# block 1

Block 1, routed clock nets over the placement:
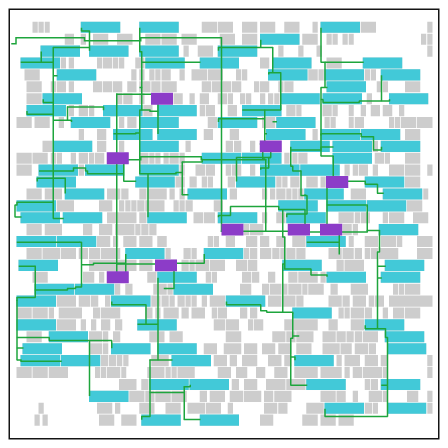

File: src/rtl/instr_mem_loader.sv
// Byte-stream instruction-memory loader: packs little-endian bytes into 32-bit
// words, writes them to consecutive word addresses, then releases core reset.
module instr_mem_loader #(
  parameter int DEPTH = 1024,
  parameter int LEN_W = 11
) (
  input  logic             clk,
  input  logic             rst,
  input  logic             start,
  input  logic [LEN_W-1:0] len,
  input  logic             in_valid,
  input  logic [7:0]       in_byte,
  output logic             in_ready,
  output logic             mem_we,
  output logic [31:0]      mem_addr,
  output logic [31:0]      mem_wd,
  output logic             busy,
  output logic             done,
  output logic             err,
  output logic             core_rst
);

  typedef enum logic [1:0] {
    IDLE  = 2'd0,
    LOAD  = 2'd1,
    WRITE = 2'd2,
    DONE  = 2'd3
  } state_t;

  localparam logic [LEN_W-1:0] DEPTH_L = LEN_W'(DEPTH);
  localparam logic [LEN_W-1:0] ONE_L   = LEN_W'(1);

  state_t           state_q, state_d;
  logic [LEN_W-1:0] len_q, len_d;
  logic [LEN_W-1:0] word_cnt_q, word_cnt_d;
  logic [1:0]       byte_cnt_q, byte_cnt_d;
  logic [31:0]      word_q, word_d;
  logic             in_ready_q, in_ready_d;
  logic             mem_we_q, mem_we_d;
  logic [31:0]      mem_addr_q, mem_addr_d;
  logic [31:0]      mem_wd_q, mem_wd_d;
  logic             busy_q, busy_d;
  logic             done_q, done_d;
  logic             err_q, err_d;
  logic             core_rst_q, core_rst_d;
  logic             xfer_s;
  logic             len_ok_s;

  // in_ready_q is high exactly while the FSM sits in LOAD.
  assign xfer_s   = in_valid & in_ready_q;
  assign len_ok_s = (len != {LEN_W{1'b0}}) && (len <= DEPTH_L);

  // Next-state, datapath and registered-output computation.
  always_comb begin
    state_d    = state_q;
    len_d      = len_q;
    word_cnt_d = word_cnt_q;
    byte_cnt_d = byte_cnt_q;
    word_d     = word_q;
    err_d      = 1'b0;

    case (state_q)
      IDLE, DONE: begin
        if (start) begin
          if (len_ok_s) begin
            len_d      = len;
            word_cnt_d = {LEN_W{1'b0}};
            byte_cnt_d = 2'd0;
            word_d     = 32'd0;
            state_d    = LOAD;
          end else begin
            err_d   = 1'b1;
            state_d = IDLE;
          end
        end else begin
          state_d = state_q;
        end
      end
      LOAD: begin
        if (xfer_s) begin
          case (byte_cnt_q)
            2'd0:    word_d[7:0]   = in_byte;
            2'd1:    word_d[15:8]  = in_byte;
            2'd2:    word_d[23:16] = in_byte;
            2'd3:    word_d[31:24] = in_byte;
            default: word_d        = word_q;
          endcase
          byte_cnt_d = byte_cnt_q + 2'd1;
          if (byte_cnt_q == 2'd3) begin
            state_d = WRITE;
          end else begin
            state_d = LOAD;
          end
        end else begin
          state_d = LOAD;
        end
      end
      WRITE: begin
        if (word_cnt_q == (len_q - ONE_L)) begin
          state_d = DONE;
        end else begin
          word_cnt_d = word_cnt_q + ONE_L;
          state_d    = LOAD;
        end
      end
      default: begin
        state_d = IDLE;
      end
    endcase

    // Outputs are a function of the next state so they register in step with it.
    in_ready_d = (state_d == LOAD);
    mem_we_d   = (state_d == WRITE);
    busy_d     = (state_d == LOAD) || (state_d == WRITE);
    done_d     = (state_d == DONE);
    core_rst_d = (state_d == DONE);
    if (state_d == WRITE) begin
      mem_addr_d = 32'({word_cnt_d, 2'b00});
      mem_wd_d   = word_d;
    end else begin
      mem_addr_d = mem_addr_q;
      mem_wd_d   = mem_wd_q;
    end
  end

  // State, datapath and output registers with asynchronous active-low reset.
  always_ff @(posedge clk or negedge rst) begin
    if (!rst) begin
      state_q    <= IDLE;
      len_q      <= {LEN_W{1'b0}};
      word_cnt_q <= {LEN_W{1'b0}};
      byte_cnt_q <= 2'd0;
      word_q     <= 32'd0;
      in_ready_q <= 1'b0;
      mem_we_q   <= 1'b0;
      mem_addr_q <= 32'd0;
      mem_wd_q   <= 32'd0;
      busy_q     <= 1'b0;
      done_q     <= 1'b0;
      err_q      <= 1'b0;
      core_rst_q <= 1'b0;
    end else begin
      state_q    <= state_d;
      len_q      <= len_d;
      word_cnt_q <= word_cnt_d;
      byte_cnt_q <= byte_cnt_d;
      word_q     <= word_d;
      in_ready_q <= in_ready_d;
      mem_we_q   <= mem_we_d;
      mem_addr_q <= mem_addr_d;
      mem_wd_q   <= mem_wd_d;
      busy_q     <= busy_d;
      done_q     <= done_d;
      err_q      <= err_d;
      core_rst_q <= core_rst_d;
    end
  end

  assign in_ready = in_ready_q;
  assign mem_we   = mem_we_q;
  assign mem_addr = mem_addr_q;
  assign mem_wd   = mem_wd_q;
  assign busy     = busy_q;
  assign done     = done_q;
  assign err      = err_q;
  assign core_rst = core_rst_q;

endmodule

File: config.mk
export PLATFORM = sky130hd
export DESIGN_NAME = instr_mem_loader
export DESIGN_NICKNAME = d
export VERILOG_FILES = /design/src/rtl/instr_mem_loader.sv
export SDC_FILE = /design/constraint.sdc
export NUM_CORES = 1
export LEC_CHECK = 0
export CAP_MARGIN = 30
export CORE_MARGIN = 1
export CORE_UTILIZATION = 57
export DETAILED_ROUTE_END_ITERATION = 8
export GPL_TIMING_DRIVEN = 1
export HOLD_SLACK_MARGIN = 0.12
export PLACE_DENSITY_LB_ADDON = 0.08
export SLEW_MARGIN = 0
export SYNTH_ARGS = -nofsm -noshare
export SYNTH_HDL_FRONTEND = slang
export SYNTH_SLANG_ARGS = --single-unit
File: constraint.sdc
create_clock -name clk -period 7.91 [get_ports clk]
set_input_delay 2.373 -clock clk [delete_from_list [all_inputs] [get_ports clk]]
set_output_delay 2.373 -clock clk [all_outputs]
set_load 0.02 [all_outputs]
# block 2

===== src/rtl/hl_reset_sequencer.sv =====
// rtl/hl_reset_sequencer.sv - lock-qualified, debounced, ordered reset release; RSTSEQ_CLKMON_EN adds clock monitor
module hl_reset_sequencer #(
    parameter int NRST            = 3,
    parameter int STEP_CYCLES     = 1024,
    parameter int DEBOUNCE_CYCLES = 4096,
    parameter int MON_CYCLES      = 256
) (
    input  logic            clk,
    input  logic            rst,
    input  logic            pll_locked,
    input  logic            extreset,
    input  logic            mon_toggle,
    output logic [NRST-1:0] rst_o,
    output logic            ready,
    output logic            fault,
    output logic [7:0]      lockloss_cnt
);
    localparam int CW = $clog2(STEP_CYCLES);
    localparam int DW = $clog2(DEBOUNCE_CYCLES);
    localparam int IW = $clog2(NRST + 1);

    typedef enum logic [1:0] {HOLD, WAIT_LOCK, RELEASE, RUN} state_t;

    state_t        state, state_nxt;
    logic [CW-1:0] cnt, cnt_nxt;
    logic [IW-1:0] idx, idx_nxt;
    logic          fault_nxt, count_loss, lost, qual_ok;
    logic [NRST-1:0] rst_nxt;
    logic          ready_nxt;

    logic          lock_m, lock_s, ext_m, ext_s, ext_db;
    logic [DW-1:0] db_cnt;

    always_ff @(posedge clk) begin
        if (rst) begin
            lock_m <= 1'b0;
            lock_s <= 1'b0;
            ext_m  <= 1'b0;
            ext_s  <= 1'b0;
            ext_db <= 1'b1;
            db_cnt <= '0;
        end else begin
            lock_m <= pll_locked;
            lock_s <= lock_m;
            ext_m  <= extreset;
            ext_s  <= ext_m;
            if (ext_s == ext_db) begin
                db_cnt <= '0;
            end else if (db_cnt == DW'(DEBOUNCE_CYCLES - 1)) begin
                ext_db <= ext_s;
                db_cnt <= '0;
            end else begin
                db_cnt <= db_cnt + DW'(1);
            end
        end
    end

`ifdef RSTSEQ_CLKMON_EN
    localparam int MW = $clog2(MON_CYCLES + 1);
    logic          mon_m, mon_s, mon_d, mon_edge, mon_lost, mon_seen, mon_seen_nxt;
    logic [MW-1:0] mon_cnt;

    assign mon_edge = mon_s ^ mon_d;
    assign mon_lost = (mon_cnt == MW'(MON_CYCLES));
    assign qual_ok  = mon_seen | mon_edge;

    always_ff @(posedge clk) begin
        if (rst) begin
            mon_m    <= 1'b0;
            mon_s    <= 1'b0;
            mon_d    <= 1'b0;
            mon_cnt  <= '0;
            mon_seen <= 1'b0;
        end else begin
            mon_m    <= mon_toggle;
            mon_s    <= mon_m;
            mon_d    <= mon_s;
            mon_seen <= mon_seen_nxt;
            if (mon_edge)
                mon_cnt <= '0;
            else if (!mon_lost)
                mon_cnt <= mon_cnt + MW'(1);
        end
    end

    // An edge must be seen inside the current, uninterrupted qualification window
    assign mon_seen_nxt = (state_nxt == WAIT_LOCK) && (cnt_nxt != '0) && (mon_seen | mon_edge);
`else
    logic mon_lost, unused_mon;
    assign mon_lost   = 1'b0;
    assign qual_ok    = 1'b1;
    assign unused_mon = mon_toggle ^ (MON_CYCLES == 0);
`endif

    assign lost = !lock_s || mon_lost;

    always_ff @(posedge clk) begin
        if (rst) begin
            state        <= HOLD;
            cnt          <= '0;
            idx          <= '0;
            rst_o        <= '1;
            ready        <= 1'b0;
            fault        <= 1'b0;
            lockloss_cnt <= 8'd0;
        end else begin
            state <= state_nxt;
            cnt   <= cnt_nxt;
            idx   <= idx_nxt;
            rst_o <= rst_nxt;
            ready <= ready_nxt;
            fault <= fault_nxt;
            if (count_loss && lockloss_cnt != 8'hFF)
                lockloss_cnt <= lockloss_cnt + 8'd1;
        end
    end

    // External reset outranks lock loss so a coincident event is not counted
    always_comb begin
        state_nxt  = state;
        cnt_nxt    = cnt;
        idx_nxt    = idx;
        fault_nxt  = fault;
        count_loss = 1'b0;
        if (ext_db) begin
            state_nxt = HOLD;
            cnt_nxt   = '0;
            idx_nxt   = '0;
        end else if (lost && (state == RELEASE || state == RUN)) begin
            state_nxt  = WAIT_LOCK;
            cnt_nxt    = '0;
            idx_nxt    = '0;
            fault_nxt  = 1'b1;
            count_loss = 1'b1;
        end else begin
            case (state)
                HOLD: begin
                    state_nxt = WAIT_LOCK;
                    cnt_nxt   = '0;
                end
                WAIT_LOCK: begin
                    if (!lock_s) begin
                        cnt_nxt = '0;
                    end else if (cnt == CW'(STEP_CYCLES - 1)) begin
                        cnt_nxt = '0;
                        if (qual_ok) begin
                            state_nxt = RELEASE;
                            idx_nxt   = '0;
                        end
                    end else begin
                        cnt_nxt = cnt + CW'(1);
                    end
                end
                RELEASE: begin
                    if (idx == IW'(NRST)) begin
                        state_nxt = RUN;
                        fault_nxt = 1'b0;
                    end else if (cnt == CW'(STEP_CYCLES - 1)) begin
                        cnt_nxt = '0;
                        idx_nxt = idx + IW'(1);
                    end else begin
                        cnt_nxt = cnt + CW'(1);
                    end
                end
                default: ;
            endcase
        end
    end

    always_comb begin
        rst_nxt   = '1;
        ready_nxt = 1'b0;
        case (state_nxt)
            RELEASE: begin
                for (int k = 0; k < NRST; k++)
                    rst_nxt[k] = (k >= int'(idx_nxt));
            end
            RUN: begin
                rst_nxt   = '0;
                ready_nxt = 1'b1;
            end
            default: ;
        endcase
    end
endmodule

===== config.mk =====
export PLATFORM = sky130hd
export DESIGN_NAME = hl_reset_sequencer
export DESIGN_NICKNAME = d
export VERILOG_FILES = /design/src/rtl/hl_reset_sequencer.sv
export SDC_FILE = /design/constraint.sdc
export NUM_CORES = 1
export LEC_CHECK = 0
export CAP_MARGIN = 40
export CORE_ASPECT_RATIO = 0.6
export CORE_MARGIN = 5
export CORE_UTILIZATION = 55
export CTS_BUF_LIST = sky130_fd_sc_hd__clkbuf_8
export CTS_CLUSTER_DIAMETER = 120
export DETAILED_ROUTE_END_ITERATION = 7
export PLACE_DENSITY = 0.84
export SYNTH_ARGS = -nofsm -noshare
export SYNTH_HDL_FRONTEND = slang
export SYNTH_SLANG_ARGS = --single-unit

===== constraint.sdc =====
create_clock -name clk -period 3.79 [get_ports clk]
set_input_delay 0.758 -clock clk [delete_from_list [all_inputs] [get_ports clk]]
set_output_delay 0.758 -clock clk [all_outputs]
set_load 0.01 [all_outputs]

# block 3

File: config.mk
export PLATFORM = sky130hd
export DESIGN_NAME = jtag_shift_engine
export DESIGN_NICKNAME = d
export VERILOG_FILES = /design/src/rtl/jtag_shift_engine.sv
export SDC_FILE = /design/constraint.sdc
export NUM_CORES = 1
export LEC_CHECK = 0
export CAP_MARGIN = 5
export CORE_MARGIN = 2
export CORE_UTILIZATION = 53
export CTS_CLUSTER_DIAMETER = 150
export DETAILED_ROUTE_END_ITERATION = 8
export PLACE_DENSITY = 0.8
export SETUP_SLACK_MARGIN = 0.3
export SYNTH_ARGS = -nofsm -noshare
export SYNTH_HDL_FRONTEND = slang
export SYNTH_SLANG_ARGS = --single-unit
export TNS_END_PERCENT = 50
File: constraint.sdc
create_clock -name clock -period 2.7 [get_ports clock]
set_clock_uncertainty 0.15 [all_clocks]
set_input_delay 0.27 -clock clock [delete_from_list [all_inputs] [get_ports clock]]
set_output_delay 0.27 -clock clock [all_outputs]
set_load 0.02 [all_outputs]
File: src/rtl/jtag_shift_engine.sv
// JTAG bit-bang master: runs whole SHIFT/TRST/RUNIDLE scan commands at a programmable
// TCK rate and returns the captured TDO vector over a valid/ready response channel.
module jtag_shift_engine #(
   parameter int unsigned MAX_LEN = 32,
   parameter int unsigned LEN_W   = 6,
   parameter int unsigned DIV_W   = 8
) (
   input  logic               clock,
   input  logic               reset,
   input  logic [DIV_W-1:0]   cfg_half_period,
   input  logic               cmd_valid,
   output logic               cmd_ready,
   input  logic [1:0]         cmd_op,
   input  logic [LEN_W-1:0]   cmd_len,
   input  logic [MAX_LEN-1:0] cmd_tms,
   input  logic [MAX_LEN-1:0] cmd_tdi,
   output logic               rsp_valid,
   input  logic               rsp_ready,
   output logic [MAX_LEN-1:0] rsp_tdo,
   output logic               rsp_undriven,
   output logic               rsp_err,
   output logic               jtag_TCK,
   output logic               jtag_TMS,
   output logic               jtag_TDI,
   output logic               jtag_TRSTn,
   input  logic               jtag_TDO_data,
   input  logic               jtag_TDO_driven
);

   localparam logic [1:0] OP_SHIFT   = 2'b00;
   localparam logic [1:0] OP_TRST    = 2'b01;
   localparam logic [1:0] OP_RUNIDLE = 2'b10;
   localparam logic [1:0] OP_RSVD    = 2'b11;

   typedef enum logic [2:0] {
      IDLE,
      SHIFT_LO,
      SHIFT_HI,
      TRST,
      RESP
   } state_t;

   state_t             state_q, state_d;
   logic [1:0]         op_q, op_d;
   logic [LEN_W-1:0]   len_q, len_d;
   logic [DIV_W-1:0]   hm1_q, hm1_d;
   logic [DIV_W-1:0]   div_q, div_d;
   logic [LEN_W-1:0]   bit_q, bit_d;
   logic               trst_hi_q, trst_hi_d;
   logic [MAX_LEN-1:0] tms_sh_q, tms_sh_d;
   logic [MAX_LEN-1:0] tdi_sh_q, tdi_sh_d;
   logic [MAX_LEN-1:0] mask_q, mask_d;

   logic               cmd_ready_d;
   logic               rsp_valid_d;
   logic [MAX_LEN-1:0] rsp_tdo_d;
   logic               rsp_undriven_d;
   logic               rsp_err_d;
   logic               tck_d, tms_d, tdi_d, trstn_d;

   logic               accept;
   logic [LEN_W-1:0]   len_clamped;
   logic [DIV_W-1:0]   h_m1;
   logic               last_bit;
   logic               div_done;

   assign accept      = cmd_valid && cmd_ready;
   assign len_clamped = (cmd_len > LEN_W'(MAX_LEN)) ? LEN_W'(MAX_LEN) : cmd_len;
   assign h_m1        = (cfg_half_period == '0) ? '0 : cfg_half_period - DIV_W'(1);
   assign last_bit    = (bit_q == len_q - LEN_W'(1));
   assign div_done    = (div_q == '0);

   // Next-state and next-output logic; every register holds unless a branch overrides it.
   always_comb begin
      state_d        = state_q;
      op_d           = op_q;
      len_d          = len_q;
      hm1_d          = hm1_q;
      div_d          = div_q;
      bit_d          = bit_q;
      trst_hi_d      = trst_hi_q;
      tms_sh_d       = tms_sh_q;
      tdi_sh_d       = tdi_sh_q;
      mask_d         = mask_q;
      rsp_valid_d    = rsp_valid;
      rsp_tdo_d      = rsp_tdo;
      rsp_undriven_d = rsp_undriven;
      rsp_err_d      = rsp_err;
      tck_d          = jtag_TCK;
      tms_d          = jtag_TMS;
      tdi_d          = jtag_TDI;
      trstn_d        = jtag_TRSTn;

      unique case (state_q)
         IDLE: begin
            if (accept) begin
               op_d           = cmd_op;
               len_d          = len_clamped;
               hm1_d          = h_m1;
               div_d          = h_m1;
               bit_d          = '0;
               trst_hi_d      = 1'b0;
               mask_d         = MAX_LEN'(1);
               rsp_tdo_d      = '0;
               rsp_undriven_d = 1'b0;
               rsp_err_d      = 1'b0;
               // Shift registers hold the bits after the one driven now; RUNIDLE drives zeros.
               tms_sh_d       = (cmd_op == OP_SHIFT) ? (cmd_tms >> 1) : '0;
               tdi_sh_d       = (cmd_op == OP_SHIFT) ? (cmd_tdi >> 1) : '0;
               if (cmd_op == OP_RSVD) begin
                  rsp_err_d   = 1'b1;
                  rsp_valid_d = 1'b1;
                  state_d     = RESP;
               end else if (len_clamped == '0) begin
                  rsp_valid_d = 1'b1;
                  state_d     = RESP;
               end else if (cmd_op == OP_TRST) begin
                  trstn_d = 1'b0;
                  tck_d   = 1'b0;
                  tms_d   = 1'b1;
                  state_d = TRST;
               end else begin
                  tck_d   = 1'b0;
                  tms_d   = (cmd_op == OP_SHIFT) ? cmd_tms[0] : 1'b0;
                  tdi_d   = (cmd_op == OP_SHIFT) ? cmd_tdi[0] : 1'b0;
                  state_d = SHIFT_LO;
               end
            end
         end

         SHIFT_LO: begin
            if (div_done) begin
               tck_d   = 1'b1;
               div_d   = hm1_q;
               state_d = SHIFT_HI;
               // TDO is captured on the clock that raises TCK.
               if (op_q == OP_SHIFT) begin
                  if (jtag_TDO_driven) begin
                     if (jtag_TDO_data) rsp_tdo_d = rsp_tdo | mask_q;
                  end else begin
                     rsp_undriven_d = 1'b1;
                  end
               end
            end else begin
               div_d = div_q - DIV_W'(1);
            end
         end

         SHIFT_HI: begin
            if (div_done) begin
               tck_d = 1'b0;
               if (last_bit) begin
                  rsp_valid_d = 1'b1;
                  state_d     = RESP;
               end else begin
                  bit_d    = bit_q + LEN_W'(1);
                  mask_d   = mask_q << 1;
                  tms_d    = tms_sh_q[0];
                  tdi_d    = tdi_sh_q[0];
                  tms_sh_d = tms_sh_q >> 1;
                  tdi_sh_d = tdi_sh_q >> 1;
                  div_d    = hm1_q;
                  state_d  = SHIFT_LO;
               end
            end else begin
               div_d = div_q - DIV_W'(1);
            end
         end

         TRST: begin
            // Two H-long halves per TCK period, counted without toggling TCK.
            if (div_done) begin
               div_d = hm1_q;
               if (!trst_hi_q) begin
                  trst_hi_d = 1'b1;
               end else if (last_bit) begin
                  trstn_d     = 1'b1;
                  rsp_valid_d = 1'b1;
                  state_d     = RESP;
               end else begin
                  trst_hi_d = 1'b0;
                  bit_d     = bit_q + LEN_W'(1);
               end
            end else begin
               div_d = div_q - DIV_W'(1);
            end
         end

         RESP: begin
            if (rsp_ready) begin
               rsp_valid_d = 1'b0;
               state_d     = IDLE;
            end
         end

         default: begin
            state_d = IDLE;
         end
      endcase

      cmd_ready_d = (state_d == IDLE);
   end

   // State and output registers.
   always_ff @(posedge clock) begin
      if (reset) begin
         state_q      <= IDLE;
         op_q         <= OP_SHIFT;
         len_q        <= '0;
         hm1_q        <= '0;
         div_q        <= '0;
         bit_q        <= '0;
         trst_hi_q    <= 1'b0;
         tms_sh_q     <= '0;
         tdi_sh_q     <= '0;
         mask_q       <= '0;
         cmd_ready    <= 1'b0;
         rsp_valid    <= 1'b0;
         rsp_tdo      <= '0;
         rsp_undriven <= 1'b0;
         rsp_err      <= 1'b0;
         jtag_TCK     <= 1'b0;
         jtag_TMS     <= 1'b1;
         jtag_TDI     <= 1'b0;
         jtag_TRSTn   <= 1'b1;
      end else begin
         state_q      <= state_d;
         op_q         <= op_d;
         len_q        <= len_d;
         hm1_q        <= hm1_d;
         div_q        <= div_d;
         bit_q        <= bit_d;
         trst_hi_q    <= trst_hi_d;
         tms_sh_q     <= tms_sh_d;
         tdi_sh_q     <= tdi_sh_d;
         mask_q       <= mask_d;
         cmd_ready    <= cmd_ready_d;
         rsp_valid    <= rsp_valid_d;
         rsp_tdo      <= rsp_tdo_d;
         rsp_undriven <= rsp_undriven_d;
         rsp_err      <= rsp_err_d;
         jtag_TCK     <= tck_d;
         jtag_TMS     <= tms_d;
         jtag_TDI     <= tdi_d;
         jtag_TRSTn   <= trstn_d;
      end
   end

endmodule

Block 1, pin map:
Pins as bars across the die edge, other pins in gray.
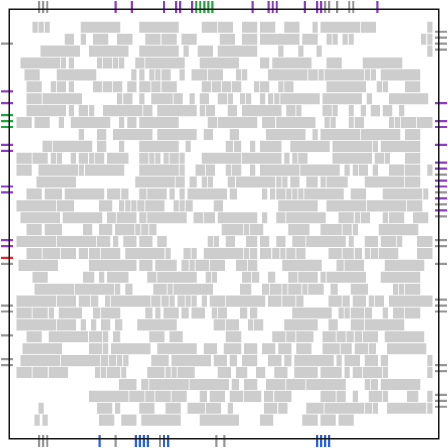
Blue marks len, pins 11, direction input, edge south. Purple marks mem_wd, pins 32, direction output, edge 14 north, 10 east, 8 west. Red marks in_ready, pins 1, direction output, edge west. Green marks in_byte, pins 8, direction input, edge 5 north, 3 west.
All pins by edge: 29 east, 27 north, 19 west, 18 south.
die boundary height: 97.79 µm
count of buffers inserted at the top-level ports: 71
die width: 97.79 µm

About 'routed clock nets over the placement' of block 1:
Purple marks clock drivers, count 9. Green marks clock wires, length 1160 µm. Cyan marks flip-flops, count 106.
There are 10 routed clock nets.
power drawn by the clock network: 340 µW
Clock Latency Late Sink: 0.36 ns
clock network fraction of design power: 13.8%
setup clock skew after layout: 0.01030 ns

==> notes.md, block 1 <==
Implementation summary

The placeable core area is 8806 µm². The pin closest to its max-slew limit shows a slew of slightly above 0.9 ns. The checks that failed: design-rule violations.

The critical path buffer and inverter count is 2. The clock buffers instantiated in the layout total 9. The chip occupies roughly 9600 µm². The worst VDD IR drop from the latest analysis is ~400 µV. STA lists the endpoint of the worst register-to-register path as mem_addr[8]. The share of final layout cell area taken by clock buffers and inverters is ~3.2%. The met2 track utilization from global routing is approximately two fifths. The power spent charging and discharging nets is between 1000 and 1500 µW. STA classifies the critical path endpoint as a register. According to the I/O placement log, the pin count is roughly 93. The global routing report lists met3 layer usage as 4.653%.

Summing internal, switching and leakage power gives 2454 µW. The standard cell area after detailed placement is slightly below 6000 µm². Yosys reports a chip area of around 5200 µm². The cell-mix breakdown from Yosys lists the XOR/XNOR area share as under 10%. The final max-slew violation count is 0. The aggregate global-route resource usage is 25.50%.

Post-route period utilization is reported as a little over two thirds. The maximum net fanout on the critical path is between 40 and 50. Data on the critical path is required at its endpoint by 8.21 ns. In this run the cell area of the synthesized design comes to approximately 5200 µm².

The post-cts hold buffer count is 0. The Yosys step of the flow raised 0 warnings. The flow ran to the end, but the final reports show violations. In this run the power density over the cells is roughly 400 nW/µm². The script parses the final routing iteration and logs DRC violations as 12. For this sky-water flow run, the detailed-routed wirelength per cell is reported as roughly 16 µm.

The initial utilization of the core area, before any placement, comes to around 59%. The number of global-route vias before repair is about 3800.
-- block 1: synth_stat cells (4+ instances only) --
cell type                   count  share of area, %
sky130_fd_sc_hd__dfrtp_1      106                51
sky130_fd_sc_hd__nand2_1       88               6.3
sky130_fd_sc_hd__nor2_1        50               3.6
sky130_fd_sc_hd__a31oi_1       33               3.9
sky130_fd_sc_hd__nand4_1       27               3.2
sky130_fd_sc_hd__clkbuf_1      26               1.9
sky130_fd_sc_hd__buf_4         22               3.2
sky130_fd_sc_hd__nand3_1       21               2.0
sky130_fd_sc_hd__o21ai_0       16               1.5
sky130_fd_sc_hd__inv_1         14               1.0
sky130_fd_sc_hd__ha_1          12               2.9
sky130_fd_sc_hd__mux2_2        11               2.4
sky130_fd_sc_hd__a21oi_1       10              0.96
sky130_fd_sc_hd__a22o_1         7               1.2
sky130_fd_sc_hd__xnor2_1        7               1.2
sky130_fd_sc_hd__xor2_1         7               1.2
sky130_fd_sc_hd__nor4_1         5              0.60
sky130_fd_sc_hd__a2bb2oi_1      4              0.67
sky130_fd_sc_hd__mux2i_1        4              0.77
sky130_fd_sc_hd__nand2b_1       4              0.48
sky130_fd_sc_hd__or3_1          4              0.48
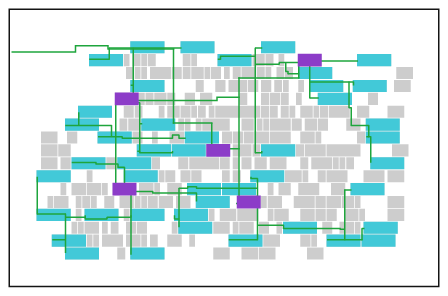
Block 2: routed clock nets over the placement
Purple marks clock drivers, count 5. Cyan marks flip-flops, count 44. Green marks clock wires, length 525 µm.
There are 6 routed clock nets.
power drawn by the clock network: 261 µW
Clock Latency Late Sink: 0.29 ns

==> notes.md, block 2 <==
Implementation summary

The via-per-instance ratio is around 5.6. The register name with the most flops is db_cnt. Counting the inverters off the clock network in the layout gives 9. The highest-delay cell along the critical path is sky130_fd_sc_hd__dfxtp_1.

The cell count in the Yosys report is 239. The endpoint identified for the worst register-to-register timing path is rst_o[2]. The share of the core area taken by cells at floorplan is a little under three fifths. The number of setup buffers added after CTS is 0. The first global-routing pass estimated around 6700 µm of wire.

No sink is reached through more buffers than the 2 on the longest clock path. For reference, the top logic cell family by area is simple AND/OR/NAND/NOR gates. The hold path startpoint is ext_m. The number of nets in the synthesized netlist is 255.

The dominant power group in this design is registers. Of the cells placed in the final design, the portion with a size suffix greater than 1 is under 10%. The number of antenna violations at the first check in global routing is 0. The root cell of the clock tree is sky130_fd_sc_hd__clkbuf_8.

The area occupied by multi-input gates is 1182 µm². After Yosys synthesis, AND-OR and OR-AND compound gates account for roughly 15% of the synthesized area. Global routing used 21.54% of the available met1 tracks. The path class of the lowest-slack min-delay path is reg2reg. The flow ran to the end, and the final reports show no timing, DRC or antenna violations.
## block 2: placed cells by master (no fill, tap or decap), types with 2 or more instances in the layout
cell	Yosys	routed
sky130_fd_sc_hd__nand3_1	9	9
sky130_fd_sc_hd__ha_1	11	11
sky130_fd_sc_hd__nand4_1	7	7
sky130_fd_sc_hd__xnor2_1	9	9
sky130_fd_sc_hd__nand2_1	15	15
sky130_fd_sc_hd__a41oi_1	2	2
sky130_fd_sc_hd__inv_1	9	9
sky130_fd_sc_hd__clkbuf_8	0	5
sky130_fd_sc_hd__a21oi_1	11	11
sky130_fd_sc_hd__xor2_1	9	9
sky130_fd_sc_hd__a31oi_1	6	6
sky130_fd_sc_hd__nor2_1	35	35
sky130_fd_sc_hd__a21o_1	2	2
sky130_fd_sc_hd__nor4_1	2	2
sky130_fd_sc_hd__nand3b_1	3	3
sky130_fd_sc_hd__nand2b_1	3	3
sky130_fd_sc_hd__clkdlybuf4s50_1	0	16
sky130_fd_sc_hd__o21bai_1	2	2
sky130_fd_sc_hd__dfxtp_1	44	44
sky130_fd_sc_hd__and3_1	8	8
sky130_fd_sc_hd__o21ai_0	10	10
sky130_fd_sc_hd__nor3_1	7	7
sky130_fd_sc_hd__nor2b_1	8	8
Block 3, placed standard cells:
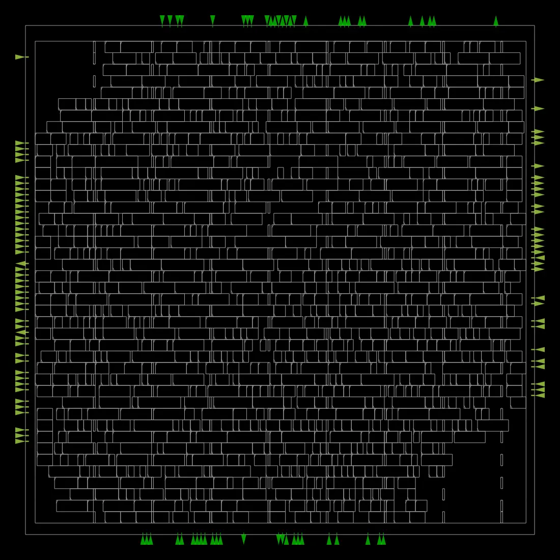
total number of tap cells: 176
sequential cells: 168
Filler cells: 885
number of cells in the finished layout apart from fillers: 1186

==> notes.md, block 3 <==
Implementation summary

The run finished with clean final reports. Once the clock tree was built, the resizer swapped between 50 and 60 gates to a different size. The floorplan step defined a core boundary enclosing 13300 µm². The synthesized netlist devotes approximately 22% of its cell area to compound gates.

Summing internal, switching and leakage power gives 9990 µW. The share of layout cells above drive strength 1 is a little over a fifth. The power report shows net switching accounting for between 30% and 40% of the total.

The worst ir drop on vdd is 577.5 µV. The critical path buffer and inverter count is 3. The detailed-route wire length per cell is 17.72 µm. The detailed-placement wirelength estimate is around 12000 µm. The standard-cell row count is about 42. The clock tree synthesis step divided the H-tree into 4 levels. The synthesized design devotes to its leading area cell type between 40% and 50% of total area. The capture point of the critical path was reported as tdi_sh_q[22]. The area occupied by multi-input gates is between 4000 and 5000 µm². Per the post-place timing report, worst setup slack is -0.01094 ns. The worst path needs approximately 2.6 ns of the cycle, external delays included. The reported leakage power is ~0.0036 µW.

In the layout the commonest cells are sky130_fd_sc_hd__dfxtp_1, sky130_fd_sc_hd__clkdlybuf4s50_1, sky130_fd_sc_hd__nand2_1. The count of unresolved DRC violations after routing is 0. The met3 track utilization from global routing is 5.991%. The power report attributes to the sequential group a share of ~33%. The count of nets after finishing is ~1100. The die height is 120.7 µm. The cell area after technology mapping is 7218 µm². The longest incremental delay of any stage on the critical path is reported as approximately 0.52 ns. Once layout is done, the placed cells without fillers occupy approximately 10000 µm².

The reg-to-reg critical path startpoint is div_q[5]. The worst path meets setup with 0.05794 ns of slack. The total of warnings raised by yosys is 0. The area used by sequential logic in the layout is 3368 µm².

The number of violations of the max-capacitance limit is 0. The setup violation total in the final timing report is 0. The number of antenna violations at the first check in global routing is 0.

The worst path required time is between 2 and 3 ns. The actual slew at the worst max-slew pin is 0.5782 ns. Setup repair after global routing could not meet its margin everywhere.
[block 3: layout make-up]
cell class / instances / share of cell area (%)
Clock inverter: 15 / 1.261
Multi-Input combinational cell: 608 / 38.51
Sequential cell: 168 / 32.33
Tap cell: 176 / 2.114
Inverter: 10 / 0.3603
Timing Repair Buffer: 192 / 21.34
Clock buffer: 17 / 4.084
[block 3: cell usage after synthesis (11+ instances only)]
cell type,n
sky130_fd_sc_hd__nor3_1,11
sky130_fd_sc_hd__nand3_1,70
sky130_fd_sc_hd__dfxtp_1,168
sky130_fd_sc_hd__clkbuf_1,48
sky130_fd_sc_hd__a21oi_1,75
sky130_fd_sc_hd__nor2_1,129
sky130_fd_sc_hd__nand2_1,100
sky130_fd_sc_hd__a211oi_1,13
sky130_fd_sc_hd__a22o_1,32
sky130_fd_sc_hd__buf_2,13
sky130_fd_sc_hd__a311oi_1,61
[block 3: logic make-up after synthesis]
group / Yosys count
flip-flops: 168
AND-OR/OR-AND: 222
AND/OR/NAND/NOR: 361
adder cells (fa/ha/maj): 4
multiplexers: 8
XOR/XNOR: 12
buffers and inverters: 80

==> gallery <==
Nets reached from selected ports.
picture 1
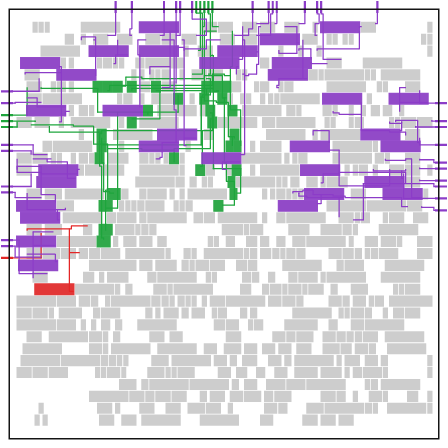
picture 2
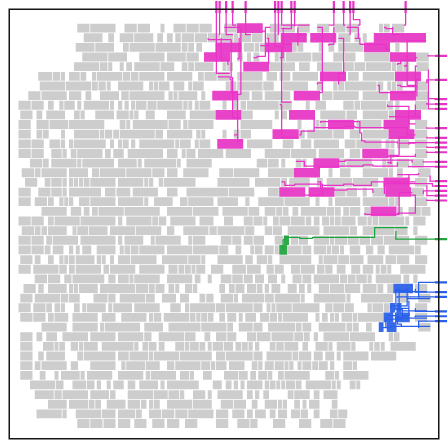
picture 3
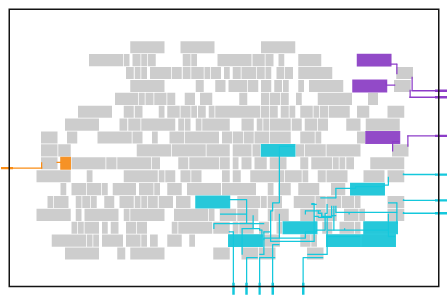
- most cells: picture 2
- fewest cells: picture 3
| from | picture |
|---|---|
| block 2 | picture 3 |
| block 1 | picture 1 |
| block 3 | picture 2 |


# block 4

Block 4, pin map:
Pins as bars across the die edge, other pins in gray.
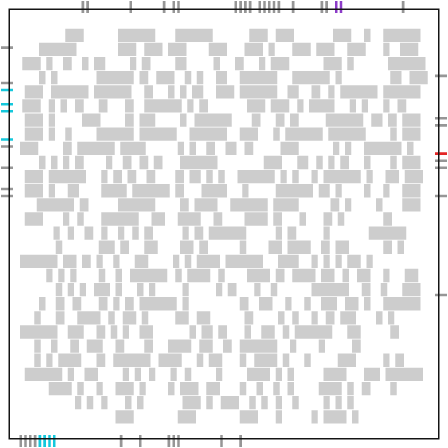

`src/rtl/status_pkg.sv`:
```
// Shared constants for the SPI status register block: per-channel bit layout
// and the reset/sticky/live masks used by the channel and top-level logic.
package status_pkg;

    localparam int BIT_SENDER_FULL    = 0;
    localparam int BIT_RECEIVER_EMPTY = 1;
    localparam int BIT_RECEIVER_FULL  = 2;
    localparam int BIT_TX_OVF         = 3;
    localparam int BIT_SENDER_EMPTY   = 4;
    localparam int BIT_TX_DONE        = 5;
    localparam int BIT_RX_UNF         = 6;
    localparam int BIT_CONN_FAIL      = 7;

    localparam logic [7:0] STATUS_RST  = 8'h12;
    localparam logic [7:0] STICKY_MASK = 8'hE8;
    localparam logic [7:0] LIVE_MASK   = 8'h17;

endpackage

```
`src/rtl/status_channel.sv`:
```
// One channel's status register: registered live FIFO flags, sticky error/event
// bits with set-over-clear priority, and a saturating connection watchdog.
module status_channel
    import status_pkg::*;
#(
    parameter int TO_W = 8
) (
    input  logic            i_clk,
    input  logic            i_rst_n,
    input  logic            i_sender_full,
    input  logic            i_sender_empty,
    input  logic            i_receiver_full,
    input  logic            i_receiver_empty,
    input  logic            i_sender_write,
    input  logic            i_receiver_read,
    input  logic            i_byte_done,
    input  logic [TO_W-1:0] i_timeout_limit,
    input  logic            i_clr_en,
    input  logic [7:0]      i_clr_mask,
    output logic [7:0]      o_status
);

    logic [7:0]      r_status;
    logic [TO_W-1:0] r_wdog_cnt;

    logic [7:0]      w_set;
    logic [7:0]      w_clr;
    logic [7:0]      w_live;
    logic [7:0]      w_sticky_nxt;
    logic [TO_W-1:0] w_cnt_nxt;
    logic            w_wdog_hit;

    // Next sticky/live contents and watchdog count; set events override clears.
    always_comb begin
        w_wdog_hit = (i_timeout_limit != '0) && (r_wdog_cnt >= i_timeout_limit);

        w_set = 8'h00;
        w_set[BIT_TX_OVF]    = i_sender_write & i_sender_full;
        w_set[BIT_TX_DONE]   = i_sender_empty & ~r_status[BIT_SENDER_EMPTY];
        w_set[BIT_RX_UNF]    = i_receiver_read & i_receiver_empty;
        w_set[BIT_CONN_FAIL] = w_wdog_hit;

        w_live = 8'h00;
        w_live[BIT_SENDER_FULL]    = i_sender_full;
        w_live[BIT_RECEIVER_EMPTY] = i_receiver_empty;
        w_live[BIT_RECEIVER_FULL]  = i_receiver_full;
        w_live[BIT_SENDER_EMPTY]   = i_sender_empty;

        if (i_clr_en) begin
            w_clr = i_clr_mask & STICKY_MASK;
        end else begin
            w_clr = 8'h00;
        end

        w_sticky_nxt = ((r_status & ~w_clr) | w_set) & STICKY_MASK;

        // Counter holds at the limit rather than wrapping, so a lowered limit also clamps it.
        if (i_byte_done || i_sender_empty) begin
            w_cnt_nxt = '0;
        end else if (r_wdog_cnt >= i_timeout_limit) begin
            w_cnt_nxt = i_timeout_limit;
        end else begin
            w_cnt_nxt = r_wdog_cnt + TO_W'(1'b1);
        end
    end

    // Status register and watchdog counter.
    always_ff @(posedge i_clk) begin
        if (!i_rst_n) begin
            r_status   <= STATUS_RST;
            r_wdog_cnt <= '0;
        end else begin
            r_status   <= w_sticky_nxt | (w_live & LIVE_MASK);
            r_wdog_cnt <= w_cnt_nxt;
        end
    end

    assign o_status = r_status;

endmodule

```
`src/rtl/status_register_ctrl.sv`:
```
// Multi-channel SPI status register: per-channel status_channel instances plus
// the shared read mux, write-1-to-clear decode, IRQ mask and interrupt output.
module status_register_ctrl
    import status_pkg::*;
#(
    parameter  int N_CH = 2,
    parameter  int TO_W = 8,
    localparam int CH_W = (N_CH > 1) ? $clog2(N_CH) : 1
) (
    input  logic            S_CLK,
    input  logic            CLR_N,
    input  logic [N_CH-1:0] SENDER_FULL,
    input  logic [N_CH-1:0] SENDER_EMPTY,
    input  logic [N_CH-1:0] RECEIVER_FULL,
    input  logic [N_CH-1:0] RECEIVER_EMPTY,
    input  logic [N_CH-1:0] SENDER_WRITE,
    input  logic [N_CH-1:0] RECEIVER_READ,
    input  logic [N_CH-1:0] BYTE_DONE,
    input  logic [TO_W-1:0] TIMEOUT_LIMIT,
    input  logic [CH_W-1:0] CH_SEL,
    input  logic            RD_STB,
    input  logic            CLR_STB,
    input  logic [7:0]      CLR_MASK,
    input  logic            MASK_WE,
    input  logic [7:0]      MASK_DATA,
    output logic [7:0]      STATUS_OUT,
    output logic            STATUS_VALID,
    output logic            IRQ
);

    logic [7:0]      w_ch_status [N_CH];
    logic [N_CH-1:0] w_clr_en;
    logic [7:0]      w_rd_data;
    logic            w_irq_any;

    logic [7:0]      r_status_out;
    logic            r_status_valid;
    logic [7:0]      r_irq_mask;
    logic            r_irq;

    for (genvar g = 0; g < N_CH; g++) begin : g_ch
        status_channel #(
            .TO_W (TO_W)
        ) u_channel (
            .i_clk            (S_CLK),
            .i_rst_n          (CLR_N),
            .i_sender_full    (SENDER_FULL[g]),
            .i_sender_empty   (SENDER_EMPTY[g]),
            .i_receiver_full  (RECEIVER_FULL[g]),
            .i_receiver_empty (RECEIVER_EMPTY[g]),
            .i_sender_write   (SENDER_WRITE[g]),
            .i_receiver_read  (RECEIVER_READ[g]),
            .i_byte_done      (BYTE_DONE[g]),
            .i_timeout_limit  (TIMEOUT_LIMIT),
            .i_clr_en         (w_clr_en[g]),
            .i_clr_mask       (CLR_MASK),
            .o_status         (w_ch_status[g])
        );
    end

    // Channel decode for read/clear; unmatched selects read as zero and clear nothing.
    always_comb begin
        w_rd_data = 8'h00;
        w_clr_en  = '0;
        w_irq_any = 1'b0;
        for (int i = 0; i < N_CH; i++) begin
            if (CH_SEL == CH_W'(i)) begin
                w_rd_data   = w_ch_status[i];
                w_clr_en[i] = CLR_STB;
            end else begin
                w_clr_en[i] = 1'b0;
            end
            w_irq_any = w_irq_any | (|(w_ch_status[i] & STICKY_MASK & r_irq_mask));
        end
    end

    // Read data capture, mask register and registered interrupt.
    always_ff @(posedge S_CLK) begin
        if (!CLR_N) begin
            r_status_out   <= 8'h00;
            r_status_valid <= 1'b0;
            r_irq_mask     <= 8'h00;
            r_irq          <= 1'b0;
        end else begin
            r_status_valid <= RD_STB;
            if (RD_STB) begin
                r_status_out <= w_rd_data;
            end
            if (MASK_WE) begin
                r_irq_mask <= MASK_DATA;
            end
            r_irq <= w_irq_any;
        end
    end

    assign STATUS_OUT   = r_status_out;
    assign STATUS_VALID = r_status_valid;
    assign IRQ          = r_irq;

endmodule
```
`config.mk`:
```
export PLATFORM = sky130hd
export DESIGN_NAME = status_register_ctrl
export DESIGN_NICKNAME = d
export VERILOG_FILES = /design/src/rtl/status_pkg.sv /design/src/rtl/status_channel.sv /design/src/rtl/status_register_ctrl.sv
export SDC_FILE = /design/constraint.sdc
export NUM_CORES = 1
export LEC_CHECK = 0
export ABC_AREA = 1
export CAP_MARGIN = 20
export CELL_PAD_IN_SITES_DETAIL_PLACEMENT = 1
export CELL_PAD_IN_SITES_GLOBAL_PLACEMENT = 1
export CORE_UTILIZATION = 37
export CTS_BUF_LIST = sky130_fd_sc_hd__clkbuf_8
export CTS_CLUSTER_SIZE = 24
export DETAILED_ROUTE_END_ITERATION = 10
export GPL_ROUTABILITY_DRIVEN = 0
export PLACE_DENSITY_LB_ADDON = 0.1
export RECOVER_POWER = 25
export SYNTH_ARGS = -nofsm -noshare
export SYNTH_HDL_FRONTEND = slang
export SYNTH_SLANG_ARGS = --single-unit
```
`constraint.sdc`:
```
create_clock -name S_CLK -period 2.3 [get_ports S_CLK]
set_clock_uncertainty 0.2 [all_clocks]
set_input_delay 0.345 -clock S_CLK [delete_from_list [all_inputs] [get_ports S_CLK]]
set_output_delay 0.345 -clock S_CLK [all_outputs]
set_load 0.02 [all_outputs]
```
# block 5

==> config.mk <==
export PLATFORM = sky130hd
export DESIGN_NAME = key_repeat_gen
export DESIGN_NICKNAME = d
export VERILOG_FILES = /design/src/rtl/key_pkg.sv /design/src/rtl/key_repeat_timer.sv /design/src/rtl/key_repeat_gen.sv
export SDC_FILE = /design/constraint.sdc
export NUM_CORES = 1
export LEC_CHECK = 0
export CORE_MARGIN = 4
export CORE_UTILIZATION = 39
export CTS_BUF_LIST = sky130_fd_sc_hd__clkbuf_8
export DETAILED_ROUTE_END_ITERATION = 16
export PLACE_DENSITY = 0.75
export SLEW_MARGIN = 20
export SYNTH_ARGS = -nofsm -noshare
export SYNTH_HDL_FRONTEND = slang
export SYNTH_HIERARCHICAL = 1
export SYNTH_SLANG_ARGS = --single-unit
==> constraint.sdc <==
create_clock -name sysclk -period 1.35 [get_ports sysclk]
set_input_delay 0.2025 -clock sysclk [delete_from_list [all_inputs] [get_ports sysclk]]
set_output_delay 0.2025 -clock sysclk [all_outputs]
set_load 0.01 [all_outputs]
==> src/rtl/key_pkg.sv <==
// Shared types and default constants for the key auto-repeat generator.
package key_pkg;

    typedef enum logic [1:0] {
        IDLE   = 2'd0,
        DELAY  = 2'd1,
        REPEAT = 2'd2
    } key_state_e;

    localparam int unsigned KEY_N_KEYS    = 5;
    localparam int unsigned KEY_DELAY_CYC = 25_000_000;
    localparam int unsigned KEY_RATE_CYC  = 5_000_000;

    function automatic int unsigned cnt_width(input int unsigned a, input int unsigned b);
        return $clog2(((a > b) ? a : b) + 1);
    endfunction

endpackage

==> src/rtl/key_repeat_timer.sv <==
// Loadable down-counter; terminal count flags the edge on which the loaded interval expires.
module key_repeat_timer
    import key_pkg::*;
#(
    parameter int unsigned CNT_W = 8
) (
    input  logic             clk_i,
    input  logic             rst_ni,
    input  logic             load_i,
    input  logic [CNT_W-1:0] load_val_i,
    output logic             tc_o
);

    logic [CNT_W-1:0] count_q;

    // Saturates at zero so an unreloaded counter can never wrap into a fresh interval.
    always_ff @(posedge clk_i or negedge rst_ni) begin
        if (!rst_ni) begin
            count_q <= '0;
        end else if (load_i) begin
            count_q <= load_val_i;
        end else if (count_q != '0) begin
            count_q <= count_q - 1'b1;
        end
    end

    assign tc_o = (count_q == CNT_W'(1));

endmodule

==> src/rtl/key_repeat_gen.sv <==
// Single-key press/auto-repeat strobe generator.
// Repeat timing is built only when KEY_REPEAT_EN is defined; otherwise only the press pulse is emitted.
module key_repeat_gen
    import key_pkg::*;
#(
    parameter int unsigned N_KEYS    = KEY_N_KEYS,
    parameter int unsigned DELAY_CYC = KEY_DELAY_CYC,
    parameter int unsigned RATE_CYC  = KEY_RATE_CYC
) (
    input  logic              sysclk,
    input  logic              rst,
    input  logic              enable,
    input  logic [N_KEYS-1:0] keys_in,
    output logic [N_KEYS-1:0] key_pulse,
    output logic [N_KEYS-1:0] key_held,
    output logic              repeat_active
);

    if (DELAY_CYC < 2 || RATE_CYC < 2) begin : g_param_check
        $error("key_repeat_gen: DELAY_CYC and RATE_CYC must both be >= 2");
    end

    key_state_e        state_q;
    logic [N_KEYS-1:0] key_pulse_q;
    logic [N_KEYS-1:0] key_held_q;
    logic              repeat_q;

    logic [N_KEYS-1:0] press_oh;
    logic              held;
    logic              tc;

    // Isolate the lowest set bit: lowest-index key wins a simultaneous press.
    assign press_oh = keys_in & (~keys_in + 1'b1);
    assign held     = |(keys_in & key_held_q);

`ifdef KEY_REPEAT_EN
    localparam int unsigned CNT_W = cnt_width(DELAY_CYC, RATE_CYC);

    logic             tmr_load;
    logic [CNT_W-1:0] tmr_val;

    // Reload on every state entry; loading zero in IDLE keeps the counter cleared.
    always_comb begin
        tmr_load = 1'b1;
        tmr_val  = '0;
        if (enable) begin
            unique case (state_q)
                IDLE: begin
                    if (|keys_in) tmr_val = CNT_W'(DELAY_CYC);
                end
                DELAY, REPEAT: begin
                    if (!held)   tmr_val  = '0;
                    else if (tc) tmr_val  = CNT_W'(RATE_CYC);
                    else         tmr_load = 1'b0;
                end
                default: tmr_val = '0;
            endcase
        end
    end

    key_repeat_timer #(
        .CNT_W(CNT_W)
    ) u_timer (
        .clk_i     (sysclk),
        .rst_ni    (rst),
        .load_i    (tmr_load),
        .load_val_i(tmr_val),
        .tc_o      (tc)
    );
`else
    assign tc = 1'b0;
`endif

    always_ff @(posedge sysclk or negedge rst) begin
        if (!rst) begin
            state_q     <= IDLE;
            key_pulse_q <= '0;
            key_held_q  <= '0;
            repeat_q    <= 1'b0;
        end else begin
            key_pulse_q <= '0;
            if (!enable) begin
                state_q    <= IDLE;
                key_held_q <= '0;
                repeat_q   <= 1'b0;
            end else begin
                unique case (state_q)
                    IDLE: begin
                        if (|keys_in) begin
                            state_q     <= DELAY;
                            key_pulse_q <= press_oh;
                            key_held_q  <= press_oh;
                        end
                    end
                    // Release is tested before terminal count so it always suppresses the pulse.
                    DELAY: begin
                        if (!held) begin
                            state_q    <= IDLE;
                            key_held_q <= '0;
                        end else if (tc) begin
                            state_q     <= REPEAT;
                            key_pulse_q <= key_held_q;
                            repeat_q    <= 1'b1;
                        end
                    end
                    REPEAT: begin
                        if (!held) begin
                            state_q    <= IDLE;
                            key_held_q <= '0;
                            repeat_q   <= 1'b0;
                        end else if (tc) begin
                            key_pulse_q <= key_held_q;
                        end
                    end
                    default: begin
                        state_q    <= IDLE;
                        key_held_q <= '0;
                        repeat_q   <= 1'b0;
                    end
                endcase
            end
        end
    end

    assign key_pulse     = key_pulse_q;
    assign key_held      = key_held_q;
    assign repeat_active = repeat_q;

endmodule
Block 5, routed metal, one color a layer:
Bar = 10 µm.
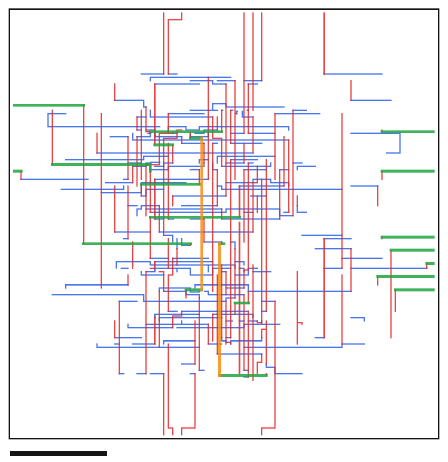
Red marks metal 2, wire length 637 µm. Green marks metal 3, wire length 93.8 µm. Blue marks metal 1, wire length 591 µm. Orange marks metal 4, wire length 29.2 µm.
wirelength, routed: 1351 µm
average wire per standard cell: 14.85 µm

Block 5, nets reached from selected ports:
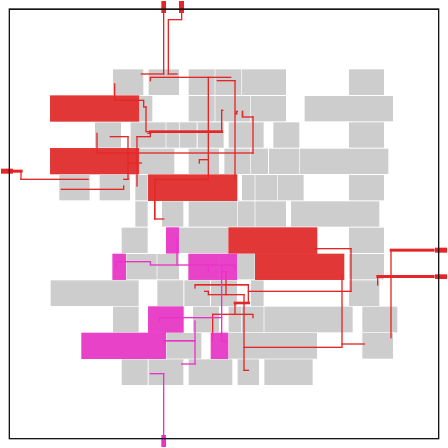
Red marks key_held, bits 5, direction output, end cells 5, buffers 7, wire 224 µm. Magenta marks enable, bits 1, direction input, end cells 7, buffers 2, wire 49.4 µm.
count of buffers inserted at the top-level ports: 17
Top-Level Pins: 19

==> notes.md, block 5 <==
Implementation summary

Setup slack on the worst reg-to-reg path comes out at slightly below 0.04 ns. The standard cell area after detailed placement is approximately 770 µm². The maximum count of clock buffers along a single path is 2. The reg-to-reg critical path startpoint is key_held[2]. The first-iteration detailed-routing DRC count is 20. The cell count in the Yosys report is 45.

On the worst setup and hold paths after CTS, the clock-pin slew comes to ~0.050 ns. Summing over the stages, the warning tally comes to 26. The floorplan step set the die height to between 40 and 50 µm. The standard-cell row count is 12.

The area share of the largest cell type after synthesis is about 54%. The run finished with clean final reports. The setup violation total in the final timing report is 0. The logic depth of the worst setup path including buffers is 4. In this run switching power makes up a little under a quarter of total power. met2 track demand over resource after global routing is 18.31%. The number of buffers and inverters on the critical path is 1. RePlAce ended its routability-driven mode at a weighted congestion of a little over 0.9. The total of warnings raised by yosys is 6.

The worst hold margin is roughly 0.30 ns. The number of instances in the placed design is 85. Yosys reports that the most numerous cell types are sky130_fd_sc_hd__dfrtp_1, sky130_fd_sc_hd__nor2_1. The global-route wire length before repair is around 1900 µm. For the worst setup path, the data required time is around 1.5 ns.

The most common cell after layout, fill and taps aside is sky130_fd_sc_hd__buf_4. For this run, global-route usage on met1 was measured as ~18%. In the finished design, the share of the clock period the worst path needs comes to 97.15%. The clock network is responsible for between 40% and 50% of the overall power. The tally of non-filler cells in the final layout is 91. The met3 track utilization from global routing is 4.472%.

The arrival time of data at the worst endpoint is listed as roughly 1.4 ns. The switching component of the power was reported as roughly 190 µW. The worst ir drop on vdd is roughly 470 µV. After routing, the total negative slack on setup checks comes to 0 ns. The least setup slack across all paths after layout is between 0.03 and 0.04 ns.
[block 5: per-layer routing]
metal | part of all wire (%) | up-vias
met5 | 0 | -
met4 | 2.1 | 0
met3 | 6.9 | 4
met2 | 47 | 27
met1 | 44 | 235
li1 | - | 231
[block 5: timing repair]
action | 4_1_cts | 5_1_grt
hold buffers | 0 | 0
resized | 5 | 3
pin swaps | 0 | 5
setup buffers | 0 | 2
setup endpoints to repair | 5 | 4
[block 5: logic make-up after synthesis]
| group | synth area share [%] |
|---|---|
| simple gates | 24.51 |
| compound gates | 17.89 |
| other cells | 0.7346 |
| buf+inv | 2.942 |
| flops | 53.92 |
[block 5: worst register-to-register path: cells and delay by family, from the launching register on]
| kind | cells | cell delay, ns |
|---|---|---|
| AND-OR/OR-AND | 3 | 0.80 |
| flip-flops | 1 | 0.39 |
[block 5: layout make-up]
cell class	instances	area [µm²]	area share, %
clock buffer	3	41.29	4.992
tap	14	17.52	2.118
inverter	2	7.507	0.9077
multi-input combinational	31	222.7	26.93
sequential	11	275.3	33.28
timing repair buffer	29	259.0	31.32
clock inverter	1	3.754	0.4539
[block 5: flip-flops by register name, summed over array words and instances (netlist names)]
name and cells:
key_held 5, key_pulse 5, state_q 1
Block 4, routed metal, one color a layer:
Bar = 20 µm.
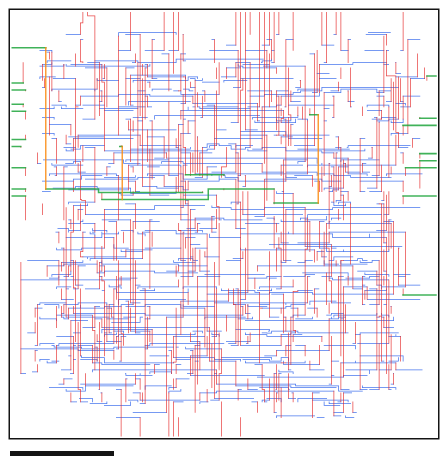
Blue marks metal 1, wire length 3190 µm. Green marks metal 3, wire length 147 µm. Red marks metal 2, wire length 2900 µm. Orange marks metal 4, wire length 54.4 µm.
wirelength, routed: 6293 µm
overall global routing resource usage: 20.80%
average wire per standard cell: 13.36 µm

Block 4, nets reached from selected ports:
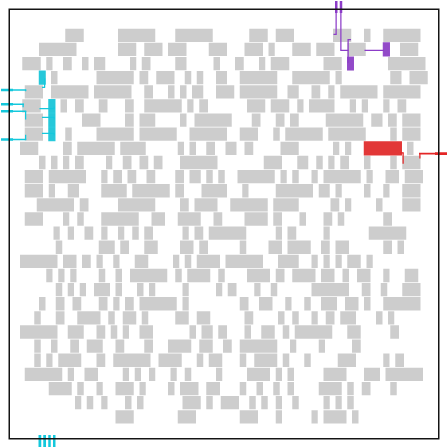
Red marks STATUS_VALID, bits 1, direction output, end cells 1, buffers 1, wire 6.50 µm. Cyan marks MASK_DATA, bits 8, direction input, end cells 4, buffers 4, wire 23.3 µm. Purple marks RECEIVER_FULL, bits 2, direction input, end cells 2, buffers 2, wire 22.0 µm.
Top-Level Pins: 54
count of buffers inserted at the top-level ports: 45

About 'pin map' of block 4:
Cyan marks MASK_DATA, pins 8, direction input, edge 4 south, 4 west. Red marks STATUS_VALID, pins 1, direction output, edge east. Purple marks RECEIVER_FULL, pins 2, direction input, edge north.
All pins by edge: 21 north, 15 south, 10 west, 8 east.
die width: 82.39 µm
die boundary height: 82.39 µm

==> notes.md, block 4 <==
Implementation summary

The flow ran to the end, and the final reports show no timing, DRC or antenna violations. Per the synthesis report, the AND-OR/OR-AND share of the synthesized area is between 10% and 20%. The die covers ~6800 µm². According to the report, the first pass of detailed routing completed in 4 iterations. STA reports a reg2reg setup slack of between 0.5 and 0.6 ns. The number of antenna violations at the first check in global routing is 0. The layout buffer count excluding clock buffers is 65. The reported leakage power is 0.001438 µW.

The cell count in the Yosys report is about 330. In this run, power in flip-flops and latches comes to about 850 µW. The final layout report lists a filler cell count of between 800 and 900.

The power group with the highest consumption is registers. The clock network burns 30.3% of the power. TritonRoute reported its final design rule violation total as 0. TritonCTS created 5 clock buffers. On the final layout, the worst hold slack is 0.2729 ns. After synthesis, the chip area reported by Yosys is between 2000 and 2500 µm². The number of gates resized after cts is 0.

For the combinational group, total power comes out at ~240 µW. The average instance area after synthesis is 7.180 µm². The commonest cells after synthesis are sky130_fd_sc_hd__nand2_1, sky130_fd_sc_hd__dfxtp_1, sky130_fd_sc_hd__nor2_1.

Timing would allow up to approximately 0.5 GHz. Non-clock inverters in the final layout number 34. The hold path startpoint is g_ch[1].u_channel.o_status[1]. Looking at the reg2reg group, the worst path starts from g_ch[1].u_channel.r_wdog_cnt[2].

The required time at the worst endpoint is listed as around 2.3 ns. The placeable core area is 6061 µm². The area occupied by multi-input gates is ~1300 µm².

The first global-routing pass estimated roughly 11000 µm of wire. The worst setup path is of the in2reg kind. The final report lists the setup-violating endpoint count as 0. Checking max transition, the worst relative margin is roughly 47%. The largest net degree at the start of global routing is 20. The post-synth register bit count is 46. For this run, the leading register cell type out of synthesis is sky130_fd_sc_hd__dfxtp_1. The tapcell count is between 70 and 80. The worst setup path is launched from an input pin.
## block 4: stage by stage
| step | power [µW] | worst slack [ns] | TNS, ns |
|---|---|---|---|
| 2_1_floorplan | 969.3 | 0.6288 | 0 |
| 4_1_cts | 1575 | 0.2961 | 0 |
| 3_5_place_dp | 1106 | -0.01976 | -0.01976 |
| 6_report | 1554 | 0.3220 | 0 |
| 3_3_place_gp | 1098 | 0.003630 | 0 |
| 5_1_grt | 1641 | 0.1615 | 0 |
## block 4: how the worst max path moves through the flow
stage                                           end  cells past startpoint
finish              g_ch[1].u_channel.r_wdog_cnt[2]                     11
global route        g_ch[0].u_channel.r_wdog_cnt[1]                     11
CTS                 g_ch[1].u_channel.r_wdog_cnt[2]                     11
detailed placement  g_ch[1].u_channel.r_wdog_cnt[2]                     11
global placement    g_ch[1].u_channel.r_wdog_cnt[2]                      8
floorplan           g_ch[0].u_channel.r_wdog_cnt[0]                     11
## block 4: metal layers
metal | GRT usage (%) | share of wire, %
met1 | 28.73 | 51
met2 | 33.55 | 46
met3 | 3.626 | 2.3
met4 | 4.737 | 0.86
met5 | 0 | 0

# block 6

**config.mk**
```make
export PLATFORM = sky130hd
export DESIGN_NAME = bitgen_obstacle_sprites
export DESIGN_NICKNAME = d
export VERILOG_FILES = /design/src/rtl/bitgen_obstacle_sprites.sv
export SDC_FILE = /design/constraint.sdc
export NUM_CORES = 1
export LEC_CHECK = 0
export CORE_MARGIN = 2
export CORE_UTILIZATION = 30
export CTS_CLUSTER_DIAMETER = 120
export DETAILED_ROUTE_END_ITERATION = 12
export HOLD_SLACK_MARGIN = 0.06
export SLEW_MARGIN = 5
export SYNTH_ARGS = -nofsm -noshare
export SYNTH_HDL_FRONTEND = slang
export SYNTH_SLANG_ARGS = --single-unit
```
**constraint.sdc**
```tcl
create_clock -name pix_clk -period 18.2 [get_ports pix_clk]
set_input_delay 2.73 -clock pix_clk [delete_from_list [all_inputs] [get_ports pix_clk]]
set_output_delay 2.73 -clock pix_clk [all_outputs]
set_load 0.05 [all_outputs]
```
**src/rtl/bitgen_obstacle_sprites.sv**
```systemverilog
// bitgen_obstacle_sprites: scrolling obstacle sprites, 3-stage ROM-fetch pipeline to registered RGB888 + opacity.
module bitgen_obstacle_sprites #(
  parameter int             NUM_OBS           = 2,
  parameter int             SPRITE_WIDTH      = 32,
  parameter int             SPRITE_HEIGHT     = 32,
  parameter int             SCALE             = 3,
  parameter logic [12:0]    BASE_ADDR         = 13'd4096,
  parameter int             OBS_Y             = 192,
  parameter int             SPACING           = 320,
  parameter int             SCREEN_WIDTH      = 640,
  parameter int             SCREEN_HEIGHT     = 480,
  parameter logic [15:0]    TRANSPARENT_COLOR = 16'hF81F,
  parameter logic [7:0]     BG_R              = 8'h88,
  parameter logic [7:0]     BG_G              = 8'hCC,
  parameter logic [7:0]     BG_B              = 8'h88
) (
  input  logic                   pix_clk,
  input  logic                   rst_n,
  input  logic                   bright,
  input  logic [9:0]             hcount,
  input  logic [9:0]             vcount,
  input  logic                   run,
  input  logic [3:0]             speed,
  input  logic                   restart,
  input  logic [15:0]            sprite_data,
  output logic [12:0]            sprite_addr,
  output logic [7:0]             vga_r,
  output logic [7:0]             vga_g,
  output logic [7:0]             vga_b,
  output logic                   pixel_opaque,
  output logic [11*NUM_OBS-1:0]  obs_x
);
  localparam int SW = SPRITE_WIDTH * SCALE;
  localparam int SH = SPRITE_HEIGHT * SCALE;
  localparam logic [10:0] RESPAWN = 11'(SCREEN_WIDTH + SW);
  logic [10:0] x_q [NUM_OBS];
  logic [10:0] x_d [NUM_OBS];
  logic [NUM_OBS-1:0] hit;
  logic [10:0] sel_x;
  logic        hit_any;
  logic        frame_tick;
  logic        in_rows;
  logic [11:0] hx;
  logic [11:0] sx;
  logic [9:0]  sy;
  logic [12:0] offset;
  logic [12:0] addr_d;
  logic        hit_d1_q, bright_d1_q, hit_d2_q, bright_d2_q;
  logic        opaque_d;
  logic [7:0]  r_d, g_d, b_d;
  assign frame_tick = (vcount == 10'(SCREEN_HEIGHT)) && (hcount == 10'd0);
  // Box tests run in biased space (hcount+SW) so off-screen-left positions stay unsigned.
  assign hx      = {2'b0, hcount} + 12'(SW);
  assign in_rows = (vcount >= 10'(OBS_Y)) && (vcount < 10'(OBS_Y + SH));
  always_comb begin
    for (int i = 0; i < NUM_OBS; i++) begin
      x_d[i] = restart ? 11'(SCREEN_WIDTH + SW + i * SPACING)
             : (frame_tick && run) ? ((x_q[i] > 11'(speed)) ? x_q[i] - 11'(speed) : RESPAWN)
             : x_q[i];
      hit[i] = bright && in_rows && (hx >= {1'b0, x_q[i]}) && (hx < {1'b0, x_q[i]} + 12'(SW));
    end
  end
  // Walk downwards so the lowest-index hit is the one left in sel_x.
  always_comb begin
    sel_x   = x_q[0];
    hit_any = 1'b0;
    for (int i = NUM_OBS - 1; i >= 0; i--) begin
      sel_x   = hit[i] ? x_q[i] : sel_x;
      hit_any = hit_any | hit[i];
    end
  end
  assign sx     = hx - {1'b0, sel_x};
  assign sy     = vcount - 10'(OBS_Y);
  assign offset = 13'(32'(sy) / SCALE * SPRITE_WIDTH + 32'(sx) / SCALE);
  assign addr_d = hit_any ? BASE_ADDR + offset : BASE_ADDR;
  assign opaque_d = bright_d2_q && hit_d2_q && (sprite_data != TRANSPARENT_COLOR);
  assign r_d = !bright_d2_q ? 8'h00 : opaque_d ? {sprite_data[15:11], sprite_data[15:13]} : BG_R;
  assign g_d = !bright_d2_q ? 8'h00 : opaque_d ? {sprite_data[10:5], sprite_data[10:9]} : BG_G;
  assign b_d = !bright_d2_q ? 8'h00 : opaque_d ? {sprite_data[4:0], sprite_data[4:2]} : BG_B;
  always_ff @(posedge pix_clk or negedge rst_n) begin
    if (!rst_n) begin
      for (int i = 0; i < NUM_OBS; i++) x_q[i] <= 11'(SCREEN_WIDTH + SW + i * SPACING);
      sprite_addr  <= BASE_ADDR;
      hit_d1_q     <= 1'b0;
      bright_d1_q  <= 1'b0;
      hit_d2_q     <= 1'b0;
      bright_d2_q  <= 1'b0;
      vga_r        <= 8'h00;
      vga_g        <= 8'h00;
      vga_b        <= 8'h00;
      pixel_opaque <= 1'b0;
    end else begin
      for (int i = 0; i < NUM_OBS; i++) x_q[i] <= x_d[i];
      sprite_addr  <= addr_d;
      hit_d1_q     <= hit_any;
      bright_d1_q  <= bright;
      hit_d2_q     <= hit_d1_q;
      bright_d2_q  <= bright_d1_q;
      vga_r        <= r_d;
      vga_g        <= g_d;
      vga_b        <= b_d;
      pixel_opaque <= opaque_d;
    end
  end
  for (genvar g = 0; g < NUM_OBS; g++) begin : g_obs
    assign obs_x[11*g +: 11] = x_q[g];
  end
endmodule

```
# block 7

$ cat src/rtl/instr_sequencer.sv
// instr_sequencer
//   Program store and run controller feeding simple_cpu's instruction input.
//   A host loads up to 2^PC_BITS words while idle. On start the words are
//   issued in order, each held for STEP_CYCLES cycles, either back-to-back
//   (free-run) or with a PAUSE between words released by step (single-step).
//
// Ports
//   clk          system clock, rising edge
//   rst          asynchronous active-low reset
//   load_en      write load_data to the store at load_addr (rejected while busy)
//   load_addr    store write address
//   load_data    store write data
//   start        begin a run (IDLE only)
//   prog_len     number of words to issue, clamped to 2^PC_BITS
//   single_step  step-mode select, sampled with start
//   step         release the next word from PAUSE
//   abort        terminate a run in RUN/PAUSE
//   instruction  word driven to the CPU (NOP_INSTR when nothing is issued)
//   pc           index of the word currently issued
//   busy         high in RUN and PAUSE
//   done         one-cycle pulse on normal completion
//   aborted      one-cycle pulse when a run ends by abort
//   load_err     one-cycle pulse when a load is rejected
module instr_sequencer #(
    parameter int unsigned             INSTR_WIDTH = 20,
    parameter int unsigned             PC_BITS     = 5,
    parameter int unsigned             STEP_CYCLES = 4,
    parameter logic [INSTR_WIDTH-1:0]  NOP_INSTR   = '0
) (
    input  logic                   clk,
    input  logic                   rst,
    input  logic                   load_en,
    input  logic [PC_BITS-1:0]     load_addr,
    input  logic [INSTR_WIDTH-1:0] load_data,
    input  logic                   start,
    input  logic [PC_BITS:0]       prog_len,
    input  logic                   single_step,
    input  logic                   step,
    input  logic                   abort,
    output logic [INSTR_WIDTH-1:0] instruction,
    output logic [PC_BITS-1:0]     pc,
    output logic                   busy,
    output logic                   done,
    output logic                   aborted,
    output logic                   load_err
);

    localparam int unsigned DEPTH = 1 << PC_BITS;
    localparam int unsigned CNT_W = (STEP_CYCLES > 1) ? $clog2(STEP_CYCLES) : 1;
    localparam logic [CNT_W-1:0] CNT_LAST  = CNT_W'(STEP_CYCLES - 1);
    localparam logic [PC_BITS:0] DEPTH_LEN = (PC_BITS + 1)'(DEPTH);

    typedef enum logic [1:0] {
        S_IDLE,
        S_RUN,
        S_PAUSE,
        S_DONE
    } state_t;

    logic [INSTR_WIDTH-1:0] mem [DEPTH];
    state_t                 state;
    logic [CNT_W-1:0]       cnt;
    logic [PC_BITS:0]       len;
    logic                   step_mode;
    logic                   last_word;

    // Store is deliberately left out of reset so a program survives rst.
    // busy is the registered RUN/PAUSE flag, so a write accepted in the
    // same IDLE cycle as start is visible to the first fetch.
    always_ff @(posedge clk) begin
        if (load_en && !busy)
            mem[load_addr] <= load_data;
    end

    assign last_word   = ({1'b0, pc} == (len - (PC_BITS + 1)'(1)));
    assign instruction = (state == S_RUN) ? mem[pc] : NOP_INSTR;

    always_ff @(posedge clk or negedge rst) begin
        if (!rst) begin
            state     <= S_IDLE;
            pc        <= '0;
            cnt       <= '0;
            len       <= '0;
            step_mode <= 1'b0;
            busy      <= 1'b0;
            done      <= 1'b0;
            aborted   <= 1'b0;
            load_err  <= 1'b0;
        end else begin
            done     <= 1'b0;
            aborted  <= 1'b0;
            load_err <= load_en && busy;
            case (state)
                S_IDLE: begin
                    if (start) begin
                        len       <= (prog_len > DEPTH_LEN) ? DEPTH_LEN : prog_len;
                        step_mode <= single_step;
                        pc        <= '0;
                        cnt       <= '0;
                        if (prog_len == '0) begin
                            state <= S_DONE;
                            done  <= 1'b1;
                        end else begin
                            state <= S_RUN;
                            busy  <= 1'b1;
                        end
                    end
                end
                S_RUN: begin
                    if (abort) begin
                        state   <= S_IDLE;
                        busy    <= 1'b0;
                        aborted <= 1'b1;
                        pc      <= '0;
                        cnt     <= '0;
                    end else if (cnt == CNT_LAST) begin
                        if (last_word) begin
                            state <= S_DONE;
                            busy  <= 1'b0;
                            done  <= 1'b1;
                        end else begin
                            pc  <= pc + 1'b1;
                            cnt <= '0;
                            if (step_mode)
                                state <= S_PAUSE;
                        end
                    end else begin
                        cnt <= cnt + 1'b1;
                    end
                end
                S_PAUSE: begin
                    if (abort) begin
                        state   <= S_IDLE;
                        busy    <= 1'b0;
                        aborted <= 1'b1;
                        pc      <= '0;
                        cnt     <= '0;
                    end else if (step) begin
                        state <= S_RUN;
                        cnt   <= '0;
                    end
                end
                S_DONE: begin
                    state <= S_IDLE;
                end
                default: begin
                    state <= S_IDLE;
                end
            endcase
        end
    end

endmodule

$ cat config.mk
export PLATFORM = sky130hd
export DESIGN_NAME = instr_sequencer
export DESIGN_NICKNAME = d
export VERILOG_FILES = /design/src/rtl/instr_sequencer.sv
export SDC_FILE = /design/constraint.sdc
export NUM_CORES = 1
export LEC_CHECK = 0
export CAP_MARGIN = 20
export CORE_MARGIN = 1.5
export CORE_UTILIZATION = 55
export CTS_BUF_LIST = sky130_fd_sc_hd__clkbuf_4 sky130_fd_sc_hd__clkbuf_8
export DETAILED_ROUTE_END_ITERATION = 12
export PLACE_DENSITY = 0.72
export SYNTH_ARGS = -nofsm -noshare
export SYNTH_HDL_FRONTEND = slang
export SYNTH_SLANG_ARGS = --single-unit
$ cat constraint.sdc
create_clock -name clk -period 3.4 [get_ports clk]
set_input_delay 1.02 -clock clk [delete_from_list [all_inputs] [get_ports clk]]
set_output_delay 1.02 -clock clk [all_outputs]
set_load 0.02 [all_outputs]
# block 8

File: config.mk
export PLATFORM = sky130hd
export DESIGN_NAME = halfword_load_unit_flat
export DESIGN_NICKNAME = d
export VERILOG_FILES = /design/src/rtl/halfword_load_unit_if.sv /design/src/rtl/halfword_load_unit.sv /design/src/flat_wrapper.sv
export SDC_FILE = /design/constraint.sdc
export NUM_CORES = 1
export LEC_CHECK = 0
export ABC_AREA = 0
export ABC_CLOCK_PERIOD_IN_PS = 2100
export CAP_MARGIN = 10
export CORE_MARGIN = 8
export CORE_UTILIZATION = 30
export DETAILED_ROUTE_END_ITERATION = 16
export GPL_ROUTABILITY_DRIVEN = 0
export PLACE_DENSITY_LB_ADDON = 0.2
export SETUP_SLACK_MARGIN = 0.02
export SLEW_MARGIN = 20
export SYNTH_ARGS = -nofsm -noshare
export SYNTH_HDL_FRONTEND = slang
export SYNTH_SLANG_ARGS = --single-unit
File: constraint.sdc
create_clock -name clk -period 2.1 [get_ports clk]
set_input_delay 0.42 -clock clk [delete_from_list [all_inputs] [get_ports clk]]
set_output_delay 0.42 -clock clk [all_outputs]
set_load 0.005 [all_outputs]
File: src/rtl/halfword_load_unit_if.sv
// Data-memory read port used by the half-word load unit.
// The master side issues requests and the slave side returns data.
interface halfword_load_unit_if;
    logic        memReq;
    logic [31:0] memAddr;
    logic        memReady;
    logic [31:0] memRdata;

    modport master (
        output memReq,
        output memAddr,
        input  memReady,
        input  memRdata
    );

    modport slave (
        input  memReq,
        input  memAddr,
        output memReady,
        output memRdata
    );
endinterface

File: src/rtl/halfword_load_unit.sv
// Half-word load sequencer: issues one aligned word read per LH/LHU, selects the half,
// and reports completion, misalignment, or a memory timeout as single-cycle pulses.
module halfword_load_unit #(
    parameter int TIMEOUT    = 16,
    parameter bit BIG_ENDIAN = 1'b0
) (
    input  logic                        clk,
    input  logic                        rst_n,
    input  logic                        startLoad,
    input  logic [31:0]                 address,
    input  logic                        extSign,
    halfword_load_unit_if.master        memBus,
    output logic [15:0]                 halfWord,
    output logic                        ExtHalf,
    output logic                        loadDone,
    output logic                        busy,
    output logic                        loadErr,
    output logic                        errCode
);

    typedef enum logic [1:0] {
        IDLE = 2'd0,
        REQ  = 2'd1,
        DONE = 2'd2,
        ERR  = 2'd3
    } state_t;

    localparam logic [7:0] WAIT_LAST = 8'(TIMEOUT - 1);

    state_t      state_r;
    logic [7:0]  waitCnt_r;
    logic [31:1] addrLatched_r;
    logic        extLatched_r;
    logic        memReq_r;
    logic [31:0] memAddr_r;

    function automatic logic [15:0] selectHalf(input logic [31:0] word, input logic addrBit1);
        logic upper;
        upper = addrBit1 ^ BIG_ENDIAN;
        if (upper) begin
            return word[31:16];
        end else begin
            return word[15:0];
        end
    endfunction

    assign memBus.memReq  = memReq_r;
    assign memBus.memAddr = memAddr_r;

    // Load FSM; every output is registered so it changes together with the state.
    always_ff @(posedge clk or negedge rst_n) begin
        if (!rst_n) begin
            state_r       <= IDLE;
            waitCnt_r     <= 8'd0;
            addrLatched_r <= 31'd0;
            extLatched_r  <= 1'b0;
            memReq_r      <= 1'b0;
            memAddr_r     <= 32'd0;
            halfWord      <= 16'd0;
            ExtHalf       <= 1'b0;
            loadDone      <= 1'b0;
            busy          <= 1'b0;
            loadErr       <= 1'b0;
            errCode       <= 1'b0;
        end else begin
            loadDone <= 1'b0;
            loadErr  <= 1'b0;
            case (state_r)
                IDLE: begin
                    if (startLoad && address[0]) begin
                        state_r <= ERR;
                        loadErr <= 1'b1;
                        errCode <= 1'b0;
                    end else if (startLoad) begin
                        state_r       <= REQ;
                        addrLatched_r <= address[31:1];
                        extLatched_r  <= extSign;
                        waitCnt_r     <= 8'd0;
                        memReq_r      <= 1'b1;
                        memAddr_r     <= {address[31:2], 2'b00};
                        busy          <= 1'b1;
                    end else begin
                        state_r <= IDLE;
                    end
                end
                REQ: begin
                    // A ready response takes priority over an expiring wait counter.
                    if (memBus.memReady) begin
                        state_r   <= DONE;
                        halfWord  <= selectHalf(memBus.memRdata, addrLatched_r[1]);
                        ExtHalf   <= extLatched_r;
                        loadDone  <= 1'b1;
                        memReq_r  <= 1'b0;
                        memAddr_r <= 32'd0;
                        busy      <= 1'b0;
                    end else if (waitCnt_r == WAIT_LAST) begin
                        state_r   <= ERR;
                        loadErr   <= 1'b1;
                        errCode   <= 1'b1;
                        memReq_r  <= 1'b0;
                        memAddr_r <= 32'd0;
                        busy      <= 1'b0;
                    end else begin
                        waitCnt_r <= waitCnt_r + 8'd1;
                    end
                end
                DONE: begin
                    state_r <= IDLE;
                end
                ERR: begin
                    state_r <= IDLE;
                end
                default: begin
                    state_r   <= IDLE;
                    memReq_r  <= 1'b0;
                    memAddr_r <= 32'd0;
                    busy      <= 1'b0;
                end
            endcase
        end
    end

endmodule

File: src/flat_wrapper.sv
// flat-port wrapper written by rule: the top's interface ports become plain ports
module halfword_load_unit_flat 
#(
    parameter int TIMEOUT    = 16,
    parameter bit BIG_ENDIAN = 1'b0
)
  (clk, rst_n, startLoad, address, extSign, halfWord, ExtHalf, loadDone, busy, loadErr, errCode, memBus_memReq, memBus_memAddr, memBus_memReady, memBus_memRdata);
  halfword_load_unit_if memBus_i ();
  input  logic clk;
  input  logic rst_n;
  input  logic startLoad;
  input  logic [31:0] address;
  input  logic extSign;
  output logic [15:0] halfWord;
  output logic ExtHalf;
  output logic loadDone;
  output logic busy;
  output logic loadErr;
  output logic errCode;
  output wire logic [$bits(memBus_i.memReq)-1:0] memBus_memReq;
  output wire logic [$bits(memBus_i.memAddr)-1:0] memBus_memAddr;
  input wire logic [$bits(memBus_i.memReady)-1:0] memBus_memReady;
  input wire logic [$bits(memBus_i.memRdata)-1:0] memBus_memRdata;
  assign memBus_memReq = memBus_i.memReq;
  assign memBus_memAddr = memBus_i.memAddr;
  assign memBus_i.memReady = memBus_memReady;
  assign memBus_i.memRdata = memBus_memRdata;
  halfword_load_unit #(.TIMEOUT(TIMEOUT), .BIG_ENDIAN(BIG_ENDIAN)) u_core (.clk(clk), .rst_n(rst_n), .startLoad(startLoad), .address(address), .extSign(extSign), .memBus(memBus_i), .halfWord(halfWord), .ExtHalf(ExtHalf), .loadDone(loadDone), .busy(busy), .loadErr(loadErr), .errCode(errCode));
endmodule
# block 9

### src/rtl/i2c_arbiter.sv
// rtl/i2c_arbiter.sv - two-port round-robin arbiter sharing one I2C master
// Optional watchdog abort: define I2C_ARB_TIMEOUT_EN.
module i2c_arbiter #(
  parameter logic [23:0] TMO_CYCLES = 24'd1_000_000
) (
  input  logic       clk_sys,
  input  logic       reset,
  input  logic       a_start,
  input  logic       a_read,
  input  logic [6:0] a_addr,
  input  logic [7:0] a_subaddr,
  input  logic [7:0] a_dout,
  output logic [7:0] a_din,
  output logic       a_ack,
  output logic       a_end,
  input  logic       b_start,
  input  logic       b_read,
  input  logic [6:0] b_addr,
  input  logic [7:0] b_subaddr,
  input  logic [7:0] b_dout,
  output logic [7:0] b_din,
  output logic       b_ack,
  output logic       b_end,
  output logic       m_start,
  output logic       m_read,
  output logic [6:0] m_addr,
  output logic [7:0] m_subaddr,
  output logic [7:0] m_dout,
  input  logic [7:0] m_din,
  input  logic       m_ack,
  input  logic       m_end,
  output logic       timeout
);

  typedef enum logic [1:0] {ST_IDLE, ST_ISSUE, ST_BUSY} state_t;
  typedef enum logic [1:0] {GR_NONE, GR_A, GR_B} grant_t;

  state_t      state_q;
  grant_t      grant_q;
  logic        last_b_q;
  logic        a_pend_q;
  logic        b_pend_q;
  logic [23:0] a_req_q;
  logic [23:0] b_req_q;
  logic [7:0]  a_din_q;
  logic [7:0]  b_din_q;
  logic        a_ack_q;
  logic        b_ack_q;
  logic        m_start_q;
  logic [23:0] m_req_q;
  logic        timeout_q;

  logic        a_take_d;
  logic        b_take_d;
  logic        win_b_d;
  logic        done_d;
  logic        abort_d;
  logic [7:0]  cap_din_d;
  logic        cap_ack_d;

  // A start is dropped while its port already owns a pending or granted slot.
  assign a_take_d  = a_start & ~a_pend_q & (grant_q != GR_A);
  assign b_take_d  = b_start & ~b_pend_q & (grant_q != GR_B);
  assign win_b_d   = b_pend_q & (~a_pend_q | ~last_b_q);
  assign done_d    = (state_q == ST_BUSY) & m_end;

`ifdef I2C_ARB_TIMEOUT_EN
  logic [23:0] tmo_cnt_q;

  always_ff @(posedge clk_sys or posedge reset) begin
    if (reset) begin
      tmo_cnt_q <= 24'd0;
    end else if (state_q == ST_IDLE) begin
      tmo_cnt_q <= 24'd0;
    end else begin
      tmo_cnt_q <= tmo_cnt_q + 24'd1;
    end
  end

  assign abort_d = (state_q != ST_IDLE) & ~done_d & (tmo_cnt_q == TMO_CYCLES - 24'd1);
`else
  logic unused_tmo;
  assign unused_tmo = |TMO_CYCLES;
  assign abort_d    = 1'b0;
`endif

  assign cap_din_d = abort_d ? 8'hFF : m_din;
  assign cap_ack_d = ~abort_d & m_ack;

  always_ff @(posedge clk_sys or posedge reset) begin
    if (reset) begin
      state_q   <= ST_IDLE;
      grant_q   <= GR_NONE;
      last_b_q  <= 1'b1;
      a_pend_q  <= 1'b0;
      b_pend_q  <= 1'b0;
      a_req_q   <= 24'd0;
      b_req_q   <= 24'd0;
      a_din_q   <= 8'd0;
      b_din_q   <= 8'd0;
      a_ack_q   <= 1'b0;
      b_ack_q   <= 1'b0;
      m_start_q <= 1'b0;
      m_req_q   <= 24'd0;
      timeout_q <= 1'b0;
    end else begin
      m_start_q <= 1'b0;
      timeout_q <= abort_d;
      if (a_take_d) begin
        a_pend_q <= 1'b1;
        a_req_q  <= {a_read, a_addr, a_subaddr, a_dout};
      end
      if (b_take_d) begin
        b_pend_q <= 1'b1;
        b_req_q  <= {b_read, b_addr, b_subaddr, b_dout};
      end
      case (state_q)
        ST_IDLE: begin
          if (a_pend_q || b_pend_q) begin
            m_start_q <= 1'b1;
            state_q   <= ST_ISSUE;
            if (win_b_d) begin
              m_req_q  <= b_req_q;
              b_pend_q <= 1'b0;
              grant_q  <= GR_B;
            end else begin
              m_req_q  <= a_req_q;
              a_pend_q <= 1'b0;
              grant_q  <= GR_A;
            end
          end
        end
        ST_ISSUE: begin
          if (!m_end) begin
            state_q <= ST_BUSY;
          end
        end
        default: ;
      endcase
      // Completion and watchdog abort share the same hand-back path.
      if (done_d || abort_d) begin
        if (grant_q == GR_B) begin
          b_din_q <= cap_din_d;
          b_ack_q <= cap_ack_d;
        end else if (grant_q == GR_A) begin
          a_din_q <= cap_din_d;
          a_ack_q <= cap_ack_d;
        end
        last_b_q <= (grant_q == GR_B);
        grant_q  <= GR_NONE;
        state_q  <= ST_IDLE;
      end
    end
  end

  assign a_din   = a_din_q;
  assign a_ack   = a_ack_q;
  assign a_end   = ~(a_pend_q | (grant_q == GR_A));
  assign b_din   = b_din_q;
  assign b_ack   = b_ack_q;
  assign b_end   = ~(b_pend_q | (grant_q == GR_B));
  assign m_start = m_start_q;
  assign {m_read, m_addr, m_subaddr, m_dout} = m_req_q;
  assign timeout = timeout_q;

endmodule

### config.mk
export PLATFORM = sky130hd
export DESIGN_NAME = i2c_arbiter
export DESIGN_NICKNAME = d
export VERILOG_FILES = /design/src/rtl/i2c_arbiter.sv
export SDC_FILE = /design/constraint.sdc
export NUM_CORES = 1
export LEC_CHECK = 0
export ABC_AREA = 0
export CAP_MARGIN = 10
export CORE_ASPECT_RATIO = 0.75
export CORE_MARGIN = 1
export CORE_UTILIZATION = 49
export DETAILED_ROUTE_END_ITERATION = 16
export GPL_ROUTABILITY_DRIVEN = 0
export PLACE_DENSITY = 0.86
export SKIP_LAST_GASP = 1
export SLEW_MARGIN = 40
export SYNTH_ARGS = -nofsm -noshare
export SYNTH_HDL_FRONTEND = slang
export SYNTH_SLANG_ARGS = --single-unit
### constraint.sdc
create_clock -name clk_sys -period 3.8 [get_ports clk_sys]
set_clock_uncertainty 0.15 [all_clocks]
set_input_delay 0.57 -clock clk_sys [delete_from_list [all_inputs] [get_ports clk_sys]]
set_output_delay 0.57 -clock clk_sys [all_outputs]
set_load 0.01 [all_outputs]
Block 8, pin map:
Pins as bars across the die edge, other pins in gray.
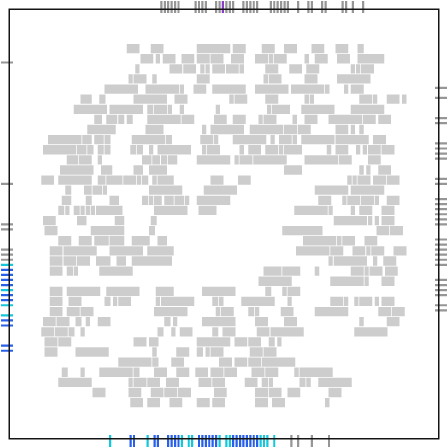
Purple marks errCode, pins 1, direction output, edge north. Cyan marks halfWord, pins 16, direction output, edge 12 south, 4 west. Blue marks memBus_memRdata, pins 32, direction input, edge 22 south, 10 west.
count of buffers inserted at the top-level ports: 120
die boundary height: 115.1 µm
die width: 115.1 µm

==> notes.md, block 8 <==
Implementation summary

The average instance area after synthesis is approximately 11 µm². The worst-case reg-to-reg setup slack stands at around 0.2 ns. The element type at the critical path end is a register. The report counts max-capacitance violations totalling 0. Counting pins that exceed their max-slew limit in the final report gives 0. The report lists the number of standard-cell rows as 36. The final standard cell utilization of the core is ~46%. The path class of the lowest-slack min-delay path is in2async. The share of synthesized area in the top cell type comes to a little over half. The source-to-sink clock delay at the later pin of the worst-skew pair is around 0.33 ns.

Per the synth stats, the proportion of register bits with asynchronous set or reset is 100.0%. The final design area excluding fillers is approximately 4500 µm². The final report lists a non-filler cell total of around 540. The share of synthesized cell area in full adder, half adder and majority cells is less than 1%.

The number of detailed-routing iterations run before antenna repair is 4. After synthesis, the cell types taking the most area are sky130_fd_sc_hd__dfrtp_1, sky130_fd_sc_hd__mux2i_1, sky130_fd_sc_hd__nand2_1, sky130_fd_sc_hd__inv_1, sky130_fd_sc_hd__o21ai_0. The script computed a power per unit cell area of 1317 nW/µm². In this run the clock root is driven by a sky130_fd_sc_hd__clkbuf_8.

The clock period minus worst slack is roughly 1.9 ns. The first-iteration detailed-routing DRC count is roughly 76. The final power report lists total power as 5891 µW. The core utilization at floorplan is 30.57%. The antenna diode count is 0. The flow ran to the end, and the final reports show no timing, DRC or antenna violations. The area used by sequential logic in the layout is between 1500 and 2000 µm². Setup violations remaining at the end of the flow were counted as 0. The signal on the critical path passes through ha_1, and3_1, a21oi_2, a211oi_4, buf_12, mux2i_1. The total detailed-routing wirelength is roughly 7400 µm. STA classifies the critical path startpoint as a register. The most common cell after layout, fill and taps aside is sky130_fd_sc_hd__clkdlybuf4s50_1. The most frequently used library cell after synthesis is sky130_fd_sc_hd__dfrtp_1.
-- block 8: state kept, by name, summed over array words and instances, names as in the netlist, 2 cells and up --
name,cells
u_core.waitCnt_r,8
u_core.halfWord,16
u_core.state_r,2
u_core.memBus.memAddr,30
-- block 8: final cells by class --
class | instances | share of cell area (%)
clock inverter | 4 | 1.566
tap | 133 | 3.719
inverter | 32 | 2.685
clock buffer | 11 | 3.160
timing repair buffer | 129 | 28.80
sequential | 63 | 35.23
multi-input combinational | 167 | 24.83
-- block 8: worst max-delay path, delay by kind of cell, from the launching register on --
family	cells	cell delay [ns]
buf+inv	1	0.24
mux	1	0.21
compound gates	2	0.43
simple gates	1	0.32
fa+ha+maj	1	0.20
flops	1	0.39
-- block 8: power breakdown --
group,internal [µW],leakage (µW),switching [µW]
clock network,691,0.000109,448
logic,1540,0.00119,1100
registers,1760,0.000791,355
total,3990,0.00209,1900
-- block 8: cell families (layout without fill, tap and decap cells) --
logic type,count (synthesis),in the layout
adder cells (fa/ha/maj),1,1
flip-flops,63,63
multiplexers,49,49
buffers and inverters,49,176
AND-OR/OR-AND,40,40
other,1,2
AND/OR/NAND/NOR,74,74
XOR/XNOR,1,1
Block 9, routed clock nets over the placement:
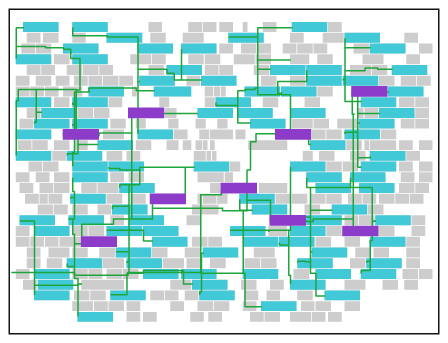
Purple marks clock drivers, count 9. Cyan marks flip-flops, count 98. Green marks clock wires, length 1100 µm.
Position of the flops: all over the die. There are 10 routed clock nets.
power drawn by the clock network: 914 µW
Clock Latency Late Sink: 0.33 ns
clock network fraction of design power: 18.3%

Block 9, nets reached from selected ports:
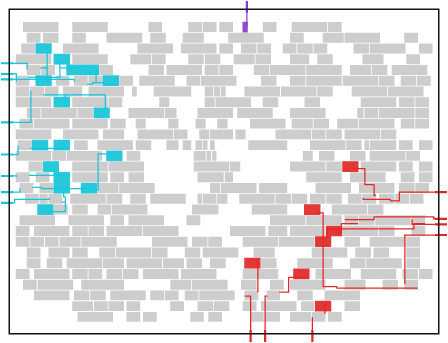
Purple marks timeout, bits 1, direction output, end cells 1, buffers 0, wire 3.90 µm. Cyan marks m_din, bits 8, direction input, end cells 16, buffers 8, wire 181 µm. Red marks b_addr, bits 7, direction input, end cells 7, buffers 7, wire 212 µm.
Top-Level Pins: 108
count of buffers inserted at the top-level ports: 106

==> notes.md, block 9 <==
Implementation summary

The reg-to-reg critical path startpoint is b_pend_q. The count of distinct cell types in the synthesized netlist is 28. In the final layout, the fill cell count is 545. The flow ran to the end, and the final reports show no timing, DRC or antenna violations.

The total detailed-routing wirelength is approximately 8400 µm. The tally of non-filler cells in the final layout is about 480. After detailed routing, the number of vias per cell comes to between 5 and 6.

The period utilization is between 60% and 70%. The clock sink count is just under 100. The CTS tree is built.

The power density over the cells is roughly 890 nW/µm². By count the netlist is led by sky130_fd_sc_hd__dfrtp_1, sky130_fd_sc_hd__mux2_2, sky130_fd_sc_hd__mux2_4. Setup repair after global routing left no endpoint under its margin.

The area of the synthesized netlist per yosys stat is between 4000 and 5000 µm². The logic depth of the worst setup path including buffers is 3. The clock-pin slew reported for the worst setup and hold paths after clock tree synthesis is about 0.06 ns. The hold path endpoint is b_req_q[0]. The most common cell after layout, fill and taps aside is sky130_fd_sc_hd__clkdlybuf4s50_1. The area fraction in and, or, nand and nor cells is between 3 and 4%. The worst ir drop on vdd is around 500 µV.

The most critical setup path has its startpoint at grant_q[1]. The count of library flops with an enable pin is 0. The area fraction in compound gates is under 10%. CTS added clock buffers totalling 9.

The number of violations of the max-capacitance limit is 0. The number of cell instances on the worst register-to-register path is 4. The highest-delay cell along the critical path is sky130_fd_sc_hd__clkdlybuf4s50_1. The H-tree depth reported by CTS is 3.
-- block 9: power by group --
part	leakage (µW)	total, µW	switching (µW)	internal (µW)
Sequential	0.00117	1920	333	1590
Clock	0.000152	914	355	559
Combinational	0.00108	2170	757	1420
Total	0.00239	5000	1440	3560
-- block 9: layer usage --
layer	track usage (%)	part of all wire [%]
met1	27.25	46
met2	31.96	45
met3	8.016	8.0
met4	6.486	0.91
met5	0	0
-- block 9: layout make-up --
type                       instances  area (µm²)  share of cell area [%]
clock buffer                      13       270.3                   4.802
clock inverter                     2       35.03                  0.6225
inverter                           2       10.01                  0.1779
multi-input combinational        141        1574                   27.97
sequential                        98        2454                   43.60
tap                              105       131.4                   2.334
timing repair buffer             114        1154                   20.50
-- block 9: sequential cells by signal (all words and copies together) (netlist names), 2 cells and up --
register  count
b_req_q      24
a_req_q      24
a_din         8
m_req_q      24
state_q       2
b_din         8
grant_q       2
-- block 9: cells by family (layout without fill, tap and decap cells) --
| kind of cell | Yosys count | count (layout) |
|---|---|---|
| compound gates | 8 | 8 |
| fa+ha+maj | 1 | 1 |
| buf+inv | 15 | 131 |
| flops | 98 | 98 |
| mux | 114 | 114 |
| other cells | 1 | 1 |
| simple gates | 17 | 17 |
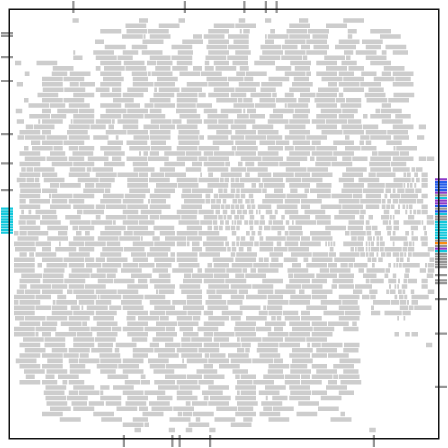
Block 7: pin map
Pins as bars across the die edge, other pins in gray.
Orange marks single_step, pins 1, direction input, edge east. Blue marks prog_len, pins 6, direction input, edge east. Cyan marks instruction, pins 20, direction output, edge 10 east, 10 west. Purple marks pc, pins 5, direction output, edge east.
All pins by edge: 40 east, 17 west, 5 south, 5 north.
die width: 218.9 µm
die boundary height: 218.9 µm
count of buffers inserted at the top-level ports: 66

Block 7, placed standard cells:
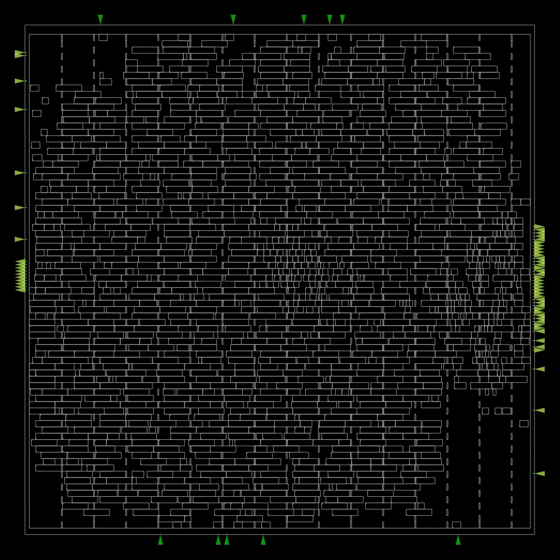
Std-Cell Core Area: 45670 µm²
number of cells in the finished layout apart from fillers: 2031

==> notes.md, block 7 <==
Implementation summary

The run finished, with violations left. The checks that failed: negative setup slack. The report lists the power per cell area as about 560 nW/µm². Global routing finished with a remaining overflow of 0.

The remaining number of nets flagged by the antenna check after routing is 0. OpenSTA, run right after detailed placement, puts the worst setup slack at -0.3099 ns. The vias after detailed routing is roughly 13000. The synthesized instance count is roughly 1100. In the layout the commonest cells are sky130_fd_sc_hd__edfxtp_1, sky130_fd_sc_hd__mux4_2, sky130_fd_sc_hd__clkbuf_8. The reg-to-reg critical path startpoint is pc[0].

The clock tree skew after final layout is around 0.021 ns. The chip area is around 48000 µm². Global route summary, busiest routing layer listed as met2. The number of antenna violations at the first check in global routing is 2. Headroom to the max-slew limit came out at ~30%.

The least setup slack across all paths after layout is -0.6216 ns. The setup violation total in the final timing report is 20. The final total negative setup slack is -11.35 ns.

The most common cell in the netlist is sky130_fd_sc_hd__edfxtp_1.
## block 7: area by class of cell
cell class | count | area [µm²]
well taps | 600 | 750.7
inverters | 8 | 30.03
multi-input cells | 375 | 5724
repair buffers | 204 | 2364
clock inverters | 46 | 289.0
fillers | 2868 | 15100
flip-flops and latches | 660 | 19730
clock buffers | 138 | 1687
## block 7: critical path, cell delays in order, from the launching register on
cell and delay [ns]:
sky130_fd_sc_hd__dfrtp_4 0.49, sky130_fd_sc_hd__buf_12 0.18, sky130_fd_sc_hd__buf_8 0.12, sky130_fd_sc_hd__buf_6 0.11
sky130_fd_sc_hd__mux4_2 0.51, sky130_fd_sc_hd__mux4_2 0.48, sky130_fd_sc_hd__a22o_1 0.26, sky130_fd_sc_hd__buf_6 0.15
## block 7: logic make-up after synthesis
kind of cell / after synthesis
flops: 660
mux: 204
simple gates: 113
buf+inv: 64
compound gates: 45
fa+ha+maj: 7
xor+xnor: 6
## block 7: worst min path at each step
| stage | endpoint |
|---|---|
| 2_1_floorplan | cnt[1] |
| 3_3_place_gp | cnt[1] |
| 3_5_place_dp | cnt[1] |
| 4_1_cts | cnt[1] |
| 5_1_grt | cnt[1] |
| 6_report | cnt[1] |
Block 6, pin map:
Pins as bars across the die edge, other pins in gray.
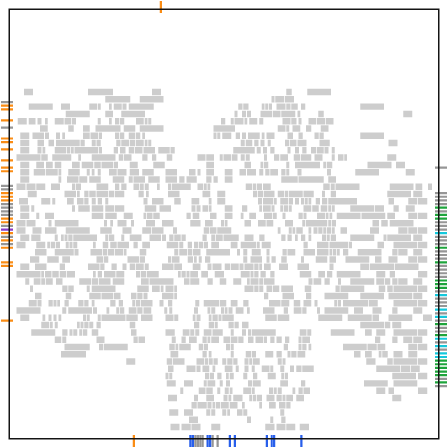
Orange marks obs_x, pins 22, direction output, edge 20 west, 1 north, 1 south. Purple marks run, pins 1, direction input, edge west. Blue marks vcount, pins 10, direction input, edge south. Cyan marks vga_b, pins 8, direction output, edge east. Green marks sprite_data, pins 16, direction input, edge east.
All pins by edge: 55 east, 32 west, 17 south, 1 north.
count of buffers inserted at the top-level ports: 104
die boundary height: 159.9 µm
die width: 159.9 µm

Block 6, nets reached from selected ports:
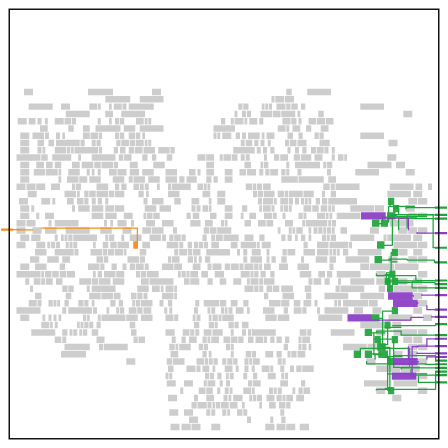
Green marks sprite_data, bits 16, direction input, end cells 25, buffers 16, wire 586 µm. Purple marks vga_b, bits 8, direction output, end cells 6, buffers 8, wire 110 µm. Orange marks run, bits 1, direction input, end cells 1, buffers 1, wire 50.2 µm.
Top-Level Pins: 105

==> notes.md, block 6 <==
Implementation summary

The source-to-sink clock delay at the later pin of the worst-skew pair is 0.36 ns. The run finished with clean final reports. Note, the detailed placer reported a final HPWL of 16630 µm.

Per the final report, max-transition violations number 0. The final timing report derives a shortest allowable period of about 12 ns. The antenna diode count is 0. According to the timing report, the data required time at the worst endpoint equals about 18 ns. The number of violations of the max-capacitance limit is 0. The number of buffers created by CTS is 9. Global routing used 27.33% of the available met2 tracks.

Across all setup checks in the final design, the least slack found is just over 6 ns. Checking hold timing, the worst path is listed with class reg2reg. For this run, the detailed router's first-pass iteration total came to 4. The most common cell after layout, fill and taps aside is sky130_fd_sc_hd__clkdlybuf4s50_1.

The area share of the largest cell type after synthesis is about 18%. Signal routing reaches up to met4. The slowest stage of the critical path is the sky130_fd_sc_hd__xnor2_1 cell. The area taken by sequential standard cells is reported as 1510 µm². The worst ir drop on vdd is about 53 µV. The CTS tree is built. The vias after detailed routing is 7194. The post-cts hold buffer count is 0. The share of final layout cell area taken by clock buffers and inverters is around 3.4%. The remaining number of nets flagged by the antenna check after routing is 0. The number of OpenROAD warnings is 30. The element type at the critical path end is a register. The highest achievable clock rate is 0.08308 GHz.
==> block 6: cells by family (layout without fill, tap and decap cells) <==
group | count (synthesis) | count (layout) | synth area share (%)
buf+inv | 108 | 192 | 6.216
simple gates | 322 | 322 | 22.05
xor+xnor | 55 | 55 | 6.714
mux | 22 | 22 | 3.588
flops | 60 | 60 | 20.72
compound gates | 282 | 282 | 26.73
fa+ha+maj | 79 | 79 | 13.98
==> block 6: where the power goes <==
group,internal [µW],switching (µW)
clock network,107,71.8
logic,252,366
registers,139,3.32
==> block 6: path summary, 6_finish.rpt <==
path / from / end / slack [ns] / depth (start not counted)
worst max-delay path: hcount[5] / sprite_addr[0] / 6.16 / 40
worst min-delay path: hit_d1_q / hit_d2_q / 0.35 / 0
worst max register to register: obs_x[12] / sprite_addr[0] / 8.70 / 44
worst min register to register: hit_d1_q / hit_d2_q / 0.35 / 0
max in group asynchronous: rst_n / obs_x[10] / 15.10 / 2
min in group asynchronous: rst_n / sprite_addr[5] / 2.56 / 2
==> block 6: worst max-delay path, delay by kind of cell <==
family,cells,cell delay (ns)
compound gates,18,4.10
fa+ha+maj,5,1.69
buf+inv,6,1.30
xor+xnor,3,1.13
simple gates,6,0.68
mux,2,0.62

==> gallery <==
Routed metal, one color a layer.
panel A
Bar = 50 µm.
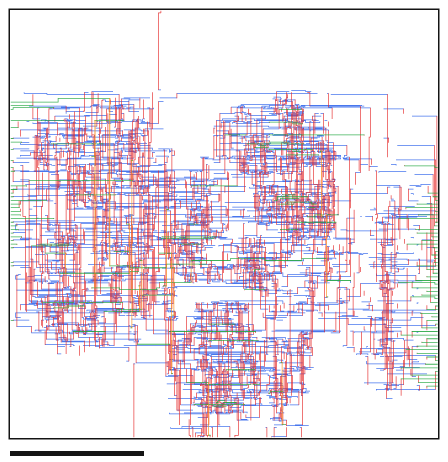
panel B
Bar = 20 µm.
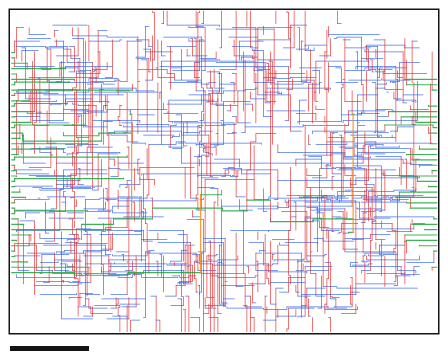
panel C
Bar = 50 µm.
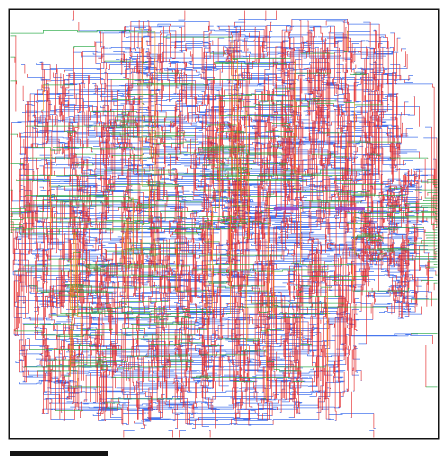
panel D
Bar = 20 µm.
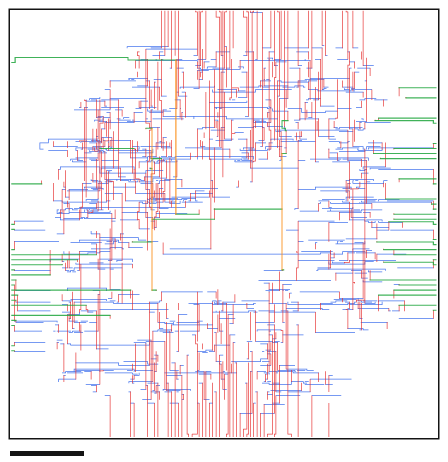
Of these, smallest die: panel B
Of these, most wire: panel C
Panel A comes from block 6.
Panel C comes from block 7.
Panel B comes from block 9.
Panel D comes from block 8.

Key to panel B:
Green marks metal 3, wire length 667 µm. Orange marks metal 4, wire length 76.2 µm. Red marks metal 2, wire length 3770 µm. Blue marks metal 1, wire length 3860 µm.


# block 10

Block 10, pin map:
Pins as bars across the die edge, other pins in gray.
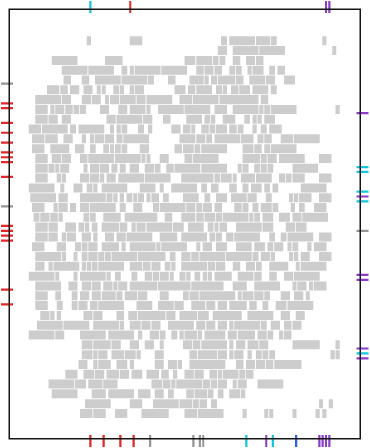

<file path="src/rtl/score_writer.sv">
// Converts a binary score to six BCD digits (double dabble) and writes them,
// most-significant first, to consecutive SRAM addresses through an sram_driver handshake.
module score_writer #(
   parameter logic [12:0] BASE_ADDR  = 13'h1148,
   parameter int          CONV_STEPS = 20
) (
   input  logic        clk,
   input  logic        reset,
   input  logic [19:0] score,
   input  logic        update,
   output logic        busy,
   output logic        done,
   output logic        drv_start,
   output logic        drv_re,
   output logic [12:0] drv_address,
   output logic [7:0]  drv_data_write,
   input  logic        drv_ready
);

   typedef enum logic [2:0] {IDLE, CONVERT, REQ, ACK, WAITRDY} state_t;

   localparam logic [19:0]   SAT_MAX   = 20'd999999;
   localparam int            CW        = (CONV_STEPS > 1) ? $clog2(CONV_STEPS) : 1;
   localparam logic [CW-1:0] LAST_STEP = CW'(CONV_STEPS - 1);

   state_t        state_q;
   logic [19:0]   bin_q;
   logic [23:0]   bcd_q;
   logic [CW-1:0] cnt_q;
   logic [2:0]    idx_q;
   logic          pend_q;
   logic [19:0]   pend_score_q;

   logic [19:0]   score_sat_d;
   logic [23:0]   bcd_adj_d;
   logic [23:0]   bcd_d;
   logic [3:0]    digit_d;

   assign drv_re      = 1'b0;
   assign score_sat_d = (score > SAT_MAX) ? SAT_MAX : score;

   // One double-dabble step: correct nibbles >=5, then shift the next binary bit in.
   always_comb begin
      bcd_adj_d = bcd_q;
      for (int i = 0; i < 6; i++) begin
         if (bcd_q[4*i +: 4] >= 4'd5) bcd_adj_d[4*i +: 4] = bcd_q[4*i +: 4] + 4'd3;
      end
      bcd_d = {bcd_adj_d[22:0], bin_q[19]};
   end

   // Index 0 is the most-significant digit, written at BASE_ADDR.
   always_comb begin
      case (idx_q)
         3'd0:    digit_d = bcd_q[23:20];
         3'd1:    digit_d = bcd_q[19:16];
         3'd2:    digit_d = bcd_q[15:12];
         3'd3:    digit_d = bcd_q[11:8];
         3'd4:    digit_d = bcd_q[7:4];
         default: digit_d = bcd_q[3:0];
      endcase
   end

   always_ff @(posedge clk) begin
      if (!reset) begin
         state_q        <= IDLE;
         busy           <= 1'b0;
         done           <= 1'b0;
         drv_start      <= 1'b0;
         drv_address    <= BASE_ADDR;
         drv_data_write <= 8'h00;
         pend_q         <= 1'b0;
         pend_score_q   <= 20'd0;
         idx_q          <= 3'd0;
         cnt_q          <= '0;
         bin_q          <= 20'd0;
         bcd_q          <= 24'd0;
      end else begin
         done <= 1'b0;
         if (update && state_q != IDLE) begin
            pend_q       <= 1'b1;
            pend_score_q <= score_sat_d;
         end
         case (state_q)
            IDLE: begin
               if (update) begin
                  bin_q   <= score_sat_d;
                  bcd_q   <= 24'd0;
                  cnt_q   <= '0;
                  busy    <= 1'b1;
                  state_q <= CONVERT;
               end
            end
            CONVERT: begin
               bcd_q <= bcd_d;
               bin_q <= {bin_q[18:0], 1'b0};
               cnt_q <= cnt_q + 1'b1;
               if (cnt_q == LAST_STEP) begin
                  idx_q   <= 3'd0;
                  state_q <= REQ;
               end
            end
            REQ: begin
               if (drv_ready) begin
                  drv_start      <= 1'b1;
                  drv_address    <= BASE_ADDR + {10'd0, idx_q};
                  drv_data_write <= {4'h0, digit_d};
                  state_q        <= ACK;
               end
            end
            ACK: begin
               if (!drv_ready) begin
                  drv_start <= 1'b0;
                  state_q   <= WAITRDY;
               end
            end
            WAITRDY: begin
               if (drv_ready) begin
                  if (idx_q == 3'd5) begin
                     done  <= 1'b1;
                     idx_q <= 3'd0;
                     // An update arriving on this very edge is newer than the pending one.
                     if (pend_q || update) begin
                        bin_q   <= update ? score_sat_d : pend_score_q;
                        pend_q  <= 1'b0;
                        bcd_q   <= 24'd0;
                        cnt_q   <= '0;
                        state_q <= CONVERT;
                     end else begin
                        busy    <= 1'b0;
                        state_q <= IDLE;
                     end
                  end else begin
                     idx_q   <= idx_q + 3'd1;
                     state_q <= REQ;
                  end
               end
            end
            default: state_q <= IDLE;
         endcase
      end
   end

endmodule
</file>
<file path="config.mk">
export PLATFORM = sky130hd
export DESIGN_NAME = score_writer
export DESIGN_NICKNAME = d
export VERILOG_FILES = /design/src/rtl/score_writer.sv
export SDC_FILE = /design/constraint.sdc
export NUM_CORES = 1
export LEC_CHECK = 0
export CORE_ASPECT_RATIO = 1.25
export CORE_MARGIN = 5
export CORE_UTILIZATION = 50
export CTS_BUF_LIST = sky130_fd_sc_hd__clkbuf_4 sky130_fd_sc_hd__clkbuf_8
export CTS_CLUSTER_DIAMETER = 80
export DETAILED_ROUTE_END_ITERATION = 7
export MAX_ROUTING_LAYER = met4
export PLACE_DENSITY = 0.74
export SKIP_CTS_REPAIR_TIMING = 1
export SYNTH_ARGS = -nofsm -noshare
export SYNTH_HDL_FRONTEND = slang
export SYNTH_SLANG_ARGS = --single-unit
</file>
<file path="constraint.sdc">
create_clock -name clk -period 1.8 [get_ports clk]
set_input_delay 0.18 -clock clk [delete_from_list [all_inputs] [get_ports clk]]
set_output_delay 0.18 -clock clk [all_outputs]
set_load 0.01 [all_outputs]
</file>
# block 11

File: src/rtl/switch_pkg.sv
// Shared constants and types for the slide-switch conditioning slice.
// Imported by switch_debounce_bit and switch_debouncer.
package switch_pkg;

    localparam int SWITCH_WIDTH   = 8;
    localparam int SAMPLE_DIV_1MS = 100000;

    typedef enum logic {
        ST_STABLE   = 1'b0,
        ST_SETTLING = 1'b1
    } deb_state_e;

    // Counter width for a 0..n-1 range; never narrower than one bit.
    function automatic int cnt_width(input int n);
        return (n > 1) ? $clog2(n) : 1;
    endfunction

endpackage

File: src/rtl/switch_debounce_bit.sv
// One switch bit: two-flop synchroniser, qualification counter and
// STABLE/SETTLING debounce FSM advanced only on sample ticks.
module switch_debounce_bit
    import switch_pkg::*;
#(
    parameter int STABLE_SAMPLES = 4
) (
    input  logic CLK,
    input  logic RST,
    input  logic tick_i,
    input  logic raw_i,
    output logic debounced_o,
    output logic flip_o
);

    localparam int CNT_W = $clog2(STABLE_SAMPLES + 1);
    localparam logic [CNT_W-1:0] CNT_ONE  = CNT_W'(1);
    localparam logic [CNT_W-1:0] CNT_LAST = CNT_W'(STABLE_SAMPLES - 1);

    logic             sync1_q;
    logic             sync2_q;
    deb_state_e       state_q;
    deb_state_e       state_d;
    logic [CNT_W-1:0] cnt_q;
    logic [CNT_W-1:0] cnt_d;
    logic             deb_q;
    logic             deb_d;
    logic             flip;
    logic             differs;

    always_ff @(posedge CLK) begin
        if (RST) begin
            sync1_q <= 1'b0;
            sync2_q <= 1'b0;
        end else begin
            sync1_q <= raw_i;
            sync2_q <= sync1_q;
        end
    end

    assign differs = (sync2_q != deb_q);

    always_comb begin
        state_d = state_q;
        cnt_d   = cnt_q;
        deb_d   = deb_q;
        flip    = 1'b0;
        if (tick_i) begin
            unique case (state_q)
                ST_STABLE: begin
                    if (differs) begin
                        if (STABLE_SAMPLES == 1) begin
                            deb_d = ~deb_q;
                            flip  = 1'b1;
                            cnt_d = '0;
                        end else begin
                            cnt_d   = CNT_ONE;
                            state_d = ST_SETTLING;
                        end
                    end
                end
                ST_SETTLING: begin
                    if (!differs) begin
                        // Returned to the held level: start over.
                        cnt_d   = '0;
                        state_d = ST_STABLE;
                    end else if (cnt_q == CNT_LAST) begin
                        deb_d   = ~deb_q;
                        flip    = 1'b1;
                        cnt_d   = '0;
                        state_d = ST_STABLE;
                    end else begin
                        cnt_d = cnt_q + CNT_ONE;
                    end
                end
            endcase
        end
    end

    always_ff @(posedge CLK) begin
        if (RST) begin
            state_q <= ST_STABLE;
            cnt_q   <= '0;
            deb_q   <= 1'b0;
        end else begin
            state_q <= state_d;
            cnt_q   <= cnt_d;
            deb_q   <= deb_d;
        end
    end

    assign debounced_o = deb_q;
    assign flip_o      = flip;

endmodule

File: src/rtl/switch_debouncer.sv
// Switch conditioning for the 0x80 peripheral: shared sample divider,
// per-bit debouncers, change strobe/mask and IRQ (SWITCH_DEBOUNCER_IRQ_EN).
module switch_debouncer
    import switch_pkg::*;
#(
    parameter int WIDTH          = SWITCH_WIDTH,
    parameter int SAMPLE_DIV     = SAMPLE_DIV_1MS,
    parameter int STABLE_SAMPLES = 4
) (
    input  logic             CLK,
    input  logic             RST,
    input  logic [WIDTH-1:0] SWITCH_IN,
    output logic [WIDTH-1:0] SWITCH_VALUE,
    output logic             CHANGE_STROBE,
    output logic [WIDTH-1:0] CHANGE_MASK,
    output logic             IRQ,
    input  logic             IRQ_ACK
);

    localparam int DIV_W = cnt_width(SAMPLE_DIV);
    localparam logic [DIV_W-1:0] DIV_ONE  = DIV_W'(1);
    localparam logic [DIV_W-1:0] DIV_LAST = DIV_W'(SAMPLE_DIV - 1);

    logic [DIV_W-1:0] div_q;
    logic [DIV_W-1:0] div_d;
    logic             tick;
    logic [WIDTH-1:0] flip;
    logic             strobe_q;
    logic             strobe_d;
    logic [WIDTH-1:0] mask_q;
    logic [WIDTH-1:0] mask_d;

    // With SAMPLE_DIV of 1 the counter sits at 0 and ticks every cycle.
    assign tick  = (div_q == DIV_LAST);
    assign div_d = tick ? '0 : div_q + DIV_ONE;

    always_ff @(posedge CLK) begin
        if (RST) begin
            div_q <= '0;
        end else begin
            div_q <= div_d;
        end
    end

    for (genvar i = 0; i < WIDTH; i++) begin : g_bit
        switch_debounce_bit #(
            .STABLE_SAMPLES (STABLE_SAMPLES)
        ) u_bit (
            .CLK         (CLK),
            .RST         (RST),
            .tick_i      (tick),
            .raw_i       (SWITCH_IN[i]),
            .debounced_o (SWITCH_VALUE[i]),
            .flip_o      (flip[i])
        );
    end

    assign strobe_d = |flip;
    assign mask_d   = flip;

    always_ff @(posedge CLK) begin
        if (RST) begin
            strobe_q <= 1'b0;
            mask_q   <= '0;
        end else begin
            strobe_q <= strobe_d;
            mask_q   <= mask_d;
        end
    end

    assign CHANGE_STROBE = strobe_q;
    assign CHANGE_MASK   = mask_q;

`ifdef SWITCH_DEBOUNCER_IRQ_EN
    logic irq_q;
    logic irq_d;

    // A fresh change outranks an acknowledge landing on the same edge.
    always_comb begin
        irq_d = irq_q;
        if (strobe_q) begin
            irq_d = 1'b1;
        end else if (IRQ_ACK) begin
            irq_d = 1'b0;
        end
    end

    always_ff @(posedge CLK) begin
        if (RST) begin
            irq_q <= 1'b0;
        end else begin
            irq_q <= irq_d;
        end
    end

    assign IRQ = irq_q;
`else
    logic unused_irq_ack;

    assign unused_irq_ack = IRQ_ACK;
    assign IRQ            = 1'b0;
`endif

endmodule

File: config.mk
export PLATFORM = sky130hd
export DESIGN_NAME = switch_debouncer
export DESIGN_NICKNAME = d
export VERILOG_FILES = /design/src/rtl/switch_pkg.sv /design/src/rtl/switch_debounce_bit.sv /design/src/rtl/switch_debouncer.sv
export SDC_FILE = /design/constraint.sdc
export NUM_CORES = 1
export LEC_CHECK = 0
export CAP_MARGIN = 20
export CORE_ASPECT_RATIO = 1.2
export CORE_MARGIN = 2
export CORE_UTILIZATION = 60
export CTS_CLUSTER_DIAMETER = 40
export DETAILED_ROUTE_END_ITERATION = 12
export PLACE_DENSITY = 0.81
export SLEW_MARGIN = 25
export SYNTH_ARGS = -nofsm -noshare
export SYNTH_HDL_FRONTEND = slang
export SYNTH_SLANG_ARGS = --single-unit
File: constraint.sdc
create_clock -name CLK -period 4.4 [get_ports CLK]
set_input_delay 1.1 -clock CLK [delete_from_list [all_inputs] [get_ports CLK]]
set_output_delay 1.1 -clock CLK [all_outputs]
set_load 0.02 [all_outputs]
Block 11, placed standard cells:
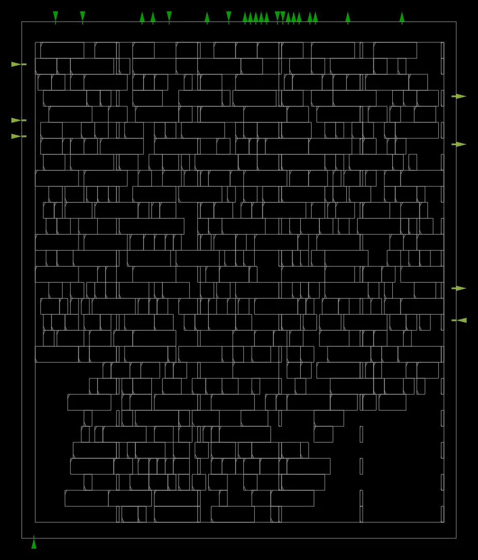
number of cells in the finished layout apart from fillers: 486
standard-cell rows: 30
Filler cells: 434

Block 11, pin map:
Pins as bars across the die edge, other pins in gray.
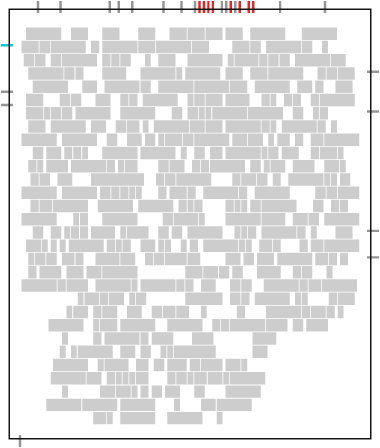
Red marks CHANGE_MASK, pins 8, direction output, edge north. Cyan marks CLK, pins 1, direction input, edge west.
All pins by edge: 21 north, 4 east, 3 west, 1 south.
die boundary height: 87.83 µm
count of buffers inserted at the top-level ports: 26
die width: 73.86 µm

==> notes.md, block 11 <==
Implementation summary

The run finished with clean final reports. The most common cell in the synthesized netlist is sky130_fd_sc_hd__dfxtp_1. The worst hold margin is 0.4411 ns. The worst setup path is launched from a register. In the post-synthesis netlist, the biggest area contributors are sky130_fd_sc_hd__dfxtp_1, sky130_fd_sc_hd__a21oi_1, sky130_fd_sc_hd__nor2b_1, sky130_fd_sc_hd__nor2_1, sky130_fd_sc_hd__xor2_1. The synthesized instance count is slightly below 400.

The area fraction in compound gates is between 10% and 20%. In the detailed route, the total length drawn on met3 is roughly 140 µm. Global routing consumed, on the met1 layer, between 20% and 30% of the routing resources. The highest achievable clock rate is 0.3891 GHz. The number of antenna violations at the first check in global routing is 0. The cell-internal power is between 1000 and 1500 µW.

The worst ir drop on vdd is about 250 µV. Per the gpl log, the routability congestion estimate is about 0.77. According to the timing report, the arrival time at the worst endpoint equals about 2.8 ns. The met2 track utilization from global routing is approximately two fifths.

The total overflow left after global routing is 0.
-- block 11: flip-flops by register name, indices dropped and copies added, names as in the netlist --
signal,flops
div_q,17
CHANGE_STROBE,1
CHANGE_MASK,8
g_bit.u_bit.cnt_q,24
g_bit.u_bit.state_q,8
g_bit.u_bit.sync2_q,8
g_bit.u_bit.debounced_o,8
g_bit.u_bit.sync1_q,8
-- block 11: final cells by class --
class	count	area share, %
clock inverter	6	1.810
inverter	5	0.4762
timing repair buffer	27	6.667
multi-input combinational	276	43.37
tap	80	2.540
clock buffer	10	3.492
sequential	82	41.65
-- block 11: path summary, 6_finish.rpt --
path	to	slack, ns	start
worst max-delay path	div_q[8]	1.83	div_q[0]
worst min-delay path	g_bit[4].u_bit.sync2_q	0.44	g_bit[4].u_bit.sync1_q
worst max register to register	div_q[8]	1.83	div_q[0]
worst min register to register	g_bit[4].u_bit.sync2_q	0.44	g_bit[4].u_bit.sync1_q
-- block 11: stage by stage --
step	utilization [%]	std cells	setup WS [ns]	area, µm²
after floorplan	-	389	2.594	3513
after global placement	65.85	470	1.868	3732
after detailed placement	65.85	470	1.797	3732
after CTS	69.54	486	1.794	3941
after global routing	69.54	486	1.569	3941
final	69.54	486	1.830	3941
Block 10, placed standard cells:
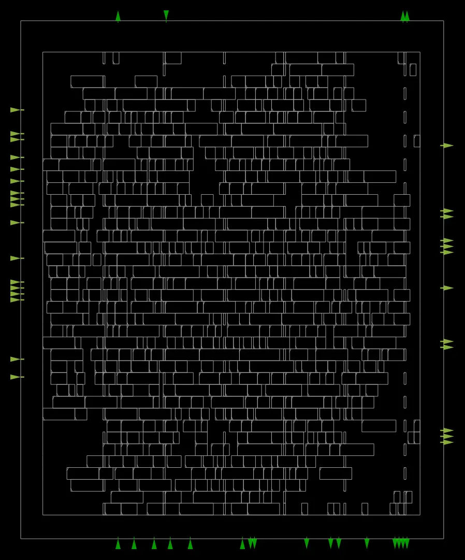
Std-Cell Core Area: 9174 µm²
sequential cells: 86
total number of tap cells: 123
fraction of area in registers: 29.37%
fin util: 64.18%

## Picture notes: 'pin map' of block 10
Blue marks drv_re, pins 1, direction output, edge south. Red marks score, pins 20, direction input, edge 15 west, 4 south, 1 north. Cyan marks drv_data_write, pins 8, direction output, edge 5 east, 2 south, 1 north. Purple marks drv_address, pins 13, direction output, edge 6 east, 5 south, 2 north.
die boundary height: 118.7 µm
count of buffers inserted at the top-level ports: 33
die width: 96.96 µm

==> notes.md, block 10 <==
Implementation summary

The register name with the most flops is bcd_q. The standard-cell row count is 39. The area occupied by multi-input gates is 2769 µm². The power after layout is 5046 µW.

After layout the clock buffers and inverters come to roughly 3.5% of cell area. The area fraction in and, or, nand and nor cells is between 10% and 20%. Summing all multiplexer cells gives an area fraction of 2.250%.

The commonest cells after synthesis are sky130_fd_sc_hd__dfxtp_1, sky130_fd_sc_hd__nor2_1, sky130_fd_sc_hd__a21oi_1. The signal on the critical path passes through nand3b_1, nor3_4, o32a_4, clkbuf_16, buf_4, o211a_1. The average instance area after synthesis is between 8 and 9 µm².

The hold path startpoint is reset. The worst setup path is launched from a register. The instance count along the most critical hold path is 2. In the layout the commonest cells are sky130_fd_sc_hd__dfxtp_1, sky130_fd_sc_hd__buf_4, sky130_fd_sc_hd__nor2_1. For reference, the final report shows the max-slew violation count at 0.

The most common cell after layout, fill and taps aside is sky130_fd_sc_hd__dfxtp_1. The number of global-route vias before repair was about 4400. The hold path endpoint is pend_score_q[14].

The area share of the largest cell type after synthesis is a little over a third. The flow ran to the end, and the final reports show no timing, DRC or antenna violations. Entering global routing, the biggest net connects 35 pins.

The source-to-sink clock delay at the later pin of the worst-skew pair is around 0.37 ns. Non-clock inverters in the final layout number 16. The most common cell in the netlist is sky130_fd_sc_hd__dfxtp_1. The predominant post-synthesis flop cell is sky130_fd_sc_hd__dfxtp_1.
==> block 10: metrics by stage <==
step / hold slack [ns] / setup slack [ns] / util [%] / cells / setup TNS [ns]
floorplan: 0.3199 / 0.006982 / - / 578 / 0
global placement: 0.4442 / -0.1427 / 60.09 / 746 / -3.262
detailed placement: 0.4589 / -0.2295 / 60.09 / 746 / -5.910
CTS: 0.3298 / -0.1050 / 62.37 / 762 / -0.1955
global route: 0.3646 / -0.03093 / 64.18 / 766 / -0.09626
finish: 0.3375 / 0.02753 / 64.18 / 766 / 0
==> block 10: power by group through the flow <==
stage | Combinational [µW] | Clock (µW) | Sequential (µW)
3_5_place_dp | 1260 | 0 | 2230
3_3_place_gp | 1230 | 0 | 2220
5_1_grt | 1520 | 1550 | 2210
2_1_floorplan | 837 | 0 | 2190
6_report | 1400 | 1450 | 2190
4_1_cts | 1270 | 1470 | 2190
==> block 10: routing by layer <==
metal / GRT usage (%) / wire [µm]
met1: 25.08 / 5334
met2: 37.09 / 6333
met3: 3.595 / 545
met4: 7.726 / 229
met5: - / 0

==> notes/layouts.md <==
Pictures saved along the way, in no particular order.

Nets reached from selected ports.
(a)
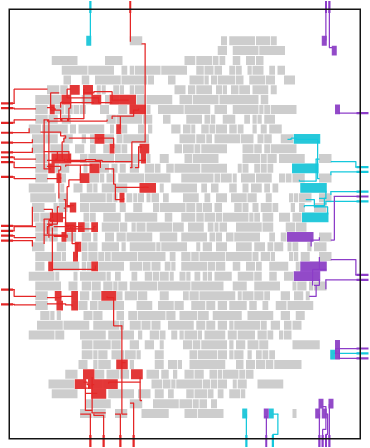
(b)
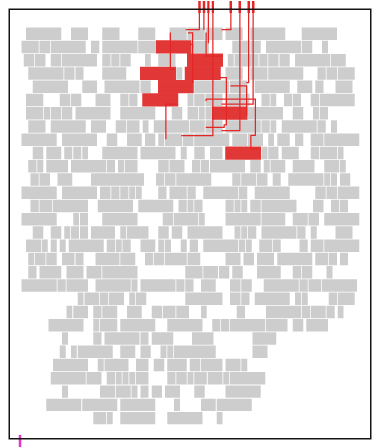
(a): block 10
(b): block 11



==> gallery <==
Routed metal, one color a layer.
Bar = 20 µm.
image #1
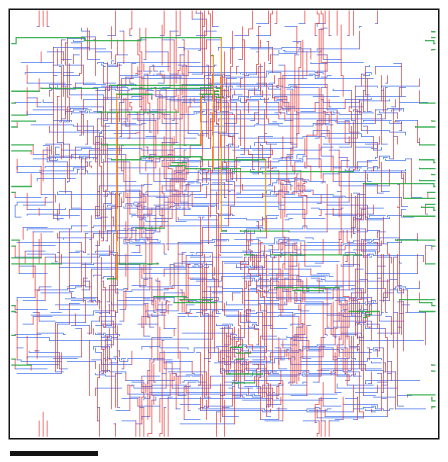
image #2
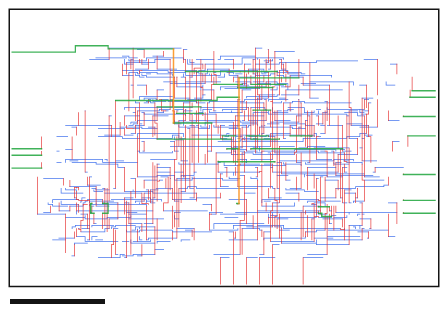
image #3
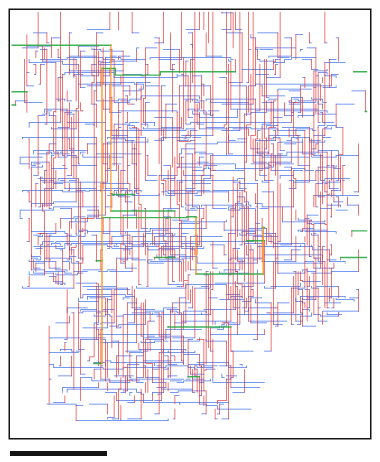
image #4
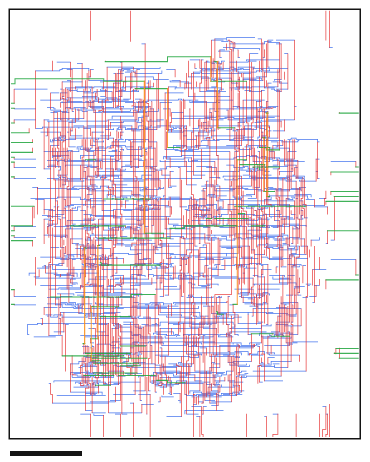
image #5
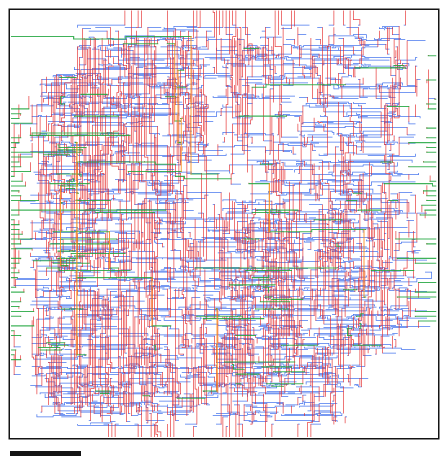
Image #4 is block 10.
Image #2 is block 2.
Image #5 is block 3.
Image #3 is block 11.
Image #1 is block 1.
- least wire: image #2
- smallest die: image #2

Key to image #2:
Blue marks metal 1, wire length 2010 µm. Orange marks metal 4, wire length 42.2 µm. Green marks metal 3, wire length 284 µm. Red marks metal 2, wire length 1560 µm.


==> layout pictures side by side <==
Pin map.
Pins as bars across the die edge, other pins in gray.
Plate I
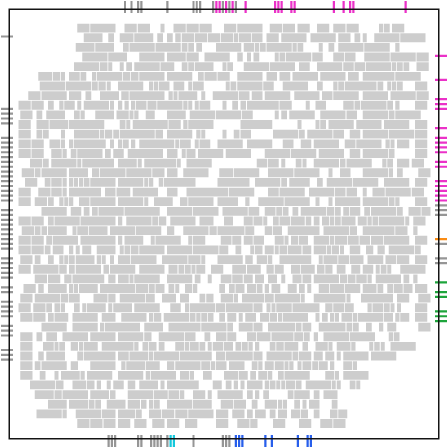
Plate II
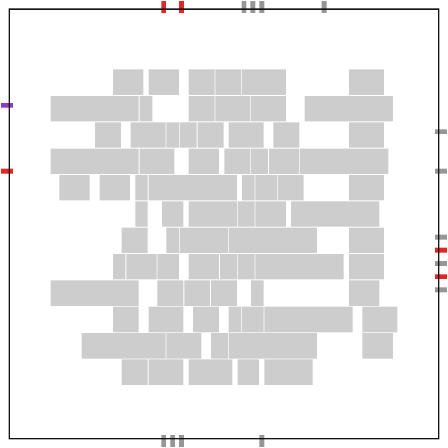
Plate III
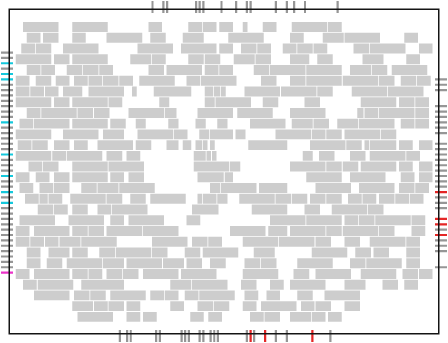
Plate IV
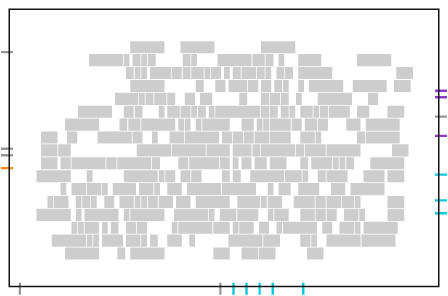
| picture | from |
|---|---|
| Plate IV | block 2 |
| Plate I | block 3 |
| Plate III | block 9 |
| Plate II | block 5 |

No activity file was given, so power comes from the tool's default toggle rates.
